# hazard_detection_unit

**hazard_detection_unit: metal 1**

Drawn at 3 px/um. Supply wires on this layer in grey.
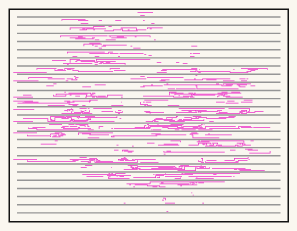
**hazard_detection_unit: placement density heat map**

Drawn at 4 px/um. 9 x 7 tiles, from white (low) to dark blue (high), 0 to 100% covered.
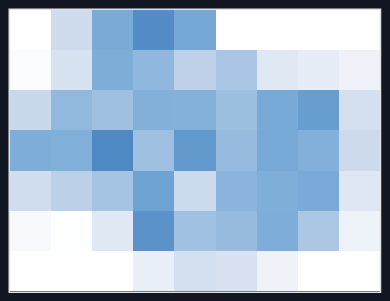
--- config.mk ---
export PLATFORM = sky130hd
export DESIGN_NAME = hazard_detection_unit
export DESIGN_NICKNAME = d
export VERILOG_FILES = /design/src/rtl/pipe_pkg.sv /design/src/rtl/stall_perf_counter.sv /design/src/rtl/hazard_detection_unit.sv
export SDC_FILE = /design/constraint.sdc
export NUM_CORES = 1
export LEC_CHECK = 0
export CAP_MARGIN = 10
export CORE_ASPECT_RATIO = 0.75
export CORE_MARGIN = 2
export CORE_UTILIZATION = 23
export CTS_BUF_LIST = sky130_fd_sc_hd__clkbuf_8
export DETAILED_ROUTE_END_ITERATION = 12
export PLACE_DENSITY = 0.47
export SYNTH_ARGS = -nofsm -noshare
export SYNTH_HDL_FRONTEND = slang
export SYNTH_SLANG_ARGS = --single-unit
--- constraint.sdc ---
create_clock -name clk -period 5.2 [get_ports clk]
set_input_delay 1.04 -clock clk [delete_from_list [all_inputs] [get_ports clk]]
set_output_delay 1.04 -clock clk [all_outputs]
set_load 0.03 [all_outputs]
--- src/rtl/pipe_pkg.sv ---
// Shared definitions for the ID-stage hazard controller: FSM encoding,
// register-zero constant, default mult/div latency and the load-use predicate.
package pipe_pkg;

  typedef enum logic [1:0] {
    RUN     = 2'b00,
    MC_BUSY = 2'b01,
    MC_DONE = 2'b10
  } hdu_state_e;

  localparam logic [4:0] REG_ZERO       = 5'd0;
  localparam int         MC_LATENCY_DEF = 4;

  // $zero is never a real dependency, so a load into it cannot cause a stall.
  function automatic logic load_use(input logic       mem_read_ex,
                                    input logic [4:0] rt_ex,
                                    input logic [4:0] rs_id,
                                    input logic [4:0] rt_id,
                                    input logic       uses_rt_id);
    return mem_read_ex && (rt_ex != REG_ZERO) &&
           ((rt_ex == rs_id) || (uses_rt_id && (rt_ex == rt_id)));
  endfunction

endpackage

--- src/rtl/stall_perf_counter.sv ---
// Saturating up-counter with increment enable and synchronous active-low clear.
module stall_perf_counter #(
  parameter int W = 16
) (
  input  logic         clk,
  input  logic         clear_n,
  input  logic         inc,
  output logic [W-1:0] count
);

  always_ff @(posedge clk) begin
    if (!clear_n) begin
      count <= '0;
    end else if (inc && (count != {W{1'b1}})) begin
      count <= count + W'(1);
    end
  end

endmodule

--- src/rtl/hazard_detection_unit.sv ---
// ID-stage hazard controller: load-use bubbles, branch/jump flushes, and an
// EX hold FSM for multi-cycle mult/div, plus a stall-cycle perf counter.
module hazard_detection_unit
  import pipe_pkg::*;
#(
  parameter int MC_LATENCY = MC_LATENCY_DEF,
  parameter int CNT_W      = 3,
  parameter int PERF_W     = 16
) (
  input  logic              clk,
  input  logic              reset,
  input  logic              MemRead_EX,
  input  logic [4:0]        RT_EX,
  input  logic [4:0]        RS_ID,
  input  logic [4:0]        RT_ID,
  input  logic              UsesRT_ID,
  input  logic              MultiCycle_EX,
  input  logic              BranchTaken_EX,
  input  logic              Jump_ID,
  output logic              PCWrite,
  output logic              IFID_Write,
  output logic              IFID_Flush,
  output logic              IDEX_Bubble,
  output logic              EX_Hold,
  output logic              EXMEM_Bubble,
  output logic              Busy,
  output logic [CNT_W-1:0]  StallCount,
  output logic [PERF_W-1:0] StallCycles
);

  if (MC_LATENCY < 2 || MC_LATENCY > 7) begin : g_bad_latency
    $error("hazard_detection_unit: MC_LATENCY must be in 2..7");
  end
  if ((MC_LATENCY - 1) >= (1 << CNT_W)) begin : g_bad_cnt_w
    $error("hazard_detection_unit: CNT_W too narrow for MC_LATENCY-1");
  end

  hdu_state_e       state_q, state_d;
  logic [CNT_W-1:0] cnt_q, cnt_d;
  logic             lu;
  logic [PERF_W-1:0] perf_count;

  assign lu = load_use(MemRead_EX, RT_EX, RS_ID, RT_ID, UsesRT_ID);

  always_ff @(posedge clk) begin
    if (!reset) begin
      state_q <= RUN;
      cnt_q   <= '0;
    end else begin
      state_q <= state_d;
      cnt_q   <= cnt_d;
    end
  end

  always_comb begin
    state_d      = state_q;
    cnt_d        = cnt_q;
    PCWrite      = 1'b1;
    IFID_Write   = 1'b1;
    IFID_Flush   = 1'b0;
    IDEX_Bubble  = 1'b0;
    EX_Hold      = 1'b0;
    EXMEM_Bubble = 1'b0;
    Busy         = 1'b0;

    case (state_q)
      RUN, MC_DONE: begin
        // MC_DONE ignores MultiCycle_EX: the finished mult/div is still flagged.
        if (state_q == MC_DONE) state_d = RUN;
        if (BranchTaken_EX) begin
          IFID_Flush  = 1'b1;
          IDEX_Bubble = 1'b1;
        end else if (MultiCycle_EX && (state_q == RUN)) begin
          PCWrite      = 1'b0;
          IFID_Write   = 1'b0;
          EX_Hold      = 1'b1;
          EXMEM_Bubble = 1'b1;
          state_d      = MC_BUSY;
          cnt_d        = CNT_W'(MC_LATENCY - 1);
        end else if (lu) begin
          PCWrite     = 1'b0;
          IFID_Write  = 1'b0;
          IDEX_Bubble = 1'b1;
        end else if (Jump_ID) begin
          IFID_Flush = 1'b1;
        end
      end
      MC_BUSY: begin
        PCWrite      = 1'b0;
        IFID_Write   = 1'b0;
        EX_Hold      = 1'b1;
        EXMEM_Bubble = 1'b1;
        Busy         = 1'b1;
        if (cnt_q <= CNT_W'(1)) begin
          state_d = MC_DONE;
          cnt_d   = '0;
        end else begin
          cnt_d = cnt_q - CNT_W'(1);
        end
      end
      default: begin
        state_d = RUN;
        cnt_d   = '0;
      end
    endcase

    if (!reset) begin
      PCWrite      = 1'b1;
      IFID_Write   = 1'b1;
      IFID_Flush   = 1'b0;
      IDEX_Bubble  = 1'b0;
      EX_Hold      = 1'b0;
      EXMEM_Bubble = 1'b0;
      Busy         = 1'b0;
    end
  end

  assign StallCount  = reset ? cnt_q : '0;
  assign StallCycles = reset ? perf_count : '0;

  stall_perf_counter #(.W(PERF_W)) u_perf (
    .clk     (clk),
    .clear_n (reset),
    .inc     (~PCWrite),
    .count   (perf_count)
  );

endmodule

==> Table 3: Implementation characteristics <==
Summary of implementation characteristics

Parameter                              Value

Min path
  Endpoint of the worst hold path .................. state_q[1]
  Hold Crit Depth .................. 1
  Worst min-delay path class .................. register to register

Power
  Total power draw .................. 367 uW
  Seq. pwr .................. 169 uW
  Sw Ratio .................. 29.7%
  Int Power .................. 258 uW
  Clock network fraction of design power .................. 29.5%
  Part of the total power dissipated in sequential elements .................. 46.0%
  Combinational Power .................. 89.7 uW

Placed design
  Port Buf Inserts .................. 47
  Post-DP HPWL .................. 2790 um
  Post-Place Worst Slack .................. 795 ps

Global route
  Via count of the first global-routing pass .................. 1252
  First-pass GRT wire length .................. 6130 um
  Number of antenna violations at the first check in global routing .................. 0
  Total global-route track usage .................. 11.8%

Cells and area
  Register Area .................. 420 um^2
  Layout overhead on the synthesized area .................. 43.7%
  Commonest non-fill, non-tap cell in the layout .................. clkdlybuf4s50_1
  Antenna Cells .................. 0

Flow run
  Number of max-cap violations .................. 0
  Total tool warning count .................. 27

Worst setup path
  Crit path kind .................. input pin to output pin
  Reg-to-Reg Start .................. u_perf.count[0]
  Most frequent CP cell .................. clkdlybuf4s50_1
  Worst R2R Setup Slack .................. 2890 ps
  Stage delay of the slowest cell on the critical path .................. 600 ps
  Arrival time at the worst endpoint .................. 3350 ps
  Highest net fanout along the worst path .................. 3
  Cell depth of the worst setup path .................. 7

Yosys
  Post-synth EDFFs .................. 0
  Number of synthesized register bits .................. 21
  Instance count of the mapped netlist .................. 172
  Mapped cell area .................. 1350 um^2
  Net count of the mapped netlist .................. 197
  Number of cells in the yosys synthesis report .................. 172
  Unique cell type count in the Yosys netlist .................. 40
  Seq share, synth .................. 31.1%
  Area share of the leading cell type in the synthesized netlist .................. 31.1%
  Cell with the most instances after synthesis .................. dfxtp_1

Clock tree
  Post CTS Setup Buffer Count .................. 0
  Clock Latency Late Sink .................. 260 ps
  Hold-fix buffers, CTS .................. 0
  Clock buffer depth .................. 2

Floorplan
  Top-level port count .................. 48
  Std cell rows .................. 24

Detailed routing
  Drt via density .................. 4.62
  Antenna Violating Nets Remaining .................. 0

Final timing
  Crit path time final .................. 4390 ps
  Hold WS .................. 463 ps
  Worst Slack Setup Final .................. 806 ps
  Max-slew violation total from the final report .................. 0
  Maximum clock frequency .................. 0.228 GHz
  Total negative slack for setup checks .................. 0 ps
  Final tally of hold violations .................. 0

Run status
  Status .................. completed
## Picture notes: 'metal 1' of hazard_detection_unit
main direction = horizontal
wire length on this layer = 1880 um
share of all routed wire = 52%
total wire length after detailed routing: 3630 um
overall via count from detail_route: 1367
GRT met1 Usage: 18.0%

## Picture notes: 'placement density heat map' of hazard_detection_unit
nearly empty tiles = 18%
mean over tiles = 28%
fullest tile = 64%
fraction of the core area occupied by cells at floorplan: 23.5%
floorplan core area: 5740 um^2
final design utilization: 33.8%

## cell families (layout without fill, tap and decap cells)
family / Yosys count / count (layout) / share of synthesized area (%)
buffers and inverters: 19 / 65 / 6.49
adders and majority gates: 3 / 3 / 2.78
DFF: 21 / 21 / 31.1
AOI/OAI and AO/OA: 30 / 30 / 13.9
xor gates and xnor gates: 10 / 10 / 6.49
and+or+nand+nor: 80 / 80 / 32.0
muxes: 9 / 9 / 7.23
## worst register-to-register path, cell delays in order, from the launching register on
cell and delay [ps]:
dfxtp_1 410, ha_1 210, inv_1 80, nor2_1 230, and3_1 270, a41o_1 580
nor3b_1 140, mux2_2 290
## final cells by class
cell class | instances | share of cell area (%)
Clock buffer | 3 | 2.13
Clock inverter | 1 | 0.258
Inverter | 11 | 2.13
Multi-Input combinational cell | 132 | 43.4
Sequential cell | 21 | 21.7
Tap cell | 78 | 5.03
Timing Repair Buffer | 50 | 25.4
## per-layer routing
| metal | part of all wire (%) | vias up | track usage (%) |
|---|---|---|---|
| met5 | 0 | - | 0 |
| met4 | 0.69 | 0 | 2.49 |
| met3 | 6.9 | 4 | 3.13 |
| met2 | 41 | 35 | 16.1 |
| met1 | 52 | 624 | 18.0 |
| li1 | - | 704 | - |

# weight_loader

`src/rtl/weight_loader.sv`:
```
// -----------------------------------------------------------------------------
// weight_loader
//
// Purpose:
//   Streams a layer's weight bytes into eight weight banks, round-robin.
//   Byte i goes to bank i[2:0] at address i[ADDR_WIDTH+2:3]. The loaded layer
//   index is latched on start and driven to all banks.
//
// Optional feature (macro WL_CHECKSUM_EN):
//   When defined, a 16-bit modulo-2^16 sum of the data bytes is accumulated.
//   Two trailing checksum bytes (MSB first) are then accepted and not written.
//   On a mismatch, err is raised alongside done. err clears on the next start.
//   When undefined, there is no CHK state, err is tied low and no sum logic
//   exists.
//
// Ports:
//   clk              rising-edge clock
//   rst_n            asynchronous active-low reset
//   start            single-cycle load request (ignored unless idle)
//   abort            cancel an in-progress load
//   layer_sel        layer index to load (1..8)
//   byte_count       number of weight bytes in the layer
//   s_valid/s_data   input byte stream
//   s_ready          stream byte accepted when s_valid && s_ready
//   wr_en            one-hot per-bank write strobe (registered)
//   cs               per-bank chip select, identical to wr_en
//   wr_addr          shared bank write address (registered)
//   wr_data          shared bank write data (registered)
//   layer2weight_cnt latched layer index
//   busy/done/err    status
// -----------------------------------------------------------------------------
module weight_loader #(
  parameter int ADDR_WIDTH = 11,
  parameter int DATA_WIDTH = 8,
  parameter int CNT_WIDTH  = 14
) (
  input  logic                  clk,
  input  logic                  rst_n,
  input  logic                  start,
  input  logic                  abort,
  input  logic [3:0]            layer_sel,
  input  logic [CNT_WIDTH-1:0]  byte_count,
  input  logic                  s_valid,
  input  logic [DATA_WIDTH-1:0] s_data,
  output logic                  s_ready,
  output logic [7:0]            wr_en,
  output logic [7:0]            cs,
  output logic [ADDR_WIDTH-1:0] wr_addr,
  output logic [DATA_WIDTH-1:0] wr_data,
  output logic [3:0]            layer2weight_cnt,
  output logic                  busy,
  output logic                  done,
  output logic                  err
);

`ifdef WL_CHECKSUM_EN
  typedef enum logic [1:0] {
    IDLE = 2'd0,
    LOAD = 2'd1,
    CHK  = 2'd2,
    DONE = 2'd3
  } state_t;
`else
  typedef enum logic [1:0] {
    IDLE = 2'd0,
    LOAD = 2'd1,
    DONE = 2'd3
  } state_t;
`endif

  state_t                  state_q, state_d;
  logic [CNT_WIDTH-1:0]    idx_q, idx_d;
  logic [CNT_WIDTH-1:0]    cnt_q, cnt_d;
  logic [3:0]              layer_q, layer_d;
  logic [7:0]              wr_en_q, wr_en_d;
  logic [ADDR_WIDTH-1:0]   wr_addr_q, wr_addr_d;
  logic [DATA_WIDTH-1:0]   wr_data_q, wr_data_d;
  logic                    hs;
  logic                    last_byte;

`ifdef WL_CHECKSUM_EN
  logic [15:0]             sum_q, sum_d;
  logic [7:0]              chk_hi_q, chk_hi_d;
  logic                    chk_phase_q, chk_phase_d;
  logic                    err_q, err_d;
`endif

  // Status and ready are pure functions of the state register, so reset
  // forces them low together with the state.
`ifdef WL_CHECKSUM_EN
  assign s_ready = (state_q == LOAD) || (state_q == CHK);
  assign err     = err_q;
`else
  assign s_ready = (state_q == LOAD);
  assign err     = 1'b0;
`endif
  assign busy             = s_ready;
  assign done             = (state_q == DONE);
  assign hs               = s_valid && s_ready;
  assign last_byte        = (idx_q == (cnt_q - CNT_WIDTH'(1)));
  assign wr_en            = wr_en_q;
  assign cs               = wr_en_q;
  assign wr_addr          = wr_addr_q;
  assign wr_data          = wr_data_q;
  assign layer2weight_cnt = layer_q;

  // State and datapath registers; the write port registers default to zero
  // every cycle so a strobe lasts exactly one cycle after its handshake.
  always_ff @(posedge clk or negedge rst_n) begin
    if (!rst_n) begin
      state_q     <= IDLE;
      idx_q       <= '0;
      cnt_q       <= '0;
      layer_q     <= '0;
      wr_en_q     <= '0;
      wr_addr_q   <= '0;
      wr_data_q   <= '0;
`ifdef WL_CHECKSUM_EN
      sum_q       <= '0;
      chk_hi_q    <= '0;
      chk_phase_q <= 1'b0;
      err_q       <= 1'b0;
`endif
    end else begin
      state_q     <= state_d;
      idx_q       <= idx_d;
      cnt_q       <= cnt_d;
      layer_q     <= layer_d;
      wr_en_q     <= wr_en_d;
      wr_addr_q   <= wr_addr_d;
      wr_data_q   <= wr_data_d;
`ifdef WL_CHECKSUM_EN
      sum_q       <= sum_d;
      chk_hi_q    <= chk_hi_d;
      chk_phase_q <= chk_phase_d;
      err_q       <= err_d;
`endif
    end
  end

  // Next-state logic. Abort is checked before the handshake so a byte
  // presented in the abort cycle is dropped.
  always_comb begin
    state_d     = state_q;
    idx_d       = idx_q;
    cnt_d       = cnt_q;
    layer_d     = layer_q;
    wr_en_d     = '0;
    wr_addr_d   = '0;
    wr_data_d   = '0;
`ifdef WL_CHECKSUM_EN
    sum_d       = sum_q;
    chk_hi_d    = chk_hi_q;
    chk_phase_d = chk_phase_q;
    err_d       = err_q;
`endif

    case (state_q)
      IDLE: begin
        if (start) begin
          layer_d = layer_sel;
          cnt_d   = byte_count;
          idx_d   = '0;
`ifdef WL_CHECKSUM_EN
          sum_d       = '0;
          chk_phase_d = 1'b0;
          err_d       = 1'b0;
`endif
          state_d = (byte_count == '0) ? DONE : LOAD;
        end
      end

      LOAD: begin
        if (abort) begin
          state_d = IDLE;
        end else if (hs) begin
          wr_en_d   = 8'(1) << idx_q[2:0];
          wr_addr_d = idx_q[ADDR_WIDTH+2:3];
          wr_data_d = s_data;
          idx_d     = idx_q + CNT_WIDTH'(1);
`ifdef WL_CHECKSUM_EN
          sum_d     = sum_q + 16'(s_data);
          if (last_byte) state_d = CHK;
`else
          if (last_byte) state_d = DONE;
`endif
        end
      end

`ifdef WL_CHECKSUM_EN
      // Two trailing bytes form the expected sum, high byte first.
      CHK: begin
        if (abort) begin
          state_d = IDLE;
        end else if (hs) begin
          if (!chk_phase_q) begin
            chk_hi_d    = s_data[7:0];
            chk_phase_d = 1'b1;
          end else begin
            err_d   = ({chk_hi_q, s_data[7:0]} != sum_q);
            state_d = DONE;
          end
        end
      end
`endif

      DONE: begin
        state_d = IDLE;
      end

      default: begin
        state_d = IDLE;
      end
    endcase
  end

endmodule

```
`config.mk`:
```
export PLATFORM = sky130hd
export DESIGN_NAME = weight_loader
export DESIGN_NICKNAME = d
export VERILOG_FILES = /design/src/rtl/weight_loader.sv
export SDC_FILE = /design/constraint.sdc
export NUM_CORES = 1
export LEC_CHECK = 0
export ABC_AREA = 1
export CORE_MARGIN = 3
export CORE_UTILIZATION = 43
export CTS_CLUSTER_DIAMETER = 80
export CTS_CLUSTER_SIZE = 30
export DETAILED_ROUTE_END_ITERATION = 8
export GPL_ROUTABILITY_DRIVEN = 0
export PLACE_DENSITY_LB_ADDON = 0.2
export RECOVER_POWER = 100
export SETUP_SLACK_MARGIN = 0.2
export SLEW_MARGIN = 20
export SYNTH_ARGS = -nofsm -noshare
export SYNTH_HDL_FRONTEND = slang
export SYNTH_SLANG_ARGS = --single-unit
```
`constraint.sdc`:
```
create_clock -name clk -period 2.2 [get_ports clk]
set_clock_uncertainty 0.05 [all_clocks]
set_input_delay 0.66 -clock clk [delete_from_list [all_inputs] [get_ports clk]]
set_output_delay 0.66 -clock clk [all_outputs]
set_load 0.01 [all_outputs]
```
==> Table 3: Implementation characteristics <==
Summary of implementation characteristics

Parameter                              Value

Run status
  Status .................. finished with violations
  Failing checks .................. capacitance limit, slew limit

Worst setup path
  Worst setup path startpoint .................. layer2weight_cnt[2]
  Crit Reg-Reg Endpoint .................. state_q[1]
  Arrival time at the worst endpoint .................. 1320 ps

Final timing
  Max-slew violation total from the final report .................. 62

Yosys
  Adder-cell share of the synthesized area .................. 2.77%
  Simple share .................. 28.5%
  Most used flip-flop cell after synthesis .................. dfrtp_1
  Share of synthesized registers carrying an async set or reset .................. 100%

Clock tree
  Clock Latency Late Sink .................. 340 ps
  Clock buffer depth .................. 2

Power
  Power dissipated in the clock network .................. 866 uW
  Reported net switching power .................. 1.48 mW
  Sw Ratio .................. 39.0%

Placed design
  Post-Place Worst Slack .................. -85.8 ps

Flow run
  Number of max-cap violations .................. 1
  Total tool warning count .................. 31
-- timing repair --
action                     in CTS  in global routing
resized                         3                 16
pin swaps                       0                  4
buffers inserted                0                  1
setup endpoints to repair       3                  8
-- layout make-up --
class / count / area [um^2] / share of cell area [%]
Clock buffer: 10 / 138 / 3.32
Clock inverter: 5 / 27.5 / 0.664
Inverter: 58 / 218 / 5.25
Multi-Input combinational cell: 262 / 1320 / 31.9
Sequential cell: 61 / 1530 / 36.8
Tap cell: 96 / 120 / 2.90
Timing Repair Buffer: 86 / 793 / 19.1
-- registers in the layout (all words and copies together) (netlist names) --
register	cells
wr_data	8
cs	8
layer2weight_cnt	4
idx_q	14
cnt_q	14
state_q	2
wr_addr	11
-- per-stage QoR --
step	util, %	instances	area (um^2)	power, mW	TNS [ps]
after floorplan	-	402	3170	2.43	0
after global placement	57.2	562	3990	2.88	-121
after detailed placement	57.2	562	3990	2.92	-295
after CTS	59.5	577	4150	3.79	0
after global routing	59.4	578	4150	4.08	0
final	59.4	578	4150	3.78	0
-- worst reg2reg max path: cells and delay by family, from the launching register on --
family / cells / cell delay, ps
AOI/OAI and AO/OA: 1 / 140
buffers and inverters: 2 / 200
DFF: 1 / 390
and+or+nand+nor: 8 / 1010
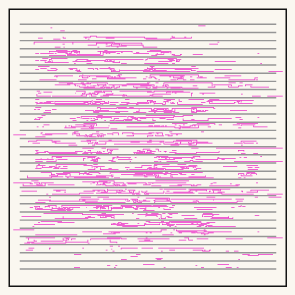
**Above:** weight_loader (metal 1).
Drawn at 3 px/um. Supply wires on this layer in grey.
nets with wire on the layer = 453
share of all routed wire = 46%
overall via count from detail_route: 2727
total wire length after detailed routing: 7240 um
GRT met1 Usage: 23.9%

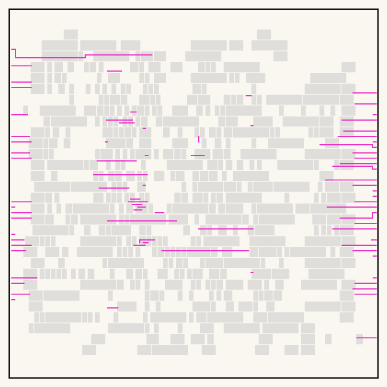
**Above:** weight_loader (signal wires on met3).
Drawn at 4 px/um.
main direction = horizontal
wire length on this layer = 433 um
met3 track demand over resource in global routing: 3.45%


# tcam_ctrl_flat

`src/rtl/tcam_pkg.sv`:
```
// Shared types and defaults for the sequential ternary-CAM controller.
// FSM encoding is fixed so the state can be probed by the existing TCAM tools.
package tcam_pkg;

  localparam int TCAM_N = 3;
  localparam int TCAM_W = 8;

  typedef enum logic [1:0] {
    ST_IDLE = 2'd0,
    ST_SCAN = 2'd1,
    ST_DONE = 2'd2
  } tcam_state_e;

endpackage

```
`src/rtl/tcam_ctrl_if.sv`:
```
// Write/search request bundle and match-result outputs of tcam_ctrl.
// master = lookup/write client, slave = the controller.
interface tcam_ctrl_if
  import tcam_pkg::*;
#(
  parameter int N         = TCAM_N,
  parameter int WORD_SIZE = TCAM_W
);

  logic                 wr_req;
  logic [N-1:0]         wr_addr;
  logic [WORD_SIZE-1:0] wr_data;
  logic [WORD_SIZE-1:0] wr_data_x;
  logic                 wr_ack;

  logic                 srch_req;
  logic [WORD_SIZE-1:0] srch_data;
  logic [WORD_SIZE-1:0] srch_data_x;
  logic                 srch_ack;

  logic                 busy;
  logic                 done;
  logic                 match_flag;
  logic [N-1:0]         match_addr;

  modport master (
    output wr_req, wr_addr, wr_data, wr_data_x,
    output srch_req, srch_data, srch_data_x,
    input  wr_ack, srch_ack,
    input  busy, done, match_flag, match_addr
  );

  modport slave (
    input  wr_req, wr_addr, wr_data, wr_data_x,
    input  srch_req, srch_data, srch_data_x,
    output wr_ack, srch_ack,
    output busy, done, match_flag, match_addr
  );

endinterface

```
`src/rtl/tcam_entry_cmp.sv`:
```
// Combinational ternary compare of one stored entry against a search key.
// A bit matches if either side marks it don't-care or the values agree.
module tcam_entry_cmp #(
  parameter int W = 8
) (
  input  logic [W-1:0] ent,
  input  logic [W-1:0] ent_x,
  input  logic         valid,
  input  logic [W-1:0] key,
  input  logic [W-1:0] key_x,
  output logic         hit
);

  assign hit = valid & (&(ent_x | key_x | ~(ent ^ key)));

endmodule

```
`src/rtl/tcam_ctrl.sv`:
```
// Sequential TCAM: entry storage, write/search arbiter, one-entry-per-cycle scan.
// Define TCAM_CTRL_EARLY_EXIT_EN to end the scan at the first (highest) hit.
module tcam_ctrl
  import tcam_pkg::*;
#(
  parameter int N         = TCAM_N,
  parameter int WORD_SIZE = TCAM_W
) (
  input  logic       clk,
  input  logic       rst_n,
  tcam_ctrl_if.slave bus
);

  localparam int DEPTH = 1 << N;

  typedef logic [WORD_SIZE-1:0] word_t;

  word_t            mem_q   [DEPTH];
  word_t            mem_x_q [DEPTH];
  logic [DEPTH-1:0] valid_q, valid_d;

  tcam_state_e state_q, state_d;
  logic [N-1:0] idx_q, idx_d;
  logic [N-1:0] hit_addr_q, hit_addr_d;
  logic [N-1:0] match_addr_q, match_addr_d;
  word_t        key_q, key_d;
  word_t        key_x_q, key_x_d;
  logic         hit_q, hit_d;
  logic         prefer_q, prefer_d;
  logic         match_flag_q, match_flag_d;

  logic idle;
  logic wr_ack;
  logic srch_ack;
  logic ent_hit;
  logic first_hit;

  assign idle     = (state_q == ST_IDLE);
  assign wr_ack   = bus.wr_req & idle
                  & ~(bus.srch_req & prefer_q);
  assign srch_ack = bus.srch_req & idle & ~wr_ack;

  tcam_entry_cmp #(
    .W(WORD_SIZE)
  ) u_cmp (
    .ent   (mem_q[idx_q]),
    .ent_x (mem_x_q[idx_q]),
    .valid (valid_q[idx_q]),
    .key   (key_q),
    .key_x (key_x_q),
    .hit   (ent_hit)
  );

  assign first_hit = ent_hit & ~hit_q;

  always_comb begin
    state_d      = state_q;
    idx_d        = idx_q;
    key_d        = key_q;
    key_x_d      = key_x_q;
    hit_d        = hit_q;
    hit_addr_d   = hit_addr_q;
    prefer_d     = prefer_q;
    match_flag_d = match_flag_q;
    match_addr_d = match_addr_q;
    valid_d      = valid_q;

    if (wr_ack) valid_d[bus.wr_addr] = 1'b1;

    // a write that beats a waiting search hands the next tie to the search
    if (wr_ack && bus.srch_req) prefer_d = 1'b1;
    else if (srch_ack)          prefer_d = 1'b0;

    unique case (state_q)
      ST_IDLE: begin
        if (srch_ack) begin
          key_d      = bus.srch_data;
          key_x_d    = bus.srch_data_x;
          idx_d      = '1;
          hit_d      = 1'b0;
          hit_addr_d = '0;
          state_d    = ST_SCAN;
        end
      end
      ST_SCAN: begin
        idx_d = idx_q - 1'b1;
        if (first_hit) begin
          hit_d      = 1'b1;
          hit_addr_d = idx_q;
        end
`ifdef TCAM_CTRL_EARLY_EXIT_EN
        if (first_hit || idx_q == '0) state_d = ST_DONE;
`else
        if (idx_q == '0) state_d = ST_DONE;
`endif
        if (state_d == ST_DONE) begin
          match_flag_d = hit_d;
          match_addr_d = hit_d ? hit_addr_d : '0;
        end
      end
      ST_DONE: state_d = ST_IDLE;
      default: state_d = ST_IDLE;
    endcase
  end

  always_ff @(posedge clk or negedge rst_n) begin
    if (!rst_n) begin
      state_q      <= ST_IDLE;
      idx_q        <= '0;
      key_q        <= '0;
      key_x_q      <= '0;
      hit_q        <= 1'b0;
      hit_addr_q   <= '0;
      prefer_q     <= 1'b0;
      match_flag_q <= 1'b0;
      match_addr_q <= '0;
      valid_q      <= '0;
    end else begin
      state_q      <= state_d;
      idx_q        <= idx_d;
      key_q        <= key_d;
      key_x_q      <= key_x_d;
      hit_q        <= hit_d;
      hit_addr_q   <= hit_addr_d;
      prefer_q     <= prefer_d;
      match_flag_q <= match_flag_d;
      match_addr_q <= match_addr_d;
      valid_q      <= valid_d;
    end
  end

  // entry payload is qualified by valid_q, so it needs no reset
  always_ff @(posedge clk) begin
    if (wr_ack) begin
      mem_q[bus.wr_addr]   <= bus.wr_data;
      mem_x_q[bus.wr_addr] <= bus.wr_data_x;
    end
  end

  assign bus.wr_ack     = wr_ack;
  assign bus.srch_ack   = srch_ack;
  assign bus.busy       = ~idle;
  assign bus.done       = (state_q == ST_DONE);
  assign bus.match_flag = match_flag_q;
  assign bus.match_addr = match_addr_q;

endmodule

```
`src/flat_wrapper.sv`:
```
// flat-port wrapper written by rule: the top's interface ports become plain ports
module tcam_ctrl_flat import tcam_pkg::*;
#(
  parameter int N         = TCAM_N,
  parameter int WORD_SIZE = TCAM_W
)
  (clk, rst_n, bus_wr_req, bus_wr_addr, bus_wr_data, bus_wr_data_x, bus_srch_req, bus_srch_data, bus_srch_data_x, bus_wr_ack, bus_srch_ack, bus_busy, bus_done, bus_match_flag, bus_match_addr);
  tcam_ctrl_if #(.N(N), .WORD_SIZE(WORD_SIZE)) bus_i ();
  input  logic clk;
  input  logic rst_n;
  input wire logic [$bits(bus_i.wr_req)-1:0] bus_wr_req;
  input wire logic [$bits(bus_i.wr_addr)-1:0] bus_wr_addr;
  input wire logic [$bits(bus_i.wr_data)-1:0] bus_wr_data;
  input wire logic [$bits(bus_i.wr_data_x)-1:0] bus_wr_data_x;
  input wire logic [$bits(bus_i.srch_req)-1:0] bus_srch_req;
  input wire logic [$bits(bus_i.srch_data)-1:0] bus_srch_data;
  input wire logic [$bits(bus_i.srch_data_x)-1:0] bus_srch_data_x;
  output wire logic [$bits(bus_i.wr_ack)-1:0] bus_wr_ack;
  output wire logic [$bits(bus_i.srch_ack)-1:0] bus_srch_ack;
  output wire logic [$bits(bus_i.busy)-1:0] bus_busy;
  output wire logic [$bits(bus_i.done)-1:0] bus_done;
  output wire logic [$bits(bus_i.match_flag)-1:0] bus_match_flag;
  output wire logic [$bits(bus_i.match_addr)-1:0] bus_match_addr;
  assign bus_i.wr_req = bus_wr_req;
  assign bus_i.wr_addr = bus_wr_addr;
  assign bus_i.wr_data = bus_wr_data;
  assign bus_i.wr_data_x = bus_wr_data_x;
  assign bus_i.srch_req = bus_srch_req;
  assign bus_i.srch_data = bus_srch_data;
  assign bus_i.srch_data_x = bus_srch_data_x;
  assign bus_wr_ack = bus_i.wr_ack;
  assign bus_srch_ack = bus_i.srch_ack;
  assign bus_busy = bus_i.busy;
  assign bus_done = bus_i.done;
  assign bus_match_flag = bus_i.match_flag;
  assign bus_match_addr = bus_i.match_addr;
  tcam_ctrl #(.N(N), .WORD_SIZE(WORD_SIZE)) u_core (.clk(clk), .rst_n(rst_n), .bus(bus_i));
endmodule
```
`config.mk`:
```
export PLATFORM = sky130hd
export DESIGN_NAME = tcam_ctrl_flat
export DESIGN_NICKNAME = d
export VERILOG_FILES = /design/src/rtl/tcam_pkg.sv /design/src/rtl/tcam_ctrl_if.sv /design/src/rtl/tcam_entry_cmp.sv /design/src/rtl/tcam_ctrl.sv /design/src/flat_wrapper.sv
export SDC_FILE = /design/constraint.sdc
export NUM_CORES = 1
export LEC_CHECK = 0
export ABC_AREA = 0
export CORE_MARGIN = 3
export CORE_UTILIZATION = 58
export CTS_CLUSTER_DIAMETER = 30
export DETAILED_ROUTE_END_ITERATION = 10
export PLACE_DENSITY = 0.88
export SYNTH_ARGS = -nofsm -noshare
export SYNTH_HDL_FRONTEND = slang
export SYNTH_SLANG_ARGS = --single-unit
export TNS_END_PERCENT = 20
```
`constraint.sdc`:
```
create_clock -name clk -period 3 [get_ports clk]
set_input_delay 0.75 -clock clk [delete_from_list [all_inputs] [get_ports clk]]
set_output_delay 0.75 -clock clk [all_outputs]
set_load 0.02 [all_outputs]
```
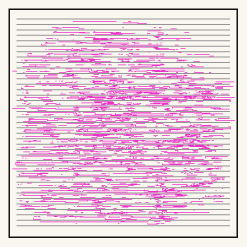
**Above:** tcam_ctrl_flat (metal 1).
Drawn at 2 px/um. Supply wires on this layer in grey.
longest straight run = 54.3 um
main direction = horizontal
wire length on this layer = 5500 um
nets with wire on the layer = 456
overall via count from detail_route: 3719
GRT met1 Usage: 30.6%
total wire length after detailed routing: 13800 um

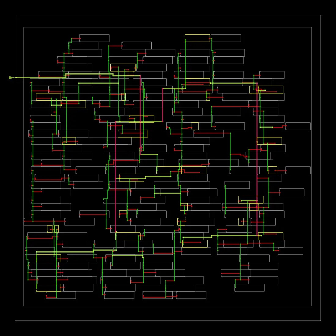
**Above:** tcam_ctrl_flat (clock nets).
worst clock skew: 9.94 ps
final sequential cell count: 166

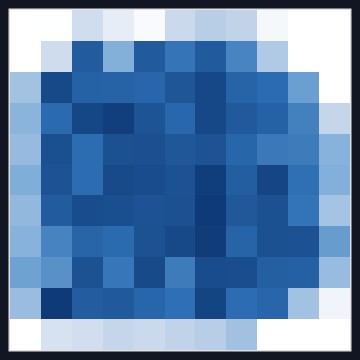
**Above:** tcam_ctrl_flat (placement density heat map).
Drawn at 3 px/um. 11 x 11 tiles, from white (low) to dark blue (high), 0 to 100% covered.
tiles over 75% full = 52%
nearly empty tiles = 9.9%
mean over tiles = 60%
fullest tile = 96%
emptiest ninth of the die = top right
densest ninth of the die = middle
floorplan core area: 11000 um^2
fraction of the core area occupied by cells at floorplan: 60.5%
final design utilization: 71.6%

==> Table 3: Implementation characteristics <==
Summary of implementation characteristics

Parameter                              Value

Run status
  Status .................. completed

Yosys
  Adder-cell share of the synthesized area .................. 0.375%
  Seq share, synth .................. 71.8%
  Post-synth EDFFs .................. 128
  Number of synthesized register bits .................. 166
  Cell with the most instances after synthesis .................. edfxtp_1
  Top post-synthesis cells by count .................. edfxtp_1, nand2_1, dfrtp_1
  Share of synthesized registers carrying an async set or reset .................. 22.9%
  Net count of the mapped netlist .................. 439
  Synth Area per Inst .................. 16.8 um^2

Flow run
  Number of max-cap violations .................. 0

Final timing
  Worst slew margin .................. 39.8%
  Final tally of setup violations .................. 0
  Max-slew violation total from the final report .................. 0
  Unrepaired setup endpoints after global routing .................. false
  Hold WS .................. 452 ps

Min path
  Worst min-delay path class .................. input pin to async pin

Worst setup path
  Largest delay share family, worst path .................. AND-OR/OR-AND gates
  Chain of cells forming the critical path .................. mux4_1, mux2i_1, xor2_1, a2111oi_0, a211o_1, nor2_1, o31a_1
  Worst setup path startpoint .................. u_core.idx_q[0]

Global route
  Total global-route track usage .................. 23.3%

Cells and area
  Layout overhead on the synthesized area .................. 18.3%
  Most frequent logic cells in the routed design .................. edfxtp_1, nand2_1, clkdlybuf4s50_1, dfrtp_1, mux2i_1
  Ratio of cells with drive above 1 in the final layout .................. 16.1%

Clock tree
  Clock tree sinks .................. 166
  Total clock buffers created by CTS .................. 17
  CTS Root Cell .................. clkbuf_16

Detailed routing
  Routed wl met2 .................. 6990 um
  Met1 Routed Length .................. 5500 um
  Number of design-rule violations left by the first detailed-router iteration .................. 276

Floorplan
  Height of the die .................. 113 um

Power
  Total power draw .................. 7.10 mW
## final cells by class
type	instances	area, um^2
clock buffers	20	447
inverters	7	26.3
clock inverters	12	105
well taps	140	175
flip-flops and latches	166	4800
fillers	708	3130
repair buffers	63	596
multi-input cells	211	1760
## worst register-to-register path: stages, from the launching register on
cell and delay (ps):
dfrtp_2 560, mux4_1 610, mux2i_1 180, xor2_1 90
a2111oi_0 590, a211o_1 290, nor2_1 120, o31a_1 290
## flip-flops by register name, summed over array words and instances (netlist names)
register               count
u_core.key_q               8
u_core.mem_x_q            64
u_core.hit_addr_q          3
u_core.mem_q              64
u_core.state_q             2
u_core.valid_q             8
u_core.prefer_q            1
u_core.idx_q               3
u_core.bus.match_flag      1
u_core.bus.match_addr      3
u_core.key_x_q             8
u_core.hit_q               1
## power breakdown
| group | internal, mW | switching (mW) |
|---|---|---|
| clock | 1.16 | 0.861 |
| combinational | 0.985 | 1.06 |
| sequential | 2.77 | 0.268 |
| total | 4.92 | 2.19 |

# wb_port_arbiter

**wb_port_arbiter: placement density heat map**

Drawn at 2 px/um. 21 x 13 tiles, from white (low) to dark blue (high), 0 to 100% covered.
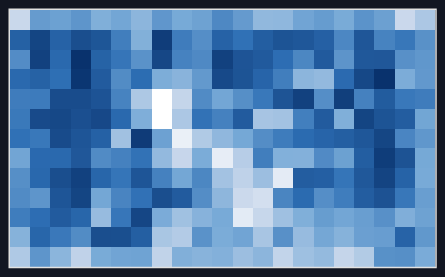
**wb_port_arbiter: signal wires on met3**

Drawn at 3 px/um.
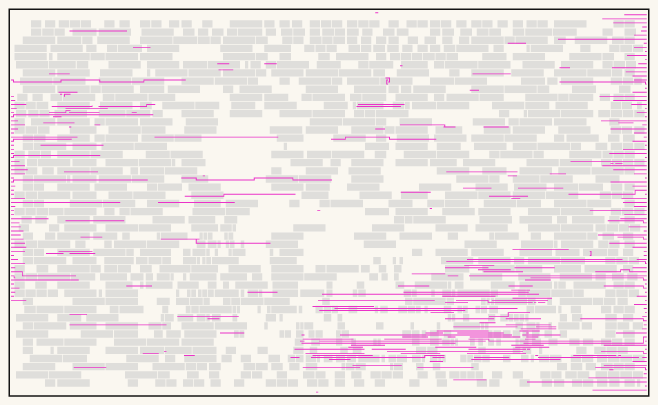
**wb_port_arbiter: metal 1**

Drawn at 1.5 px/um. Supply wires on this layer in grey.
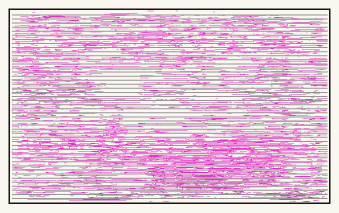
### src/rtl/mips_cpu_pkg.sv
// mips_cpu_pkg: shared datapath types for the writeback port arbiter
package mips_cpu_pkg;
  typedef logic [31:0] word_t;
  typedef logic [63:0] double_word_t;
  typedef enum logic [4:0] {
    R_ZERO, R_AT, R_V0, R_V1, R_A0, R_A1, R_A2, R_A3,
    R_T0, R_T1, R_T2, R_T3, R_T4, R_T5, R_T6, R_T7,
    R_S0, R_S1, R_S2, R_S3, R_S4, R_S5, R_S6, R_S7,
    R_T8, R_T9, R_K0, R_K1, R_GP, R_SP, R_FP, R_RA
  } reg_enum;
  typedef enum logic {WB_RF, WB_HILO} wb_kind_enum;
  typedef struct packed {
    wb_kind_enum  kind;
    reg_enum      rfwa;
    double_word_t data;
  } llu_entry_t;
endpackage

### src/rtl/sync_fifo.sv
// sync_fifo: in-order FIFO exposing count and every slot with its validity
module sync_fifo #(
  parameter int W = 8,
  parameter int DEPTH = 4
) (
  input  logic                        clk,
  input  logic                        rst,
  input  logic                        push,
  input  logic                        pop,
  input  logic [W-1:0]                din,
  output logic [W-1:0]                dout,
  output logic [$clog2(DEPTH):0]      count,
  output logic [DEPTH-1:0][W-1:0]     entries,
  output logic [DEPTH-1:0]            valid
);
  localparam int AW = $clog2(DEPTH);
  logic [AW-1:0] wr_ptr, rd_ptr;
  // pointers and occupancy; caller guarantees no push when full, no pop when empty
  always_ff @(posedge clk or posedge rst)
    if (rst) begin
      wr_ptr <= '0;
      rd_ptr <= '0;
      count  <= '0;
    end else begin
      wr_ptr <= wr_ptr + AW'(push);
      rd_ptr <= rd_ptr + AW'(pop);
      count  <= count + (AW+1)'(push) - (AW+1)'(pop);
    end
  // storage needs no reset; validity comes from the pointers
  always_ff @(posedge clk)
    if (push) entries[wr_ptr] <= din;
  assign dout = entries[rd_ptr];
  // a slot is live when its distance from the read pointer is below the count
  always_comb begin
    valid = '0;
    for (int i = 0; i < DEPTH; i++) valid[i] = {1'b0, AW'(i) - rd_ptr} < count;
  end
endmodule

### src/rtl/wb_port_arbiter.sv
// wb_port_arbiter: shares regfile and HI/LO write ports between writeback and a long-latency unit
module wb_port_arbiter
  import mips_cpu_pkg::*;
#(
  parameter int DEPTH = 4,
  parameter int MAX_WAIT = 8
) (
  input  logic         clk,
  input  logic         rst,
  input  logic         pipe_rfwe,
  input  reg_enum      pipe_rfwa,
  input  word_t        pipe_rfwd,
  input  logic         pipe_hilowe,
  input  word_t        pipe_hi,
  input  word_t        pipe_lo,
  input  logic         llu_valid,
  output logic         llu_ready,
  input  logic         llu_is_hilo,
  input  reg_enum      llu_rfwa,
  input  double_word_t llu_data,
  output logic         rfwe,
  output reg_enum      rfwa,
  output word_t        rfwd,
  output logic         hilowe,
  output word_t        hi_i,
  output word_t        lo_i,
  output logic         stall_pipe,
  output logic [31:0]  pend_mask,
  output logic         hilo_pend
);
  localparam int CW = $clog2(DEPTH) + 1;
  localparam int WW = $clog2(MAX_WAIT + 1);
  llu_entry_t in_ent, head;
  llu_entry_t [DEPTH-1:0] slots;
  logic [DEPTH-1:0] slot_valid;
  logic [CW-1:0] count;
  logic [WW-1:0] wait_cnt;
  logic head_valid, head_rf, drain, blocked, push;
  assign in_ent     = '{kind: wb_kind_enum'(llu_is_hilo), rfwa: llu_rfwa, data: llu_data};
  assign llu_ready  = count < CW'(DEPTH);
  assign push       = llu_valid && llu_ready;
  assign head_valid = count != '0;
  assign head_rf    = head.kind == WB_RF;
  assign drain      = head_valid && (head_rf ? !pipe_rfwe : !pipe_hilowe);
  assign blocked    = head_valid && !drain;
  sync_fifo #(.W($bits(llu_entry_t)), .DEPTH(DEPTH)) u_fifo (
    .clk(clk), .rst(rst), .push(push), .pop(drain), .din(in_ent),
    .dout(head), .count(count), .entries(slots), .valid(slot_valid)
  );
  // pipeline owns a port whenever it writes it; a $zero-targeted head drains silently
  always_comb begin
    rfwe   = pipe_rfwe || (drain && head_rf && head.rfwa != R_ZERO);
    rfwa   = pipe_rfwe ? pipe_rfwa : head.rfwa;
    rfwd   = pipe_rfwe ? pipe_rfwd : head.data[31:0];
    hilowe = pipe_hilowe || (drain && !head_rf);
    hi_i   = pipe_hilowe ? pipe_hi : head.data[63:32];
    lo_i   = pipe_hilowe ? pipe_lo : head.data[31:0];
  end
  // starvation guard: stall raised as the blocked count reaches MAX_WAIT-1, dropped on drain
  always_ff @(posedge clk or posedge rst)
    if (rst) begin
      wait_cnt   <= '0;
      stall_pipe <= 1'b0;
    end else begin
      wait_cnt   <= !blocked ? '0 : wait_cnt == WW'(MAX_WAIT) ? wait_cnt : wait_cnt + WW'(1);
      stall_pipe <= drain ? 1'b0 : (blocked && wait_cnt == WW'(MAX_WAIT - 2)) ? 1'b1 : stall_pipe;
    end
  // pending destinations for the decode interlock; $zero never reported
  always_comb begin
    pend_mask = '0;
    hilo_pend = 1'b0;
    for (int i = 0; i < DEPTH; i++) begin
      if (slot_valid[i] && slots[i].kind == WB_RF) pend_mask[slots[i].rfwa] = 1'b1;
      if (slot_valid[i] && slots[i].kind == WB_HILO) hilo_pend = 1'b1;
    end
    pend_mask[0] = 1'b0;
  end
endmodule

### config.mk
export PLATFORM = sky130hd
export DESIGN_NAME = wb_port_arbiter
export DESIGN_NICKNAME = d
export VERILOG_FILES = /design/src/rtl/mips_cpu_pkg.sv /design/src/rtl/sync_fifo.sv /design/src/rtl/wb_port_arbiter.sv
export SDC_FILE = /design/constraint.sdc
export NUM_CORES = 1
export LEC_CHECK = 0
export CAP_MARGIN = 20
export CORE_ASPECT_RATIO = 0.6
export CORE_UTILIZATION = 50
export CTS_CLUSTER_SIZE = 40
export DETAILED_ROUTE_END_ITERATION = 10
export GPL_TIMING_DRIVEN = 1
export PLACE_DENSITY = 0.82
export REMOVE_ABC_BUFFERS = 1
export SYNTH_ARGS = -nofsm -noshare
export SYNTH_HDL_FRONTEND = slang
export SYNTH_SLANG_ARGS = --single-unit
### constraint.sdc
create_clock -name clk -period 8.64 [get_ports clk]
set_clock_uncertainty 0.05 [all_clocks]
set_input_delay 1.728 -clock clk [delete_from_list [all_inputs] [get_ports clk]]
set_output_delay 1.728 -clock clk [all_outputs]
set_load 0.01 [all_outputs]
==> Table 3: Implementation characteristics <==
Summary of implementation characteristics

Parameter                              Value

Run status
  Status .................. completed

Yosys
  Area share of the leading cell type in the synthesized netlist .................. 63.1%
  Mapped cell area .................. 13300 um^2
  Area fraction in compound gates .................. 5.22%
  Simple share .................. 5.32%
  Synth Area per Inst .................. 17.9 um^2

Power
  Maximum ir drop on the vdd rail .................. 0.000188 V

Worst setup path
  Arrival time at the worst endpoint .................. 3850 ps

Cells and area
  Tally of filler cells in the layout .................. 1739
  Layout overhead on the synthesized area .................. 32.2%
  Share of cell area taken by multi-input logic gates .................. 24.9%
  Logic cell area .................. 4380 um^2

Floorplan
  Total Die Area .................. 27300 um^2

Detailed routing
  Iteration tally of the first detailed-router pass .................. 6

Clock tree
  Post CTS Setup Buffer Count .................. 0

Global route
  Met2 Use GR .................. 40.3%

Placed design
  Post-Place Worst Slack .................. 3400 ps
Notes on 'placement density heat map' of wb_port_arbiter above:
nearly empty tiles = 0.70%
fullest tile = 99%
mean over tiles = 63%
tiles over 75% full = 34%
final design utilization: 68.4%
fraction of the core area occupied by cells at floorplan: 51.7%
floorplan core area: 25700 um^2

Notes on 'signal wires on met3' of wb_port_arbiter above:
main direction = horizontal
longest straight run = 72.0 um
wire length on this layer = 3460 um
share of all routed wire = 9.7%
met3 track demand over resource in global routing: 7.40%
total wire length after detailed routing: 35600 um

Notes on 'metal 1' of wb_port_arbiter above:
main direction = horizontal
share of all routed wire = 43%
longest straight run = 78.7 um
nets with wire on the layer = 1143
overall via count from detail_route: 8391
GRT met1 Usage: 37.4%

[where the power goes]
part | switching (mW) | internal (mW) | total (mW)
Sequential | 0.146 | 1.78 | 1.93
Clock | 0.488 | 0.616 | 1.10
Combinational | 0.900 | 0.985 | 1.89
Total | 1.53 | 3.39 | 4.92
[worst paths after layout]
path / start / endpoint / slack (ps) / cells past startpoint
hold / removal: stall_pipe / stall_pipe / 510 / 2
max in group asynchronous: rst / u_fifo.rd_ptr[1] / 6720 / 2
setup reg to reg: u_fifo.rd_ptr[0] / u_fifo.count[2] / 5300 / 9
min in group asynchronous: rst / u_fifo.wr_ptr[1] / 1460 / 2
hold reg to reg: stall_pipe / stall_pipe / 510 / 2
setup / recovery: u_fifo.rd_ptr[0] / pend_mask[16] / 3010 / 8
[critical path, stage by stage (launching register included)]
cell	delay, ps
dfrtp_4	880
xor2_1	240
inv_1	70
ha_1	290
a21oi_2	280
o21ai_1	110
or3_1	520
o211ai_1	320
clkdlybuf4s50_1	610
[registers in the layout, summed over array words and instances, names as in the netlist]
name and count:
stall_pipe 1, u_fifo.count 3, u_fifo.entries 280, u_fifo.rd_ptr 2
u_fifo.wr_ptr 2, wait_cnt 4

# mem_ram_fifo_ctrl

**mem_ram_fifo_ctrl: placement density heat map**

Drawn at 2 px/um. 15 x 15 tiles, from white (low) to dark blue (high), 0 to 100% covered.
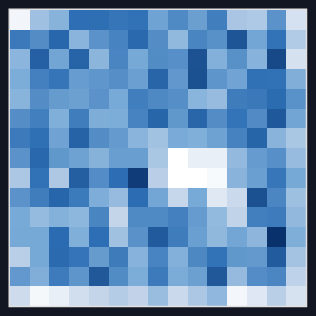
<file path="config.mk">
export PLATFORM = sky130hd
export DESIGN_NAME = mem_ram_fifo_ctrl
export DESIGN_NICKNAME = d
export VERILOG_FILES = /design/src/rtl/mem_ram_fifo_ctrl.sv
export SDC_FILE = /design/constraint.sdc
export NUM_CORES = 1
export LEC_CHECK = 0
export CORE_UTILIZATION = 47
export CTS_CLUSTER_DIAMETER = 80
export DETAILED_ROUTE_END_ITERATION = 10
export PLACE_DENSITY_LB_ADDON = 0.08
export SETUP_SLACK_MARGIN = 0.4
export SYNTH_ARGS = -nofsm -noshare
export SYNTH_HDL_FRONTEND = slang
export SYNTH_SLANG_ARGS = --single-unit
</file>
<file path="constraint.sdc">
create_clock -name clk -period 8.45 [get_ports clk]
set_input_delay 1.69 -clock clk [delete_from_list [all_inputs] [get_ports clk]]
set_output_delay 1.69 -clock clk [all_outputs]
set_load 0.02 [all_outputs]
</file>
<file path="src/rtl/mem_ram_fifo_ctrl.sv">
// Stream FIFO controller wrapped around an external two-port RAM with a
// fixed read latency. Returned read data lands in a small skid queue so that
// downstream backpressure never has to stall RAM reads already in flight.
module mem_ram_fifo_ctrl #(
    parameter int DATA_W   = 73,
    parameter int ADDR_W   = 2,
    parameter int DEPTH    = 4,
    parameter int RD_LAT   = 2,
    parameter int OQ_DEPTH = 3,
    parameter int CNT_W    = 4
) (
    input  logic              clk,
    input  logic              rst,
    input  logic              flush,
    input  logic              in_valid,
    output logic              in_ready,
    input  logic [DATA_W-1:0] in_data,
    output logic              out_valid,
    input  logic              out_ready,
    output logic [DATA_W-1:0] out_data,
    output logic              ram_wr_en,
    output logic [ADDR_W-1:0] ram_wr_addr,
    output logic [DATA_W-1:0] ram_wr_data,
    output logic              ram_rd_en,
    output logic [ADDR_W-1:0] ram_rd_addr,
    input  logic [DATA_W-1:0] ram_rd_data,
    output logic [CNT_W-1:0]  fill
);

    localparam int OQ_PW = (OQ_DEPTH > 1) ? $clog2(OQ_DEPTH) : 1;

    logic [ADDR_W-1:0] wptr_q, wptr_d;
    logic [ADDR_W-1:0] rptr_q, rptr_d;
    logic [CNT_W-1:0]  ram_cnt_q, ram_cnt_d;
    logic [RD_LAT-1:0] infl_q, infl_d;
    logic [CNT_W-1:0]  infl_cnt;
    logic [OQ_PW-1:0]  oq_head_q, oq_head_d;
    logic [OQ_PW-1:0]  oq_tail_q, oq_tail_d;
    logic [CNT_W-1:0]  oq_cnt_q, oq_cnt_d;
    logic [CNT_W-1:0]  fill_q, fill_d;
    logic [DATA_W-1:0] oq_mem_q [OQ_DEPTH];
    logic              push, pop, ret, oq_we;

    function automatic logic [CNT_W-1:0] popcnt(input logic [RD_LAT-1:0] v);
        logic [CNT_W-1:0] n;
        n = '0;
        for (int unsigned i = 0; i < RD_LAT; i++) begin
            n = n + CNT_W'(v[i]);
        end
        return n;
    endfunction

    function automatic logic [OQ_PW-1:0] oq_inc(input logic [OQ_PW-1:0] p);
        return (p == OQ_PW'(OQ_DEPTH - 1)) ? '0 : p + 1'b1;
    endfunction

    // Handshakes and RAM strobes; a read is only issued when the skid queue
    // has a free slot reserved for it counting every read still in flight.
    always_comb begin
        infl_cnt    = popcnt(infl_q);
        in_ready    = !rst && !flush && (ram_cnt_q < CNT_W'(DEPTH));
        ram_rd_en   = !rst && !flush && (ram_cnt_q != '0) &&
                      ((oq_cnt_q + infl_cnt) < CNT_W'(OQ_DEPTH));
        out_valid   = !rst && (oq_cnt_q != '0);
        push        = in_valid && in_ready;
        pop         = out_valid && out_ready && !flush;
        ram_wr_en   = push;
        ram_wr_addr = wptr_q;
        ram_wr_data = in_data;
        ram_rd_addr = rptr_q;
        out_data    = oq_mem_q[oq_head_q];
        fill        = rst ? '0 : fill_q;
    end

    // Next-state for pointers, counters and the in-flight shift register.
    always_comb begin
        ret       = infl_q[RD_LAT-1];
        oq_we     = ret;
        wptr_d    = push      ? wptr_q + 1'b1 : wptr_q;
        rptr_d    = ram_rd_en ? rptr_q + 1'b1 : rptr_q;
        ram_cnt_d = ram_cnt_q + CNT_W'(push) - CNT_W'(ram_rd_en);
        infl_d    = (infl_q << 1) | RD_LAT'(ram_rd_en);
        oq_tail_d = ret ? oq_inc(oq_tail_q) : oq_tail_q;
        oq_head_d = pop ? oq_inc(oq_head_q) : oq_head_q;
        oq_cnt_d  = oq_cnt_q + CNT_W'(ret) - CNT_W'(pop);
        if (flush) begin
            oq_we     = 1'b0;
            wptr_d    = '0;
            rptr_d    = '0;
            ram_cnt_d = '0;
            infl_d    = '0;
            oq_tail_d = '0;
            oq_head_d = '0;
            oq_cnt_d  = '0;
        end
        // fill is registered from next-state so it tracks the stage counts
        // of the cycle in which it is visible.
        fill_d = ram_cnt_d + popcnt(infl_d) + oq_cnt_d;
    end

    // Control state registers.
    always_ff @(posedge clk) begin
        if (rst) begin
            wptr_q    <= '0;
            rptr_q    <= '0;
            ram_cnt_q <= '0;
            infl_q    <= '0;
            oq_head_q <= '0;
            oq_tail_q <= '0;
            oq_cnt_q  <= '0;
            fill_q    <= '0;
        end else begin
            wptr_q    <= wptr_d;
            rptr_q    <= rptr_d;
            ram_cnt_q <= ram_cnt_d;
            infl_q    <= infl_d;
            oq_head_q <= oq_head_d;
            oq_tail_q <= oq_tail_d;
            oq_cnt_q  <= oq_cnt_d;
            fill_q    <= fill_d;
        end
    end

    // Skid queue storage captures returning RAM data at the tail.
    always_ff @(posedge clk) begin
        if (oq_we && !rst) begin
            oq_mem_q[oq_tail_q] <= ram_rd_data;
        end
    end

endmodule

</file>
==> Table 3: Implementation characteristics <==
Summary of implementation characteristics

Parameter                              Value

Detailed routing
  Drt via density .................. 5.02
  Total wire length after detailed routing .................. 20000 um

Final timing
  Final tally of setup violations .................. 0
  Maximum clock frequency .................. 0.173 GHz
  Worst slew margin .................. 24.8%
  Worst clock skew .................. 9.64 ps

Global route
  Maximum number of pins on one net before global-route repair .................. 85
  Total grt overflow .................. 0

Placed design
  Placed Instance Area .................. 11400 um^2
  Dpl cells .................. 1028
  Weighted congestion at the end of routability-driven global placement .................. 0.727

Power
  Part of the total power dissipated in sequential elements .................. 53.8%
  Sw Ratio .................. 19.3%
  Reported net switching power .................. 471 uW

Cells and area
  Ratio of cells with drive above 1 in the final layout .................. 6.49%
  Non-filler cells in the finished layout .................. 1076
  Register Area .................. 7060 um^2
  Tally of filler cells in the layout .................. 1659
  Logic cell area .................. 2240 um^2
  Count of clock buffers in the final design .................. 31
  Multi-input comb cells .................. 329
  Total Nets Final .................. 954
  Layout overhead on the synthesized area .................. 21.7%
  Clock buffers and inverters, area share .................. 6.62%

Clock tree
  TritonCTS clock tree .................. built
  Hold-fix buffers, CTS .................. 0
  Clock tree sinks .................. 243
  Clock slew seen by the registers of the worst setup and hold paths .................. 60 ps

Yosys
  Main logic family after synthesis .................. multiplexers
  Adder-cell share of the synthesized area .................. 3.00%
  Post-synth EDFFs .................. 219
  Cell with the most instances after synthesis .................. edfxtp_1
  Area share of the leading cell type in the synthesized netlist .................. 65.7%
  Count of yosys warnings during synthesis .................. 0
  Synth Area per Inst .................. 14.6 um^2
  Most used flip-flop cell after synthesis .................. edfxtp_1
  Cell type contributing the most total cell area after synthesis .................. edfxtp_1
  Seq share, synth .................. 70.5%
  Instance count of the mapped netlist .................. 685

Worst setup path
  Number of buffers and inverters on the critical path .................. 3
  Crit Reg-Reg Endpoint .................. fill_q[3]
  Worst R2R Setup Slack .................. 4000 ps
  Reg-to-Reg Start .................. infl_q[1]
  Slowest-stage cell, CP .................. clkdlybuf4s50_1
  Stage delay of the slowest cell on the critical path .................. 640 ps
  Arrival time at the worst endpoint .................. 4080 ps
  Worst setup path end .................. ram_rd_en

Run status
  Status .................. completed

Floorplan
  Top-level port count .................. 309
  Std cell rows .................. 53
Notes on 'placement density heat map' of mem_ram_fifo_ctrl above:
fullest tile = 99%
mean over tiles = 54%
tiles over 75% full = 14%
fraction of the core area occupied by cells at floorplan: 47.7%
floorplan core area: 21000 um^2
final design utilization: 58.1%

==> routing by layer <==
metal / GRT usage (%) / routed length, um / vias up
met5: 2.05 / 63 / -
met4: 6.86 / 531 / 2
met3: 6.42 / 1720 / 46
met2: 30.7 / 9700 / 194
met1: 21.1 / 7940 / 2563
li1: - / - / 2592
==> stage by stage <==
stage               utilization, %  setup WS (ps)  hold WS [ps]
finish                        58.1           2680           497
global route                  58.1           2520           517
CTS                           58.1           2670           506
detailed placement            54.3           2410           496
global placement              54.3           2570           479
floorplan                        -            712           450
==> sequential cells by signal, indices dropped and copies added, names as in the netlist, named ones only <==
signal	count
ram_wr_addr	2
oq_tail_q	2
fill_q	4
oq_cnt_q	4
ram_cnt_q	4
oq_head_q	2
infl_q	2
oq_mem_q	219
ram_rd_addr	2
==> power groups by stage <==
stage          registers, mW  clock network, mW  logic, mW
2_1_floorplan           1.34                  0     0.0704
3_5_place_dp            1.34                  0     0.0729
4_1_cts                 1.31               1.08     0.0737
5_1_grt                 1.31               1.13     0.0793
6_report                1.31               1.06     0.0733
3_3_place_gp            1.34                  0     0.0701

# rand_roller

File: config.mk
export PLATFORM = sky130hd
export DESIGN_NAME = rand_roller
export DESIGN_NICKNAME = d
export VERILOG_FILES = /design/src/rtl/rand_roller_pkg.sv /design/src/rtl/rand_roller_lfsr.sv /design/src/rtl/rand_roller.sv
export SDC_FILE = /design/constraint.sdc
export NUM_CORES = 1
export LEC_CHECK = 0
export CAP_MARGIN = 0
export CORE_ASPECT_RATIO = 0.9
export CORE_MARGIN = 5
export CORE_UTILIZATION = 36
export CTS_CLUSTER_DIAMETER = 30
export CTS_CLUSTER_SIZE = 28
export DETAILED_ROUTE_END_ITERATION = 10
export GPL_ROUTABILITY_DRIVEN = 0
export PLACE_DENSITY_LB_ADDON = 0.1
export SLEW_MARGIN = 25
export SYNTH_ARGS = -nofsm -noshare
export SYNTH_HDL_FRONTEND = slang
export SYNTH_SLANG_ARGS = --single-unit
File: constraint.sdc
create_clock -name i_clk -period 4.61 [get_ports i_clk]
set_input_delay 0.922 -clock i_clk [delete_from_list [all_inputs] [get_ports i_clk]]
set_output_delay 0.922 -clock i_clk [all_outputs]
set_load 0.01 [all_outputs]
File: src/rtl/rand_roller_pkg.sv
// Shared types, default Galois tap masks and period helper for the rand_roller slowing-dice generator.
package rand_roller_pkg;

    typedef enum logic {S_IDLE, S_ROLL} state_t;

    // Right-shift Galois masks known to give maximal-length sequences
    localparam logic [3:0]  TAPS_4  = 4'h9;
    localparam logic [7:0]  TAPS_8  = 8'hB8;
    localparam logic [15:0] TAPS_16 = 16'hB400;
    localparam logic [31:0] TAPS_32 = 32'h8020_0003;

    function automatic logic [31:0] stage_period(input logic [31:0] base, input logic [31:0] stage);
        return base << stage;
    endfunction

endpackage

File: src/rtl/rand_roller_lfsr.sv
// Free-running Galois LFSR; a zero SEED is replaced by 1 so the register never locks up.
module rand_roller_lfsr #(
    parameter int              LFSR_W    = 16,
    parameter logic [LFSR_W-1:0] LFSR_TAPS = 16'hB400,
    parameter logic [LFSR_W-1:0] SEED      = 16'h0001
) (
    input  logic              i_clk,
    input  logic              i_rst_n,
    output logic [LFSR_W-1:0] state
);

    localparam logic [LFSR_W-1:0] SEED_EFF = (SEED == '0) ? LFSR_W'(1) : SEED;

    always_ff @(posedge i_clk or negedge i_rst_n) begin
        if (!i_rst_n) state <= SEED_EFF;
        else          state <= (state >> 1) ^ (state[0] ? LFSR_TAPS : '0);
    end

endmodule

File: src/rtl/rand_roller.sv
// Slowing-dice roller: samples a free-running LFSR at a rate that halves each stage, then freezes.
// Optional RAND_ROLLER_HISTORY_EN adds o_prev_out holding the previous roll's frozen value.
module rand_roller
    import rand_roller_pkg::*;
#(
    parameter int                OUT_W        = 4,
    parameter int                LFSR_W       = 16,
    parameter logic [LFSR_W-1:0] LFSR_TAPS    = 16'hB400,
    parameter logic [LFSR_W-1:0] SEED         = 16'h0001,
    parameter int                NUM_STAGES   = 5,
    parameter int                BASE_PERIOD  = 3125000,
    parameter int                STAGE_CYCLES = 10000000
) (
    input  logic                          i_clk,
    input  logic                          i_rst_n,
    input  logic                          i_start,
    output logic [OUT_W-1:0]              o_random_out,
    output logic                          o_busy,
    output logic                          o_done,
`ifdef RAND_ROLLER_HISTORY_EN
    output logic [OUT_W-1:0]              o_prev_out,
`endif
    output logic [$clog2(NUM_STAGES):0]   o_stage
);

    localparam int ST_W   = $clog2(NUM_STAGES) + 1;
    localparam int PC_RAW = $clog2(BASE_PERIOD << (NUM_STAGES - 1));
    localparam int PC_W   = (PC_RAW < 1) ? 1 : PC_RAW;
    localparam int SC_RAW = $clog2(STAGE_CYCLES);
    localparam int SC_W   = (SC_RAW < 1) ? 1 : SC_RAW;

    state_t            state_q, state_d;
    logic [PC_W-1:0]   period_cnt;
    logic [SC_W-1:0]   stage_cnt;
    logic [ST_W-1:0]   stage;
    logic [LFSR_W-1:0] lfsr_state;
    logic [31:0]       period_m1;
    logic              rolling, tick, stage_end, finish, done_q;
    logic              unused_lfsr;

    rand_roller_lfsr #(
        .LFSR_W   (LFSR_W),
        .LFSR_TAPS(LFSR_TAPS),
        .SEED     (SEED)
    ) u_lfsr (
        .i_clk  (i_clk),
        .i_rst_n(i_rst_n),
        .state  (lfsr_state)
    );

    // Only the low OUT_W bits are displayed; the rest just feed the sequence.
    assign unused_lfsr = ^lfsr_state;

    assign rolling   = (state_q == S_ROLL);
    assign period_m1 = stage_period(32'(BASE_PERIOD), 32'(stage)) - 32'd1;
    assign tick      = rolling && (32'(period_cnt) == period_m1);
    assign stage_end = (stage_cnt == SC_W'(STAGE_CYCLES - 1));
    assign finish    = rolling && stage_end && (stage == ST_W'(NUM_STAGES - 1));

    always_ff @(posedge i_clk or negedge i_rst_n) begin
        if (!i_rst_n) state_q <= S_IDLE;
        else          state_q <= state_d;
    end

    always_comb begin
        state_d = state_q;
        case (state_q)
            S_IDLE:  if (i_start) state_d = S_ROLL;
            S_ROLL:  if (i_start) state_d = S_ROLL;
                     else if (finish) state_d = S_IDLE;
            default: state_d = S_IDLE;
        endcase
    end

    always_comb begin
        o_busy  = rolling;
        o_stage = rolling ? stage + ST_W'(1) : '0;
        o_done  = done_q;
    end

    always_ff @(posedge i_clk or negedge i_rst_n) begin
        if (!i_rst_n) begin
            period_cnt   <= '0;
            stage_cnt    <= '0;
            stage        <= '0;
            o_random_out <= '0;
            done_q       <= 1'b0;
        end else begin
            done_q <= finish && !i_start;
            // A tick on the restart or completion cycle still lands its update.
            if (tick) o_random_out <= lfsr_state[OUT_W-1:0];
            if (i_start) begin
                period_cnt <= '0;
                stage_cnt  <= '0;
                stage      <= '0;
            end else if (rolling) begin
                if (stage_end) begin
                    period_cnt <= '0;
                    stage_cnt  <= '0;
                    stage      <= finish ? '0 : stage + ST_W'(1);
                end else begin
                    stage_cnt  <= stage_cnt + SC_W'(1);
                    period_cnt <= tick ? '0 : period_cnt + PC_W'(1);
                end
            end
        end
    end

`ifdef RAND_ROLLER_HISTORY_EN
    logic [OUT_W-1:0] final_q;

    always_ff @(posedge i_clk or negedge i_rst_n) begin
        if (!i_rst_n) begin
            final_q    <= '0;
            o_prev_out <= '0;
        end else if (finish && !i_start) begin
            o_prev_out <= final_q;
            final_q    <= tick ? lfsr_state[OUT_W-1:0] : o_random_out;
        end
    end
`endif

endmodule

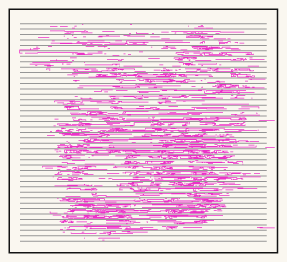
**Above:** rand_roller (metal 1).
Drawn at 2 px/um. Supply wires on this layer in grey.
share of all routed wire = 53%
longest straight run = 50.6 um
nets with wire on the layer = 532
main direction = horizontal
GRT met1 Usage: 24.4%
overall via count from detail_route: 4057
total wire length after detailed routing: 12500 um

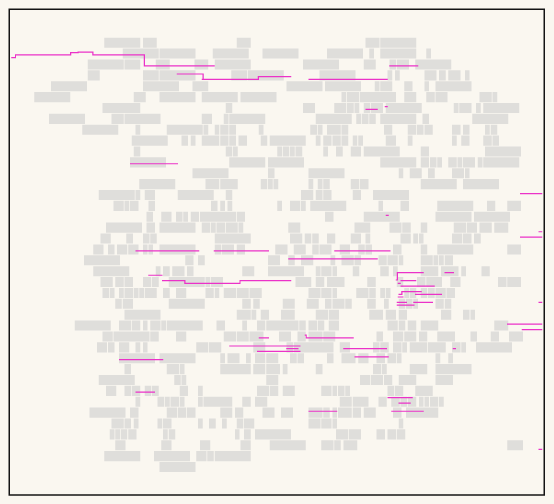
**Above:** rand_roller (signal wires on met3).
Drawn at 4 px/um.
share of all routed wire = 3.3%
main direction = horizontal
wire length on this layer = 406 um
longest straight run = 22.1 um
nets with wire on the layer = 34
met3 track demand over resource in global routing: 3.52%

==> Table 3: Implementation characteristics <==
Summary of implementation characteristics

Parameter                              Value

Run status
  Status .................. completed

Cells and area
  Final std cell area, no fill .................. 5470 um^2
  Logic cell area .................. 2860 um^2
  Sequential cell area share .................. 34.8%
  Antenna Cells .................. 0
  Tally of filler cells in the layout .................. 1344
  Non-filler cells in the finished layout .................. 732
  Ratio of cells with drive above 1 in the final layout .................. 7.80%
  Clock buffers and inverters, area share .................. 5.22%
  Layout overhead on the synthesized area .................. 10.9%
  Share of cell area taken by multi-input logic gates .................. 52.2%
  Biggest Area Class .................. logic gates
  Total Nets Final .................. 575

Yosys
  Count of yosys warnings during synthesis .................. 0
  Cell with the most instances after synthesis .................. dfrtp_1
  Area share of the leading cell type in the synthesized netlist .................. 38.0%
  Number of synthesized register bits .................. 76
  Post-synth EDFFs .................. 0
  Top post-synthesis cells by count .................. dfrtp_1, nand2_1, nor2_1
  Instance count of the mapped netlist .................. 561
  Synth Area per Inst .................. 8.79 um^2
  Adder-cell share of the synthesized area .................. 3.30%
  Mapped cell area .................. 4930 um^2
  Net count of the mapped netlist .................. 577
  Seq share, synth .................. 38.6%
  Area fraction in compound gates .................. 15.6%
  Most area-consuming cells after synthesis .................. dfrtp_1, xnor2_1, nand2_1

Min path
  Worst min-delay path class .................. register to register

Detailed routing
  DRC violation count after routing .................. 0
  Wire length per cell .................. 17.1 um
  Number of design-rule violations left by the first detailed-router iteration .................. 397

Clock tree
  Maximum level of the CTS H-tree .................. 3
  CTS Root Cell .................. clkbuf_16
  Clock slew seen by the registers of the worst setup and hold paths .................. 60 ps
  Clock buffer depth .................. 2
  Count of cells resized by post-cts repair .................. 0
  TritonCTS clock tree .................. built

Placed design
  Dpl cells .................. 716
  Placed Instance Area .................. 5180 um^2
  Port Buf Inserts .................. 12

Global route
  First-pass GRT wire length .................. 20900 um
  Maximum number of pins on one net before global-route repair .................. 77
  Total global-route track usage .................. 16.3%

Worst setup path
  Worst R2R Setup Slack .................. 700 ps
  Most frequent CP cell .................. ha_1
  Arrival time at the worst endpoint .................. 4140 ps
  Crit path kind .................. register to register
  Required arrival time at the worst endpoint .................. 4840 ps
  Number of buffers and inverters on the critical path .................. 2
  Reg-to-Reg Start .................. stage[0]
  Reg2reg path depth .................. 14
  Worst setup path end .................. period_cnt[21]

Final timing
  Worst clock skew .................. 9.96 ps
  Final tally of setup violations .................. 0
  Hold WS .................. 347 ps
  Final worst-path cycle share .................. 84.8%

Floorplan
  Tap Count .................. 168
  Die Span X .................. 133 um
  Std cell rows .................. 40

Power
  Total power draw .................. 1.74 mW
  Maximum ir drop on the vdd rail .................. 0.000172 V
  Leakage power .................. 2.29 nW

Flow run
  Total tool warning count .................. 34
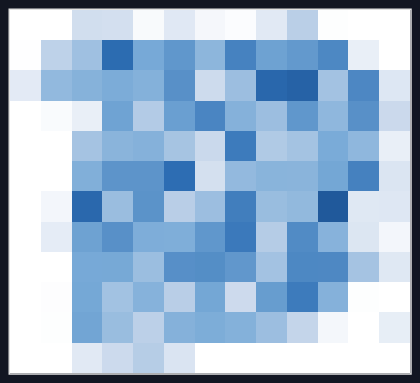
**Above:** rand_roller (placement density heat map).
Drawn at 3 px/um. 13 x 12 tiles, from white (low) to dark blue (high), 0 to 100% covered.
mean over tiles = 33%
nearly empty tiles = 21%
fullest tile = 84%
tiles over 75% full = 3.8%
fraction of the core area occupied by cells at floorplan: 36.8%
floorplan core area: 13400 um^2
final design utilization: 40.8%

## registers in the layout, indices dropped and copies added, names as in the netlist
name,count
period_cnt,26
o_done,1
stage,4
o_random_out,4
stage_cnt,24
o_busy,1
u_lfsr.state,16
## where the power goes
group,leakage [nW],switching [mW],internal (mW)
logic,1.12,0.219,0.147
registers,1.05,0.0168,0.674
clock network,0.130,0.315,0.372
## worst register-to-register path, stage by stage, from the launching register on
cell,delay (ps)
dfrtp_1,610
inv_1,180
ha_1,270
nand3_1,140
ha_1,350
nor2b_1,170
a22oi_1,110
nor3_2,260
nand2_1,110
nor4_1,400
o211ai_1,210
o31ai_4,420
buf_12,230
nor2_1,70
a211o_1,260
## worst min path at each step
stage | to | depth (start not counted)
after floorplan | u_lfsr.state[11] | 0
after global placement | u_lfsr.state[14] | 0
after detailed placement | u_lfsr.state[8] | 0
after CTS | u_lfsr.state[3] | 0
after global routing | u_lfsr.state[14] | 0
final | u_lfsr.state[3] | 0
## metal layers
layer  vias to the layer above  part of all wire [%]  track usage, %
li1                       2003                     -               -
met1                      1963                    53            24.4
met2                        77                    43            23.4
met3                        14                   3.2            3.52
met4                         0                   1.4            5.27
met5                         -                     0               0

# note_sequencer

**note_sequencer: clock nets**

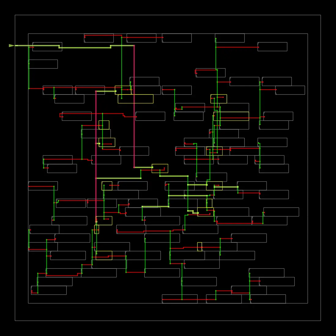
**note_sequencer: clock network drawn from the DEF**

Drawn at 4 px/um.
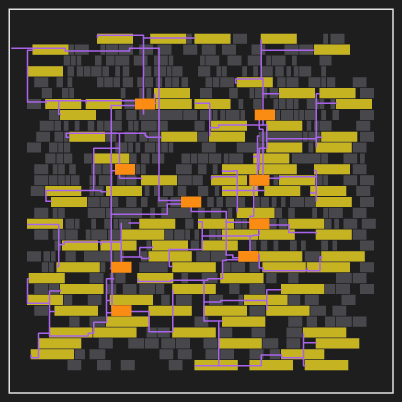
### src/rtl/audio_pkg.sv
// Shared audio definitions: score word layout, mode encodings, end marker and default tempo.
package audio_pkg;

    typedef enum logic [1:0] {
        MODE_NORMAL   = 2'b00,
        MODE_STACCATO = 2'b01,
        MODE_SLURRED  = 2'b10,
        MODE_BPM_COMM = 2'b11
    } mode_e;

    localparam logic [15:0] END_WORD    = 16'hC000;
    localparam int unsigned DEFAULT_BPM = 80;

    localparam int MODE_HI = 15, MODE_LO = 14;
    localparam int TONE_HI = 13, TONE_LO = 8;
    localparam int BPMF_HI = 7,  BPMF_LO = 0;
    localparam int NOTE_HI = 3,  NOTE_LO = 0;

    typedef enum logic       {F_IDLE, F_WAIT}         fetch_e;
    typedef enum logic [1:0] {P_STOP, P_RUN, P_PAUSE} play_e;

    typedef struct packed {
        logic [1:0] mode;
        logic [5:0] tone;
        logic [3:0] note;
    } note_t;

endpackage

### src/rtl/note_fifo.sv
// 2-entry, 16-bit FIFO with flush. Popping while empty and pushing in the same
// cycle hands the incoming word straight through without storing it.
module note_fifo (
    input  logic        clk_i,
    input  logic        rst_i,
    input  logic        push_i,
    input  logic        pop_i,
    input  logic        flush_i,
    input  logic [15:0] data_i,
    output logic [15:0] data_o,
    output logic        full_o,
    output logic        empty_o
);
    logic [15:0] mem_q [2];
    logic        wr_q, rd_q;
    logic [1:0]  cnt_q, cnt_d;
    logic        do_push, do_pop;

    assign empty_o = (cnt_q == 2'd0);
    assign full_o  = (cnt_q == 2'd2);
    assign do_pop  = pop_i && !empty_o;
    assign do_push = push_i && !(empty_o && pop_i) && (!full_o || pop_i);
    assign cnt_d   = cnt_q + {1'b0, do_push} - {1'b0, do_pop};
    assign data_o  = empty_o ? data_i : mem_q[rd_q];

    always_ff @(posedge clk_i) begin
        if (do_push) mem_q[wr_q] <= data_i;
    end

    always_ff @(posedge clk_i or posedge rst_i) begin
        if (rst_i) begin
            wr_q  <= 1'b0;
            rd_q  <= 1'b0;
            cnt_q <= 2'd0;
        end else if (flush_i) begin
            wr_q  <= 1'b0;
            rd_q  <= 1'b0;
            cnt_q <= 2'd0;
        end else begin
            if (do_push) wr_q <= ~wr_q;
            if (do_pop)  rd_q <= ~rd_q;
            cnt_q <= cnt_d;
        end
    end

endmodule

### src/rtl/note_sequencer.sv
// Prefetches score words from RAM into a 2-entry buffer and plays them out one note at a time.
// Define NOTE_SEQ_LOOP_EN to restart from START_ADDR at the end marker instead of stopping.
module note_sequencer
    import audio_pkg::*;
#(
    parameter int unsigned ADDR_W      = 23,
    parameter int unsigned START_ADDR  = 0,
    parameter int unsigned BPM_DEFAULT = DEFAULT_BPM
) (
    input  logic              CLK,
    input  logic              RST,
    input  logic              PLAY_TOGGLE,
    output logic              MEM_REQ,
    output logic [ADDR_W-1:0] MEM_ADDR,
    input  logic              MEM_ACK,
    input  logic [15:0]       MEM_DATA,
    input  logic              NOTE_DONE,
    output logic              NOTE_VALID,
    output logic [1:0]        MODE,
    output logic [5:0]        TONE,
    output logic [3:0]        NOTE,
    output logic [7:0]        BPM,
    output logic              PLAYING,
    output logic              SONG_END
);
    localparam logic [ADDR_W-1:0] START_A = ADDR_W'(START_ADDR);
    localparam logic [7:0]        BPM_RST = 8'(BPM_DEFAULT);

    fetch_e            fstate_q, fstate_d;
    play_e             pstate_q, pstate_d;
    logic [ADDR_W-1:0] addr_q, addr_d;
    logic              discard_q, discard_d, endbuf_q, endbuf_d, need_q, need_d;
    logic              valid_q, valid_d, song_end_q, song_end_d;
    note_t             note_q, note_d;
    logic [7:0]        bpm_q, bpm_d;

    logic        ack_ok, push, pop_req, pop, flush, full, empty, is_cmd, is_end;
    logic [15:0] head;

    note_fifo u_fifo (
        .clk_i  (CLK),
        .rst_i  (RST),
        .push_i (push),
        .pop_i  (pop),
        .flush_i(flush),
        .data_i (MEM_DATA),
        .data_o (head),
        .full_o (full),
        .empty_o(empty)
    );

    assign ack_ok  = (fstate_q == F_WAIT) && MEM_ACK;
    assign push    = ack_ok && !discard_q;
    assign pop_req = ((pstate_q == P_STOP) && PLAY_TOGGLE) ||
                     ((pstate_q == P_RUN) && !PLAY_TOGGLE && (need_q || NOTE_DONE));
    assign pop     = pop_req && (!empty || push);
    assign is_cmd  = (head[MODE_HI:MODE_LO] == MODE_BPM_COMM);
    assign is_end  = (head == END_WORD);
    assign flush   = pop && is_end;

    always_ff @(posedge CLK or posedge RST) begin
        if (RST) begin
            fstate_q   <= F_IDLE;
            pstate_q   <= P_STOP;
            addr_q     <= START_A;
            discard_q  <= 1'b0;
            endbuf_q   <= 1'b0;
            need_q     <= 1'b0;
            valid_q    <= 1'b0;
            note_q     <= '0;
            bpm_q      <= BPM_RST;
            song_end_q <= 1'b0;
        end else begin
            fstate_q   <= fstate_d;
            pstate_q   <= pstate_d;
            addr_q     <= addr_d;
            discard_q  <= discard_d;
            endbuf_q   <= endbuf_d;
            need_q     <= need_d;
            valid_q    <= valid_d;
            note_q     <= note_d;
            bpm_q      <= bpm_d;
            song_end_q <= song_end_d;
        end
    end

    always_comb begin
        fstate_d = fstate_q;
        case (fstate_q)
            F_IDLE:  if (!full && !endbuf_q) fstate_d = F_WAIT;
            F_WAIT:  if (MEM_ACK) fstate_d = F_IDLE;
            default: fstate_d = F_IDLE;
        endcase

        pstate_d = pstate_q;
        case (pstate_q)
            P_STOP:  if (PLAY_TOGGLE) pstate_d = P_RUN;
            P_RUN:   if (PLAY_TOGGLE) pstate_d = P_PAUSE;
            P_PAUSE: if (PLAY_TOGGLE) pstate_d = P_RUN;
            default: pstate_d = P_STOP;
        endcase
`ifndef NOTE_SEQ_LOOP_EN
        if (flush) pstate_d = P_STOP;
`endif
    end

    always_comb begin
        addr_d     = addr_q;
        discard_d  = discard_q;
        endbuf_d   = endbuf_q;
        need_d     = need_q;
        valid_d    = valid_q;
        note_d     = note_q;
        bpm_d      = bpm_q;
        song_end_d = 1'b0;

        if (ack_ok) begin
            if (discard_q) begin
                discard_d = 1'b0;
                addr_d    = START_A;
            end else begin
                addr_d = addr_q + ADDR_W'(1);
            end
        end
        if (push && MEM_DATA == END_WORD) endbuf_d = 1'b1;
        // A fetch still in flight keeps its address on the bus; rewind once it lands.
        if (flush) begin
            endbuf_d = 1'b0;
            if (fstate_q == F_WAIT && !MEM_ACK) discard_d = 1'b1;
            else                                addr_d    = START_A;
        end

        if (pstate_q == P_RUN && PLAY_TOGGLE)   valid_d = 1'b0;
        if (pstate_q == P_PAUSE && PLAY_TOGGLE) valid_d = !need_q;

        if (pop_req) begin
            if (!pop) begin
                need_d  = 1'b1;
                valid_d = 1'b0;
            end else if (!is_cmd) begin
                note_d  = '{mode: head[MODE_HI:MODE_LO], tone: head[TONE_HI:TONE_LO],
                            note: head[NOTE_HI:NOTE_LO]};
                valid_d = 1'b1;
                need_d  = 1'b0;
            end else if (!is_end) begin
                bpm_d   = head[BPMF_HI:BPMF_LO];
                need_d  = 1'b1;
                valid_d = 1'b0;
            end else begin
                song_end_d = 1'b1;
                valid_d    = 1'b0;
`ifdef NOTE_SEQ_LOOP_EN
                need_d     = 1'b1;
`else
                need_d     = 1'b0;
                bpm_d      = BPM_RST;
`endif
            end
        end
    end

    assign MEM_REQ    = (fstate_q == F_WAIT);
    assign MEM_ADDR   = addr_q;
    assign NOTE_VALID = valid_q;
    assign MODE       = note_q.mode;
    assign TONE       = note_q.tone;
    assign NOTE       = note_q.note;
    assign BPM        = bpm_q;
    assign PLAYING    = (pstate_q == P_RUN);
    assign SONG_END   = song_end_q;

endmodule

### config.mk
export PLATFORM = sky130hd
export DESIGN_NAME = note_sequencer
export DESIGN_NICKNAME = d
export VERILOG_FILES = /design/src/rtl/audio_pkg.sv /design/src/rtl/note_fifo.sv /design/src/rtl/note_sequencer.sv
export SDC_FILE = /design/constraint.sdc
export NUM_CORES = 1
export LEC_CHECK = 0
export CAP_MARGIN = 40
export CORE_MARGIN = 4
export CORE_UTILIZATION = 53
export DETAILED_ROUTE_END_ITERATION = 8
export HOLD_SLACK_MARGIN = 0.05
export MAX_ROUTING_LAYER = met4
export PLACE_DENSITY_LB_ADDON = 0.1
export SLEW_MARGIN = 10
export SYNTH_ARGS = -nofsm -noshare
export SYNTH_HDL_FRONTEND = slang
export SYNTH_SLANG_ARGS = --single-unit
### constraint.sdc
create_clock -name CLK -period 2.9 [get_ports CLK]
set_input_delay 0.87 -clock CLK [delete_from_list [all_inputs] [get_ports CLK]]
set_output_delay 0.87 -clock CLK [all_outputs]
set_load 0.01 [all_outputs]
==> Table 3: Implementation characteristics <==
Summary of implementation characteristics

Parameter                              Value

Power
  Combinational Power Share .................. 42.7%
  Sw Ratio .................. 35.3%

Yosys
  Cell with the most instances after synthesis .................. dfrtp_1
  Seq share, synth .................. 57.5%
  Most used flip-flop cell after synthesis .................. dfrtp_1
  Number of synthesized register bits .................. 87
  Count of yosys warnings during synthesis .................. 0

Clock tree
  Clock buffer depth .................. 2
  TritonCTS clock tree .................. built

Global route
  Maximum number of pins on one net before global-route repair .................. 33
  Number of antenna violations at the first check in global routing .................. 0

Placed design
  Post-Place Worst Slack .................. 34.9 ps
  Placed Instance Area .................. 5120 um^2
  Weighted congestion at the end of routability-driven global placement .................. 0.840

Cells and area
  Logic cell area .................. 1600 um^2
  Share of cell area taken by multi-input logic gates .................. 30.0%
  Clock buffers and inverters, area share .................. 4.01%
  Final sequential cell count .................. 87
  Final std cell area, no fill .................. 5330 um^2
  Tally of filler cells in the layout .................. 565

Final timing
  Max-slew violation total from the final report .................. 0
  Worst slew margin .................. 53.7%
  Crit path time final .................. 2560 ps

Floorplan
  Tap Count .................. 99
  Fraction of the core area occupied by cells at floorplan .................. 55.2%

Worst setup path
  Number of buffers and inverters on the critical path .................. 2
  Reg-to-Reg Start .................. u_fifo.rd_q

Min path
  Worst Min Path Start .................. NOTE[0]

Run status
  Status .................. completed
About 'clock nets' of note_sequencer:
total clock buffers created by CTS: 9
worst clock skew: 17.9 ps
clock tree sinks: 87
count of clock buffers in the final design: 11
power dissipated in the clock network: 918 uW

About 'clock network drawn from the DEF' of note_sequencer:
clock drivers -> orange  # count 9
clock wires -> purple  # length 994 um
flip-flops -> yellow  # count 87
routed clock nets = 10
flops lie = widely spread
Clock Latency Late Sink: 350 ps
clock network fraction of design power: 18.5%

## cells by family (layout without fill, tap and decap cells)
family	count (synthesis)	count (layout)	share of synthesized area (%)
DFF	87	87	57.5
and+or+nand+nor	136	136	16.3
xor gates and xnor gates	16	16	3.45
muxes	38	38	9.88
adders and majority gates	2	2	0.615
buffers and inverters	22	130	3.14
AOI/OAI and AO/OA	62	62	9.08
## per-stage QoR
stage | instances | total power, mW | util [%]
floorplan | 363 | 3.08 | -
global placement | 554 | 3.98 | 69.5
detailed placement | 554 | 4.06 | 69.5
CTS | 570 | 4.97 | 72.4
global route | 570 | 5.25 | 72.4
finish | 570 | 4.95 | 72.4
## per-layer routing
| layer | vias to the layer above | GRT usage, % | share of wire (%) |
|---|---|---|---|
| li1 | 1511 | - | - |
| met1 | 1536 | 31.4 | 45 |
| met2 | 90 | 34.0 | 47 |
| met3 | 12 | 3.24 | 5.7 |
| met4 | 0 | 8.29 | 1.4 |
| met5 | - | - | 0 |
## power by group through the flow
stage	registers, mW	clock network (mW)	logic, mW
after global routing	1.96	0.990	2.30
final	1.92	0.918	2.12
after global placement	1.92	0	2.06
after floorplan	1.94	0	1.14
after CTS	1.92	0.928	2.13
after detailed placement	1.94	0	2.12

# gpio_in_capture_flat

==> src/rtl/gpio_in_capture_if.sv <==
// Bus interface for gpio_in_capture: CPU-side write data, address, strobe and registered read data.
interface gpio_in_capture_if #(
  parameter int unsigned NPINS = 16
);
  logic [NPINS-1:0] data_write;
  logic [NPINS-1:0] data_read;
  logic [1:0]       addr;
  logic             w_strobe;

  modport master (output data_write, output addr, output w_strobe, input data_read);
  modport slave  (input data_write, input addr, input w_strobe, output data_read);
endinterface

==> src/rtl/gpio_in_capture.sv <==
// gpio_in_capture: synchronises input pins, filters the level, latches enabled edges as sticky events, raises irq.
// Optional per-pin debounce filter is built when GPIO_DEBOUNCE_EN is defined.
module gpio_in_capture #(
  parameter int unsigned npins     = 16,
  parameter int unsigned DB_CYCLES = 4
) (
  input  logic             clk,
  input  logic             reset_n,
  gpio_in_capture_if.slave bus,
  input  logic [npins-1:0] pins_in,
  output logic             irq
);

  localparam int unsigned AW = 2;
  localparam logic [AW-1:0] A_LEVEL  = AW'(0);
  localparam logic [AW-1:0] A_RISE   = AW'(1);
  localparam logic [AW-1:0] A_FALL   = AW'(2);
  localparam logic [AW-1:0] A_STATUS = AW'(3);

  logic [npins-1:0] r_sync0;
  logic [npins-1:0] r_sync1;
  logic [npins-1:0] r_level;
  logic [npins-1:0] r_rise_en;
  logic [npins-1:0] r_fall_en;
  logic [npins-1:0] r_status;
  logic [npins-1:0] r_data_read;
  logic             r_irq;

  logic [npins-1:0] w_toggle;
  logic [npins-1:0] w_rise;
  logic [npins-1:0] w_fall;
  logic [npins-1:0] w_w1c;
  logic [npins-1:0] w_read;

`ifdef GPIO_DEBOUNCE_EN
  localparam int unsigned CW = $clog2(DB_CYCLES + 1);
  localparam logic [CW-1:0] CNT_LAST = CW'(DB_CYCLES - 1);

  logic [CW-1:0] r_cnt [npins];

  // Level flips on the DB_CYCLES-th consecutive cycle the synchronised pin disagrees with it
  always_comb begin
    w_toggle = '0;
    for (int unsigned i = 0; i < npins; i++) begin
      w_toggle[i] = (r_sync1[i] != r_level[i]) && (r_cnt[i] == CNT_LAST);
    end
  end

  always_ff @(posedge clk) begin
    for (int unsigned i = 0; i < npins; i++) begin
      if (!reset_n || (r_sync1[i] == r_level[i]) || w_toggle[i]) begin
        r_cnt[i] <= '0;
      end else begin
        r_cnt[i] <= r_cnt[i] + CW'(1);
      end
    end
  end
`else
  assign w_toggle = r_sync1 ^ r_level;
`endif

  assign w_rise = w_toggle &  r_sync1 & r_rise_en;
  assign w_fall = w_toggle & ~r_sync1 & r_fall_en;
  assign w_w1c  = (bus.w_strobe && (bus.addr == A_STATUS)) ? bus.data_write : '0;

  // Read mux; registered below so a same-cycle write returns the old value
  always_comb begin
    w_read = '0;
    case (bus.addr)
      A_LEVEL:  w_read = r_level;
      A_RISE:   w_read = r_rise_en;
      A_FALL:   w_read = r_fall_en;
      A_STATUS: w_read = r_status;
      default:  w_read = '0;
    endcase
  end

  always_ff @(posedge clk) begin
    if (!reset_n) begin
      r_sync0     <= '0;
      r_sync1     <= '0;
      r_level     <= '0;
      r_rise_en   <= '0;
      r_fall_en   <= '0;
      r_status    <= '0;
      r_data_read <= '0;
      r_irq       <= 1'b0;
    end else begin
      r_sync0 <= pins_in;
      r_sync1 <= r_sync0;
      r_level <= r_level ^ w_toggle;
      if (bus.w_strobe && (bus.addr == A_RISE)) r_rise_en <= bus.data_write;
      if (bus.w_strobe && (bus.addr == A_FALL)) r_fall_en <= bus.data_write;
      // New events override a simultaneous clear
      r_status    <= (r_status & ~w_w1c) | w_rise | w_fall;
      r_data_read <= w_read;
      r_irq       <= |r_status;
    end
  end

  assign bus.data_read = r_data_read;
  assign irq           = r_irq;

endmodule
==> src/flat_wrapper.sv <==
// flat-port wrapper written by rule: the top's interface ports become plain ports
module gpio_in_capture_flat 
#(
  parameter int unsigned npins     = 16,
  parameter int unsigned DB_CYCLES = 4
)
  (clk, reset_n, pins_in, irq, bus_data_write, bus_addr, bus_w_strobe, bus_data_read);
  gpio_in_capture_if bus_i ();
  input  logic clk;
  input  logic reset_n;
  input  logic [npins-1:0] pins_in;
  output logic irq;
  input wire logic [$bits(bus_i.data_write)-1:0] bus_data_write;
  input wire logic [$bits(bus_i.addr)-1:0] bus_addr;
  input wire logic [$bits(bus_i.w_strobe)-1:0] bus_w_strobe;
  output wire logic [$bits(bus_i.data_read)-1:0] bus_data_read;
  assign bus_i.data_write = bus_data_write;
  assign bus_i.addr = bus_addr;
  assign bus_i.w_strobe = bus_w_strobe;
  assign bus_data_read = bus_i.data_read;
  gpio_in_capture #(.npins(npins), .DB_CYCLES(DB_CYCLES)) u_core (.clk(clk), .reset_n(reset_n), .bus(bus_i), .pins_in(pins_in), .irq(irq));
endmodule
==> config.mk <==
export PLATFORM = sky130hd
export DESIGN_NAME = gpio_in_capture_flat
export DESIGN_NICKNAME = d
export VERILOG_FILES = /design/src/rtl/gpio_in_capture_if.sv /design/src/rtl/gpio_in_capture.sv /design/src/flat_wrapper.sv
export SDC_FILE = /design/constraint.sdc
export NUM_CORES = 1
export LEC_CHECK = 0
export CAP_MARGIN = 30
export CORE_MARGIN = 4
export CORE_UTILIZATION = 50
export CTS_BUF_LIST = sky130_fd_sc_hd__clkbuf_16
export CTS_CLUSTER_DIAMETER = 150
export DETAILED_ROUTE_END_ITERATION = 16
export PLACE_DENSITY = 0.75
export SYNTH_ARGS = -nofsm -noshare
export SYNTH_HDL_FRONTEND = slang
export SYNTH_SLANG_ARGS = --single-unit
export TNS_END_PERCENT = 5
==> constraint.sdc <==
create_clock -name clk -period 2.15 [get_ports clk]
set_input_delay 0.3225 -clock clk [delete_from_list [all_inputs] [get_ports clk]]
set_output_delay 0.3225 -clock clk [all_outputs]
set_load 0.03 [all_outputs]
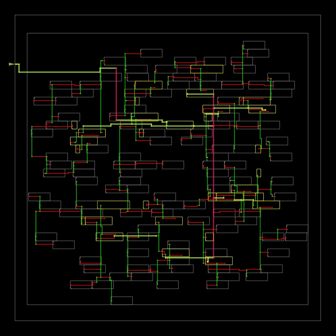
**Above:** gpio_in_capture_flat (clock nets).
total clock buffers created by CTS: 17
Clock Latency Late Sink: 400 ps
count of clock buffers in the final design: 17
clock tree sinks: 113

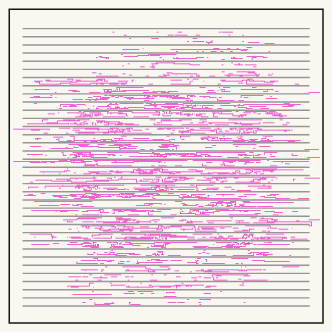
**Above:** gpio_in_capture_flat (metal 1).
Drawn at 3 px/um. Supply wires on this layer in grey.
wire length on this layer = 3980 um
longest straight run = 31.3 um
share of all routed wire = 42%
main direction = horizontal
GRT met1 Usage: 21.8%
total wire length after detailed routing: 9560 um

==> Table 3: Implementation characteristics <==
Summary of implementation characteristics

Parameter                              Value

Run status
  Status .................. completed

Floorplan
  Top-level port count .................. 54
  Height of the die .................. 104 um
  Total Die Area .................. 10800 um^2
  Fraction of the core area occupied by cells at floorplan .................. 52.2%
  Floorplan core area .................. 8850 um^2

Yosys
  Main logic family after synthesis .................. simple AND/OR/NAND/NOR gates
  Mapped cell area .................. 4620 um^2
  Seq share, synth .................. 49.0%
  Area share of the leading cell type in the synthesized netlist .................. 49.0%
  Post-synth EDFFs .................. 0
  Number of cells in the yosys synthesis report .................. 455
  Most used flip-flop cell after synthesis .................. dfxtp_1
  Share of synthesized registers carrying an async set or reset .................. 0%
  Number of synthesized register bits .................. 113
  Most area-consuming cells after synthesis .................. dfxtp_1, ha_1, and2_1
  Cell type contributing the most total cell area after synthesis .................. dfxtp_1
  Mux share .................. 8.04%
  Adder-cell share of the synthesized area .................. 8.67%
  Simple share .................. 17.9%
  Instance count of the mapped netlist .................. 455
  Xor/xnor share of the synthesized area .................. 3.03%

Cells and area
  Ratio of cells with drive above 1 in the final layout .................. 10.3%
  Final design utilization .................. 65.5%
  Antenna Cells .................. 0
  Total Nets Final .................. 580
  Layout overhead on the synthesized area .................. 25.4%
  Non-filler cells in the finished layout .................. 632

Worst setup path
  Slowest-stage cell, CP .................. clkdlybuf4s50_1
  Worst R2R Setup Slack .................. 930 ps
  Arrival time at the worst endpoint .................. 1410 ps
  Required arrival time at the worst endpoint .................. 1830 ps
  Crit Reg-Reg Endpoint .................. u_core.r_status[5]
  Critical Path Start Type .................. register
  Number of buffers and inverters on the critical path .................. 1

Final timing
  Unrepaired setup endpoints after global routing .................. false
  Transition time of the tightest slew-check pin .................. 438 ps
  Worst Slack Setup Final .................. 418 ps
  Final tally of hold violations .................. 0
  Crit path time final .................. 1730 ps
  Max-slew violation total from the final report .................. 0
  Hold WS .................. 429 ps

Power
  Maximum ir drop on the vdd rail .................. 0.000642 V
  Seq. pwr .................. 2.44 mW
  Int Power .................. 4.37 mW
  Power dissipated in the clock network .................. 2.57 mW
  Total power draw .................. 5.83 mW
  Sw Ratio .................. 25.1%
  P per Cell Area .................. 1010 nW/um^2
  Reported net switching power .................. 1.46 mW
  Combinational Power Share .................. 14.0%

Detailed routing
  Overall via count from detail_route .................. 3406

Flow run
  Number of max-cap violations .................. 0

Global route
  First-pass GRT wire length .................. 16200 um
  Via count of the first global-routing pass .................. 3498
  Number of antenna violations at the first check in global routing .................. 0

Min path
  Hold Crit Depth .................. 1
  Endpoint of the worst hold path .................. u_core.r_sync1[5]

Clock tree
  Hold-fix buffers, CTS .................. 0
  Maximum level of the CTS H-tree .................. 4
  Clock slew seen by the registers of the worst setup and hold paths .................. 50 ps
  Clock buffer depth .................. 2

Placed design
  Weighted congestion at the end of routability-driven global placement .................. 0.754
  Dpl cells .................. 600
  Post-DP HPWL .................. 6280 um
  Placed Instance Area .................. 5240 um^2
[worst max path at each step]
| stage | startpoint | endpoint | slack [ps] | depth (start not counted) |
|---|---|---|---|---|
| after floorplan | bus_addr[1] | u_core.bus.data_read[11] | 820 | 4 |
| after global placement | bus_w_strobe | u_core.r_rise_en[8] | 340 | 5 |
| after detailed placement | bus_w_strobe | u_core.r_rise_en[1] | 290 | 5 |
| after CTS | u_core.bus.data_read[7] | bus_data_read[7] | 400 | 1 |
| after global routing | u_core.bus.data_read[7] | bus_data_read[7] | 380 | 1 |
| final | u_core.bus.data_read[7] | bus_data_read[7] | 420 | 1 |
[layout make-up]
| type | count | area, um^2 |
|---|---|---|
| fill | 664 | 3050 |
| sequential | 113 | 2260 |
| multi-input combinational | 281 | 2070 |
| timing repair buffer | 65 | 653 |
| clock buffer | 17 | 425 |
| tap | 108 | 135 |
| clock inverter | 15 | 128 |
| inverter | 33 | 124 |
[per-layer routing]
metal  GRT usage, %  part of all wire (%)  routed length, um
met1           21.8                    42               3980
met2           32.0                    51               4830
met3           5.65                   6.7                638
met4           5.60                   1.0                 99
met5              0                     0                  0

# instruction_fetch_unit

**instruction_fetch_unit: placement density heat map**

Drawn at 2 px/um. 17 x 19 tiles, from white (low) to dark blue (high), 0 to 100% covered.
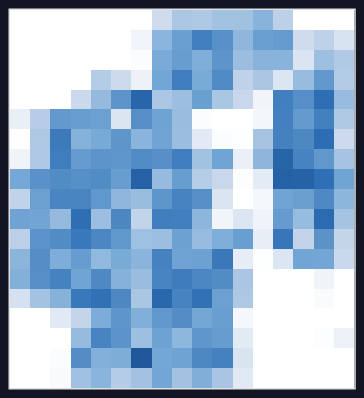
**instruction_fetch_unit: signal wires on met3**

Drawn at 2 px/um.
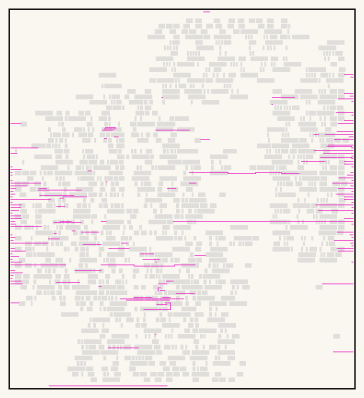
--- config.mk ---
export PLATFORM = sky130hd
export DESIGN_NAME = instruction_fetch_unit
export DESIGN_NICKNAME = d
export VERILOG_FILES = /design/src/rtl/fetch_pkg.sv /design/src/rtl/fetch_fifo.sv /design/src/rtl/instruction_fetch_unit.sv
export SDC_FILE = /design/constraint.sdc
export NUM_CORES = 1
export LEC_CHECK = 0
export ABC_CLOCK_PERIOD_IN_PS = 3400
export CORE_ASPECT_RATIO = 1.1
export CORE_MARGIN = 2
export CORE_UTILIZATION = 30
export CTS_CLUSTER_SIZE = 8
export DETAILED_ROUTE_END_ITERATION = 6
export HOLD_SLACK_MARGIN = 0.06
export PLACE_DENSITY = 0.59
export RECOVER_POWER = 100
export SYNTH_ARGS = -nofsm -noshare
export SYNTH_HDL_FRONTEND = slang
export SYNTH_SLANG_ARGS = --single-unit
--- constraint.sdc ---
create_clock -name clk -period 3.4 [get_ports clk]
set_input_delay 0.68 -clock clk [delete_from_list [all_inputs] [get_ports clk]]
set_output_delay 0.68 -clock clk [all_outputs]
set_load 0.05 [all_outputs]
--- src/rtl/fetch_pkg.sv ---
// fetch_pkg: shared state encoding, instruction field widths and PC constants
// for the instruction fetch unit.
package fetch_pkg;
    typedef enum logic [1:0] {FETCH, FLUSH, HALT} fetch_state_t;
    localparam int OPCODE_W = 5;
    localparam int REG_W = 5;
    localparam int IMM_W = 12;
    localparam logic [OPCODE_W-1:0] HALT_OPCODE = 5'h1F;
    localparam logic [31:0] PC_STEP = 32'd4;
endpackage

--- src/rtl/fetch_fifo.sv ---
// fetch_fifo: count-based synchronous instruction buffer with flush; the head
// entry is read straight from registers so the output is registered.
module fetch_fifo
    import fetch_pkg::*;
#(
    parameter int DEPTH = 2,
    parameter int WIDTH = 64
) (
    input  logic             clk,
    input  logic             reset_n,
    input  logic             flush,
    input  logic             push,
    input  logic [WIDTH-1:0] din,
    input  logic             pop,
    output logic [WIDTH-1:0] dout,
    output logic [3:0]       count
);
    localparam int AW = (DEPTH > 1) ? $clog2(DEPTH) : 1;
    localparam logic [AW-1:0] LAST = AW'(DEPTH - 1);
    logic [WIDTH-1:0] mem [DEPTH];
    logic [AW-1:0] wr_ptr, rd_ptr;
    logic do_push, do_pop;
    assign do_pop = pop && (count != 4'd0);
    // a full buffer still accepts a push when the same cycle pops
    assign do_push = push && ((count != 4'(DEPTH)) || do_pop);
    assign dout = mem[rd_ptr];
    always_ff @(posedge clk or negedge reset_n) begin
        if (!reset_n) begin
            for (int i = 0; i < DEPTH; i++) mem[i] <= '0;
            wr_ptr <= '0;
            rd_ptr <= '0;
            count <= '0;
        end else if (flush) begin
            wr_ptr <= '0;
            rd_ptr <= '0;
            count <= '0;
        end else begin
            if (do_push) begin
                mem[wr_ptr] <= din;
                wr_ptr <= (wr_ptr == LAST) ? '0 : wr_ptr + AW'(1);
            end
            if (do_pop) rd_ptr <= (rd_ptr == LAST) ? '0 : rd_ptr + AW'(1);
            count <= count + 4'(do_push) - 4'(do_pop);
        end
    end
endmodule

--- src/rtl/instruction_fetch_unit.sv ---
// instruction_fetch_unit: credit-limited fetch with redirect flush and buffered
// decoder interface; define IFETCH_HALT_EN to stop fetching on a popped halt opcode.
module instruction_fetch_unit
    import fetch_pkg::*;
#(
    parameter logic [31:0] RESET_PC = 32'h0000_2000,
    parameter int FIFO_DEPTH = 2
) (
    input  logic        clk,
    input  logic        reset_n,
    input  logic        redirect_valid,
    input  logic [31:0] redirect_pc,
    output logic        imem_req_valid,
    input  logic        imem_req_ready,
    output logic [31:0] imem_req_addr,
    input  logic        imem_rsp_valid,
    input  logic [31:0] imem_rsp_data,
    output logic        inst_valid,
    input  logic        inst_ready,
    output logic [31:0] instruction,
    output logic [31:0] inst_pc,
    output logic        halted
);
    fetch_state_t state;
    logic [31:0] pc, rsp_pc;
    logic [3:0] inflight, discard_cnt, fifo_count, rsp_left;
    logic started, req_hs, pop, push, halt_pop, flush;
    logic [63:0] fifo_dout;
    assign inst_valid = fifo_count != 4'd0;
    assign pop = inst_valid && inst_ready;
`ifdef IFETCH_HALT_EN
    assign halt_pop = pop && (instruction[OPCODE_W-1:0] == HALT_OPCODE);
    assign halted = state == HALT;
`else
    assign halt_pop = 1'b0;
    assign halted = 1'b0;
`endif
    assign imem_req_valid = started && (state == FETCH) && !redirect_valid
                            && ((5'(fifo_count) + 5'(inflight)) < 5'(FIFO_DEPTH));
    assign imem_req_addr = pc;
    assign req_hs = imem_req_valid && imem_req_ready;
    assign push = imem_rsp_valid && (state == FETCH) && !redirect_valid && !halt_pop;
    assign flush = redirect_valid || halt_pop;
    // in FETCH the outstanding requests are contiguous and end just below pc
    assign rsp_pc = pc - 32'(inflight) * PC_STEP;
    assign rsp_left = inflight - 4'(imem_rsp_valid);
    assign {inst_pc, instruction} = fifo_dout;
    fetch_fifo #(
        .DEPTH(FIFO_DEPTH),
        .WIDTH(64)
    ) u_fifo (
        .clk(clk),
        .reset_n(reset_n),
        .flush(flush),
        .push(push),
        .din({rsp_pc, imem_rsp_data}),
        .pop(pop),
        .dout(fifo_dout),
        .count(fifo_count)
    );
    always_ff @(posedge clk or negedge reset_n) begin
        if (!reset_n) begin
            state <= FETCH;
            pc <= RESET_PC;
            inflight <= '0;
            discard_cnt <= '0;
            started <= 1'b0;
        end else begin
            started <= 1'b1;
            inflight <= inflight + 4'(req_hs) - 4'(imem_rsp_valid);
            if (redirect_valid) begin
                pc <= redirect_pc;
                discard_cnt <= rsp_left;
                state <= (rsp_left != 4'd0) ? FLUSH : FETCH;
            end else begin
                if (req_hs) pc <= pc + PC_STEP;
                if (state == FETCH && halt_pop) state <= HALT;
                if (state == FLUSH && imem_rsp_valid) begin
                    discard_cnt <= discard_cnt - 4'd1;
                    if (discard_cnt == 4'd1) state <= FETCH;
                end
            end
        end
    end
endmodule

==> Table 3: Implementation characteristics <==
Summary of implementation characteristics

Parameter                              Value

Final timing
  Total negative slack for setup checks .................. 0 ps
  Hold WS .................. 468 ps
  Transition time of the tightest slew-check pin .................. 2460 ps
  Worst slew margin .................. -63.9%
  Max-slew violation total from the final report .................. 46
  Final tally of setup violations .................. 0

Run status
  Status .................. finished with violations
  Failing checks .................. capacitance limit, slew limit

Yosys
  Adder-cell share of the synthesized area .................. 3.81%
  Top post-synthesis cells by count .................. nand2_1, dfrtp_1, o21ai_0
  Count of yosys warnings during synthesis .................. 0
  Simple share .................. 22.6%
  Area fraction in compound gates .................. 9.99%
  Number of synthesized register bits .................. 176
  Seq share, synth .................. 47.2%
  Most area-consuming cells after synthesis .................. dfrtp_1, nand2_1, mux2_2
  Mapped cell area .................. 9330 um^2

Global route
  Number of antenna violations at the first check in global routing .................. 0
  Total global-route track usage .................. 16.3%
  First-pass GRT wire length .................. 41100 um
  Via count of the first global-routing pass .................. 7516
  GRT met1 Usage .................. 22.4%

Worst setup path
  Critical Path Start Type .................. register
  Critical Path Sink Type .................. output pin
  Reg-to-Reg Start .................. inflight[1]
  Arrival time at the worst endpoint .................. 2460 ps
  Stage delay of the slowest cell on the critical path .................. 490 ps
  Largest delay share family, worst path .................. simple AND/OR/NAND/NOR gates
  Slowest-stage cell, CP .................. nor4_2
  Worst R2R Setup Slack .................. 340 ps

Floorplan
  Die Span X .................. 172 um
  Height of the die .................. 189 um
  Tap Count .................. 414
  Total Die Area .................. 32500 um^2

Min path
  Worst min-delay path class .................. register to register
  Endpoint of the worst hold path .................. u_fifo.mem[72]

Clock tree
  TritonCTS clock tree .................. built
  Clock slew seen by the registers of the worst setup and hold paths .................. 70 ps
  Count of cells resized by post-cts repair .................. 0
  Clock buffer depth .................. 2
  Maximum level of the CTS H-tree .................. 4
  Post CTS Setup Buffer Count .................. 0
  Hold-fix buffers, CTS .................. 0
  Clock Latency Late Sink .................. 430 ps

Cells and area
  Total Nets Final .................. 1248
  Layout overhead on the synthesized area .................. 28.8%
  Share of cell area taken by multi-input logic gates .................. 37.2%
  Non-filler cells in the finished layout .................. 1578
  Multi-input comb cells .................. 740
  Layout buffering overhead excluding clock cells .................. 15.6%
  Tally of filler cells in the layout .................. 3108
  Repair and plain buffers .................. 188
  Count of non-CTS inverters in the layout .................. 29
  Clock buffers and inverters, area share .................. 5.31%

Detailed routing
  Wire length per cell .................. 16.5 um
  Routed wl met2 .................. 12100 um
  DRC violation count after routing .................. 0
  Number of design-rule violations left by the first detailed-router iteration .................. 468
  Met1 Routed Length .................. 12500 um

Power
  Clock network fraction of design power .................. 20.9%
  Maximum ir drop on the vdd rail .................. 0.000345 V
  P per Cell Area .................. 855 nW/um^2

Placed design
  Weighted congestion at the end of routability-driven global placement .................. 0.831
  Port Buf Inserts .................. 167

Flow run
  Number of max-cap violations .................. 1
About 'placement density heat map' of instruction_fetch_unit:
tiles over 75% full = 2.8%
emptiest ninth of the die = bottom right
nearly empty tiles = 24%
floorplan core area: 30500 um^2
fraction of the core area occupied by cells at floorplan: 30.6%
final design utilization: 39.4%

About 'signal wires on met3' of instruction_fetch_unit:
nets with wire on the layer = 132
wire length on this layer = 1170 um
longest straight run = 89.9 um
main direction = horizontal
met3 track demand over resource in global routing: 3.07%
overall via count from detail_route: 7653
total wire length after detailed routing: 26100 um

-- how the worst max path moves through the flow --
stage                                 to  cells after the start           start  slack (ps)
after global routing         inflight[2]                     12     inflight[1]          90
after floorplan           imem_req_valid                      6  redirect_valid          70
after detailed placement     inflight[2]                     12     inflight[1]         380
after CTS                 imem_req_valid                      5     inflight[1]         250
final                     imem_req_valid                      5     inflight[1]         260
after global placement       inflight[2]                     12     inflight[1]         450
-- cell usage in the layout (no fill, tap or decap), drive strengths merged, types with 4 or more instances in the layout --
master,count
and2,8
nand4,8
clkdlybuf4s50,66
nor2,24
a21oi,18
bufinv,4
ha,22
or3,7
nand3,20
nor3,24
o31ai,4
nor4,21
nand2,311
a211oi,9
nand2b,4
o311ai,11
buf,14
nand4b,4
a311oi,6
fa,4
dfrtp,175
inv,30
mux2,67
xor2,5
and3,5
dlygate4sd3,98
xnor2,36
clkbuf,31
o21ai,80
-- worst reg2reg max path: cells and delay by family, from the launching register on --
| kind | cells | cell delay (ps) |
|---|---|---|
| adder cells (fa/ha/maj) | 4 | 1370 |
| AND/OR/NAND/NOR | 3 | 550 |
| flip-flops | 1 | 480 |
| buffers and inverters | 4 | 370 |
| XOR/XNOR | 1 | 170 |

# channel_initial_selection

### config.mk
export PLATFORM = sky130hd
export DESIGN_NAME = channel_initial_selection
export DESIGN_NICKNAME = d
export VERILOG_FILES = /design/src/rtl/channel_initial_selection.sv
export SDC_FILE = /design/constraint.sdc
export NUM_CORES = 1
export LEC_CHECK = 0
export ABC_AREA = 1
export CAP_MARGIN = 20
export CORE_ASPECT_RATIO = 1.2
export CORE_MARGIN = 2
export CORE_UTILIZATION = 50
export DETAILED_ROUTE_END_ITERATION = 8
export PLACE_DENSITY = 0.8
export SETUP_SLACK_MARGIN = 0.2
export SLEW_MARGIN = 40
export SYNTH_ARGS = -nofsm -noshare
export SYNTH_HDL_FRONTEND = slang
export SYNTH_SLANG_ARGS = --single-unit
### constraint.sdc
create_clock -name aclk -period 2.6 [get_ports aclk]
set_clock_uncertainty 0.05 [all_clocks]
set_input_delay 0.52 -clock aclk [delete_from_list [all_inputs] [get_ports aclk]]
set_output_delay 0.52 -clock aclk [all_outputs]
set_load 0.005 [all_outputs]
### src/rtl/channel_initial_selection.sv
// Channel-side initial-selection sequencer for one bus-and-tag channel:
// address out, select, command out, status in, service out, then report a result.
module channel_initial_selection #(
    parameter int unsigned SYNC_STAGES    = 2,
    parameter int unsigned SETUP_CYCLES   = 4,
    parameter int unsigned TIMEOUT_CYCLES = 1000
) (
    input  logic       aclk,
    input  logic       aresetn,
    input  logic       start_valid,
    output logic       start_ready,
    input  logic [7:0] start_address,
    input  logic [7:0] start_command,
    output logic       result_valid,
    input  logic       result_ready,
    output logic [1:0] result_code,
    output logic [7:0] result_status,
    output logic [7:0] bus_out,
    input  logic [7:0] bus_in,
    output logic       operational_out,
    output logic       hold_out,
    output logic       select_out,
    output logic       address_out,
    output logic       command_out,
    output logic       service_out,
    output logic       suppress_out,
    input  logic       operational_in,
    input  logic       select_in,
    input  logic       address_in,
    input  logic       status_in
);

    localparam int unsigned TMR_W  = 16;
    localparam int unsigned SYNC_W = 12;

    localparam logic [1:0] RC_OK       = 2'd0;
    localparam logic [1:0] RC_NODEV    = 2'd1;
    localparam logic [1:0] RC_TIMEOUT  = 2'd2;
    localparam logic [1:0] RC_MISMATCH = 2'd3;

    typedef enum logic [3:0] {
        ST_IDLE, ST_ASETUP, ST_ASEL, ST_SEL, ST_CSETUP,
        ST_CMD, ST_STAT, ST_SVC, ST_DONE
    } state_t;

    state_t             state, state_nxt;
    logic [TMR_W-1:0]   timer, timer_nxt;
    logic [7:0]         addr_q, addr_nxt, cmd_q, cmd_nxt;
    logic               start_ready_nxt, result_valid_nxt;
    logic [1:0]         result_code_nxt;
    logic [7:0]         result_status_nxt, bus_out_nxt;
    logic               hold_nxt, select_nxt, address_nxt, command_nxt, service_nxt;
    logic               do_abort;
    logic [1:0]         abort_code;
    logic               setup_done, timeout_hit;

    logic [SYNC_W-1:0]  sync_q [SYNC_STAGES];
    logic [7:0]         bus_in_s;
    logic               op_s, sel_s, addr_s, stat_s;

    // Inbound tags and bus share one synchroniser chain so they stay aligned
    always_ff @(posedge aclk) begin
        if (!aresetn) begin
            for (int i = 0; i < int'(SYNC_STAGES); i++) sync_q[i] <= '0;
        end else begin
            sync_q[0] <= {bus_in, operational_in, select_in, address_in, status_in};
            for (int i = 1; i < int'(SYNC_STAGES); i++) sync_q[i] <= sync_q[i-1];
        end
    end

    assign {bus_in_s, op_s, sel_s, addr_s, stat_s} = sync_q[SYNC_STAGES-1];

    assign suppress_out = 1'b0;

    // Timeout fires on the cycle the timer would reach TIMEOUT_CYCLES
    assign setup_done  = (timer == TMR_W'(SETUP_CYCLES - 1));
    assign timeout_hit = (timer == TMR_W'(TIMEOUT_CYCLES - 1));

    always_comb begin
        state_nxt         = state;
        addr_nxt          = addr_q;
        cmd_nxt           = cmd_q;
        start_ready_nxt   = start_ready;
        result_valid_nxt  = result_valid;
        result_code_nxt   = result_code;
        result_status_nxt = result_status;
        bus_out_nxt       = bus_out;
        hold_nxt          = hold_out;
        select_nxt        = select_out;
        address_nxt       = address_out;
        command_nxt       = command_out;
        service_nxt       = service_out;
        do_abort          = 1'b0;
        abort_code        = RC_OK;
        timer_nxt         = '0;

        case (state)
            ST_IDLE: begin
                start_ready_nxt = 1'b1;
                if (start_valid && start_ready) begin
                    addr_nxt        = start_address;
                    cmd_nxt         = start_command;
                    bus_out_nxt     = start_address;
                    start_ready_nxt = 1'b0;
                    state_nxt       = ST_ASETUP;
                end
            end
            ST_ASETUP: begin
                if (setup_done) begin
                    address_nxt = 1'b1;
                    state_nxt   = ST_ASEL;
                end
            end
            ST_ASEL: begin
                if (setup_done) begin
                    select_nxt  = 1'b1;
                    hold_nxt    = 1'b1;
                    address_nxt = 1'b0;
                    state_nxt   = ST_SEL;
                end
            end
            ST_SEL: begin
                if (sel_s) begin
                    do_abort   = 1'b1;
                    abort_code = RC_NODEV;
                end else if (op_s && addr_s) begin
                    if (bus_in_s != addr_q) begin
                        do_abort   = 1'b1;
                        abort_code = RC_MISMATCH;
                    end else begin
                        bus_out_nxt = cmd_q;
                        state_nxt   = ST_CSETUP;
                    end
                end else if (timeout_hit) begin
                    do_abort   = 1'b1;
                    abort_code = RC_TIMEOUT;
                end
            end
            ST_CSETUP: begin
                if (setup_done) begin
                    command_nxt = 1'b1;
                    state_nxt   = ST_CMD;
                end
            end
            ST_CMD: begin
                if (!op_s || (addr_s && timeout_hit)) begin
                    do_abort   = 1'b1;
                    abort_code = RC_TIMEOUT;
                end else if (!addr_s) begin
                    command_nxt = 1'b0;
                    bus_out_nxt = 8'h00;
                    state_nxt   = ST_STAT;
                end
            end
            ST_STAT: begin
                if (!op_s || (!stat_s && timeout_hit)) begin
                    do_abort   = 1'b1;
                    abort_code = RC_TIMEOUT;
                end else if (stat_s) begin
                    result_status_nxt = bus_in_s;
                    service_nxt       = 1'b1;
                    state_nxt         = ST_SVC;
                end
            end
            ST_SVC: begin
                if (!op_s || (stat_s && timeout_hit)) begin
                    do_abort   = 1'b1;
                    abort_code = RC_TIMEOUT;
                end else if (!stat_s) begin
                    service_nxt      = 1'b0;
                    select_nxt       = 1'b0;
                    hold_nxt         = 1'b0;
                    result_code_nxt  = RC_OK;
                    result_valid_nxt = 1'b1;
                    state_nxt        = ST_DONE;
                end
            end
            ST_DONE: begin
                if (result_valid && result_ready) begin
                    result_valid_nxt = 1'b0;
                    state_nxt        = ST_IDLE;
                end
            end
            default: state_nxt = ST_IDLE;
        endcase

        // Abort: drop the handshake at once, no orderly disconnect
        if (do_abort) begin
            hold_nxt          = 1'b0;
            select_nxt        = 1'b0;
            address_nxt       = 1'b0;
            command_nxt       = 1'b0;
            service_nxt       = 1'b0;
            bus_out_nxt       = 8'h00;
            result_code_nxt   = abort_code;
            result_status_nxt = 8'h00;
            result_valid_nxt  = 1'b1;
            state_nxt         = ST_DONE;
        end

        if (state_nxt == state && state != ST_IDLE && state != ST_DONE)
            timer_nxt = timer + TMR_W'(1);
    end

    always_ff @(posedge aclk) begin
        if (!aresetn) begin
            state           <= ST_IDLE;
            timer           <= '0;
            addr_q          <= 8'h00;
            cmd_q           <= 8'h00;
            start_ready     <= 1'b1;
            result_valid    <= 1'b0;
            result_code     <= RC_OK;
            result_status   <= 8'h00;
            bus_out         <= 8'h00;
            operational_out <= 1'b0;
            hold_out        <= 1'b0;
            select_out      <= 1'b0;
            address_out     <= 1'b0;
            command_out     <= 1'b0;
            service_out     <= 1'b0;
        end else begin
            state           <= state_nxt;
            timer           <= timer_nxt;
            addr_q          <= addr_nxt;
            cmd_q           <= cmd_nxt;
            start_ready     <= start_ready_nxt;
            result_valid    <= result_valid_nxt;
            result_code     <= result_code_nxt;
            result_status   <= result_status_nxt;
            bus_out         <= bus_out_nxt;
            operational_out <= 1'b1;
            hold_out        <= hold_nxt;
            select_out      <= select_nxt;
            address_out     <= address_nxt;
            command_out     <= command_nxt;
            service_out     <= service_nxt;
        end
    end

endmodule

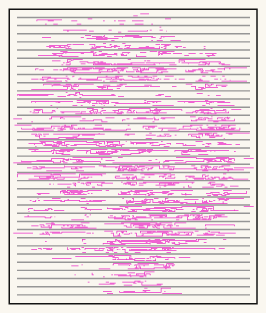
**Above:** channel_initial_selection (metal 1).
Drawn at 3 px/um. Supply wires on this layer in grey.
main direction = horizontal
share of all routed wire = 43%
longest straight run = 17.5 um
GRT met1 Usage: 24.5%
overall via count from detail_route: 3184
total wire length after detailed routing: 7950 um

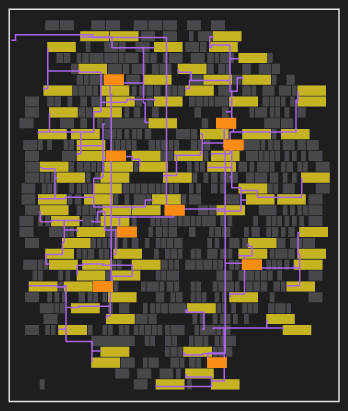
**Above:** channel_initial_selection (clock network drawn from the DEF).
Drawn at 4 px/um.
clock wires -> purple  # length 946 um
clock drivers -> orange  # count 9
flip-flops -> yellow  # count 85
flops lie = widely spread
routed clock nets = 10
power dissipated in the clock network: 1.06 mW
Clock Latency Late Sink: 360 ps
clock network fraction of design power: 38.6%

tightest hold or removal path, cell delays in order, from the launching register on:
cell     delay [ps]
dfxtp_1         310
nand2_1          40
inv_1            40
path summary, 6_finish.rpt:
path,from,endpoint,slack [ps]
setup reg to reg,timer[0],timer[11],430
hold / removal,sync_q[0][9],sync_q[0][21],370
hold reg to reg,sync_q[0][9],sync_q[0][21],370
setup / recovery,timer[0],timer[11],430
cell usage in the layout (no fill, tap or decap), types with 3 or more instances in the layout:
master / count
mux2i_1: 8
dfxtp_1: 85
nand2_1: 119
nand3_1: 28
nor2_4: 3
inv_2: 4
o21ai_0: 29
buf_4: 5
nor2_2: 9
nor3_1: 3
xnor2_1: 8
xor2_1: 9
clkbuf_8: 9
nand4_1: 8
inv_1: 80
clkdlybuf4s50_1: 57
a21oi_1: 29
nor2_1: 52
state kept, by name, summed over array words and instances (netlist names), 2 cells and up:
signal and count:
sync_q 24, state 4, result_code 2, timer 16
addr_q 8, cmd_q 8, result_status 8, bus_out 8
power by group:
part | total, mW | switching [mW] | internal (mW) | leakage (nW)
Clock | 1.06 | 0.504 | 0.559 | 0.118
Combinational | 0.300 | 0.158 | 0.141 | 1.28
Sequential | 1.40 | 0.0310 | 1.36 | 0.696
==> Table 3: Implementation characteristics <==
Summary of implementation characteristics

Parameter                              Value

Yosys
  Instance count of the mapped netlist .................. 505
  Top post-synthesis cells by count .................. nand2_1, dfxtp_1, inv_1
  Adder-cell share of the synthesized area .................. 0.342%
  Simple share .................. 27.2%
  Cell type contributing the most total cell area after synthesis .................. dfxtp_1
  Mapped cell area .................. 3660 um^2
  Number of cells in the yosys synthesis report .................. 505
  Synthesis area per yosys .................. 3660 um^2
  Mux share .................. 2.19%

Clock tree
  Post CTS Setup Buffer Count .................. 0
  Clock slew seen by the registers of the worst setup and hold paths .................. 90 ps
  Maximum level of the CTS H-tree .................. 3

Placed design
  Weighted congestion at the end of routability-driven global placement .................. 0.869
  Dpl cells .................. 643
  Post-DP HPWL .................. 5630 um
  Post-Place Worst Slack .................. 297 ps

Global route
  Maximum number of pins on one net before global-route repair .................. 47
  Number of antenna violations at the first check in global routing .................. 0
  Total grt overflow .................. 0
  Via count of the first global-routing pass .................. 2958

Final timing
  Maximum clock frequency .................. 0.460 GHz
  Max-slew violation total from the final report .................. 0
  Crit path time final .................. 2170 ps
  Hold WS .................. 369 ps

Worst setup path
  Cell depth of the worst setup path .................. 13
  Slowest-stage cell, CP .................. dfxtp_1
  Stage delay of the slowest cell on the critical path .................. 380 ps

Floorplan
  Fraction of the core area occupied by cells at floorplan .................. 50.9%
  Die Span X .................. 82.1 um

Detailed routing
  Antenna Violating Nets Remaining .................. 0
  Drt via density .................. 4.82
  Total length of routed met3 wires .................. 344 um
  Routed wl met2 .................. 3990 um

Cells and area
  Multi-input comb cells .................. 322
  Antenna Cells .................. 0
  Tally of filler cells in the layout .................. 607
  Biggest Area Class .................. flip-flops and latches
  Sequential cell area share .................. 37.3%

Min path
  Worst min-delay path class .................. register to register

Power
  P per Cell Area .................. 604 nW/um^2
  Total power draw .................. 2.76 mW

Run status
  Status .................. completed

Flow run
  Number of max-cap violations .................. 0


==> screenshots <==
Metal 1.
Plate I
Drawn at 1.5 px/um. Supply wires on this layer in grey.
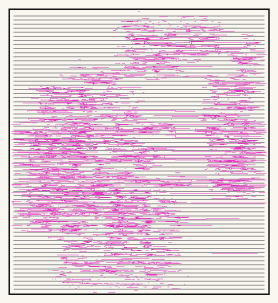
Plate II
Drawn at 2 px/um. Supply wires on this layer in grey.
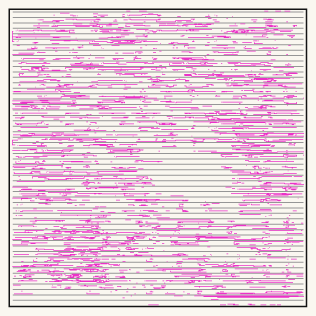
Plate III
Drawn at 3 px/um. Supply wires on this layer in grey.
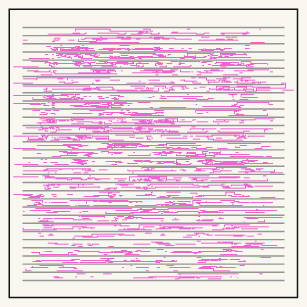
| picture | from |
|---|---|
| Plate I | instruction_fetch_unit |
| Plate III | note_sequencer |
| Plate II | mem_ram_fifo_ctrl |

Key to Plate I:
nets with wire on the layer = 1109
share of all routed wire = 48%
wire length on this layer = 12500 um
longest straight run = 67.6 um
main direction = horizontal


## Gallery

Placement density heat map.
(a)
Drawn at 4 px/um. 10 x 10 tiles, from white (low) to dark blue (high), 0 to 100% covered.
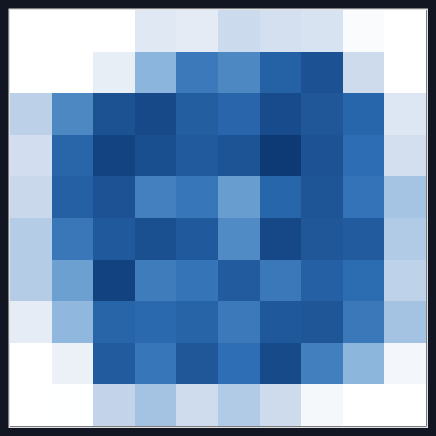
(b)
Drawn at 4 px/um. 10 x 10 tiles, from white (low) to dark blue (high), 0 to 100% covered.
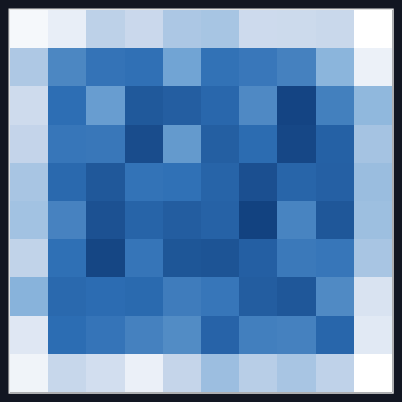
(c)
Drawn at 4 px/um. 8 x 10 tiles, from white (low) to dark blue (high), 0 to 100% covered.
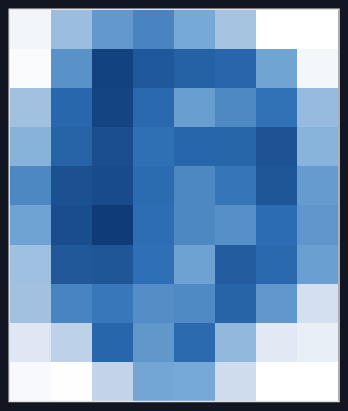
(d)
Drawn at 4 px/um. 9 x 9 tiles, from white (low) to dark blue (high), 0 to 100% covered.
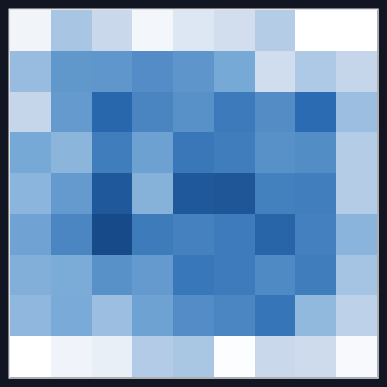
Of these, largest die: (a)
(b) is note_sequencer.
(d) is weight_loader.
(c) is channel_initial_selection.
(a) is gpio_in_capture_flat.

Power is estimated from default activity; no workload was simulated.
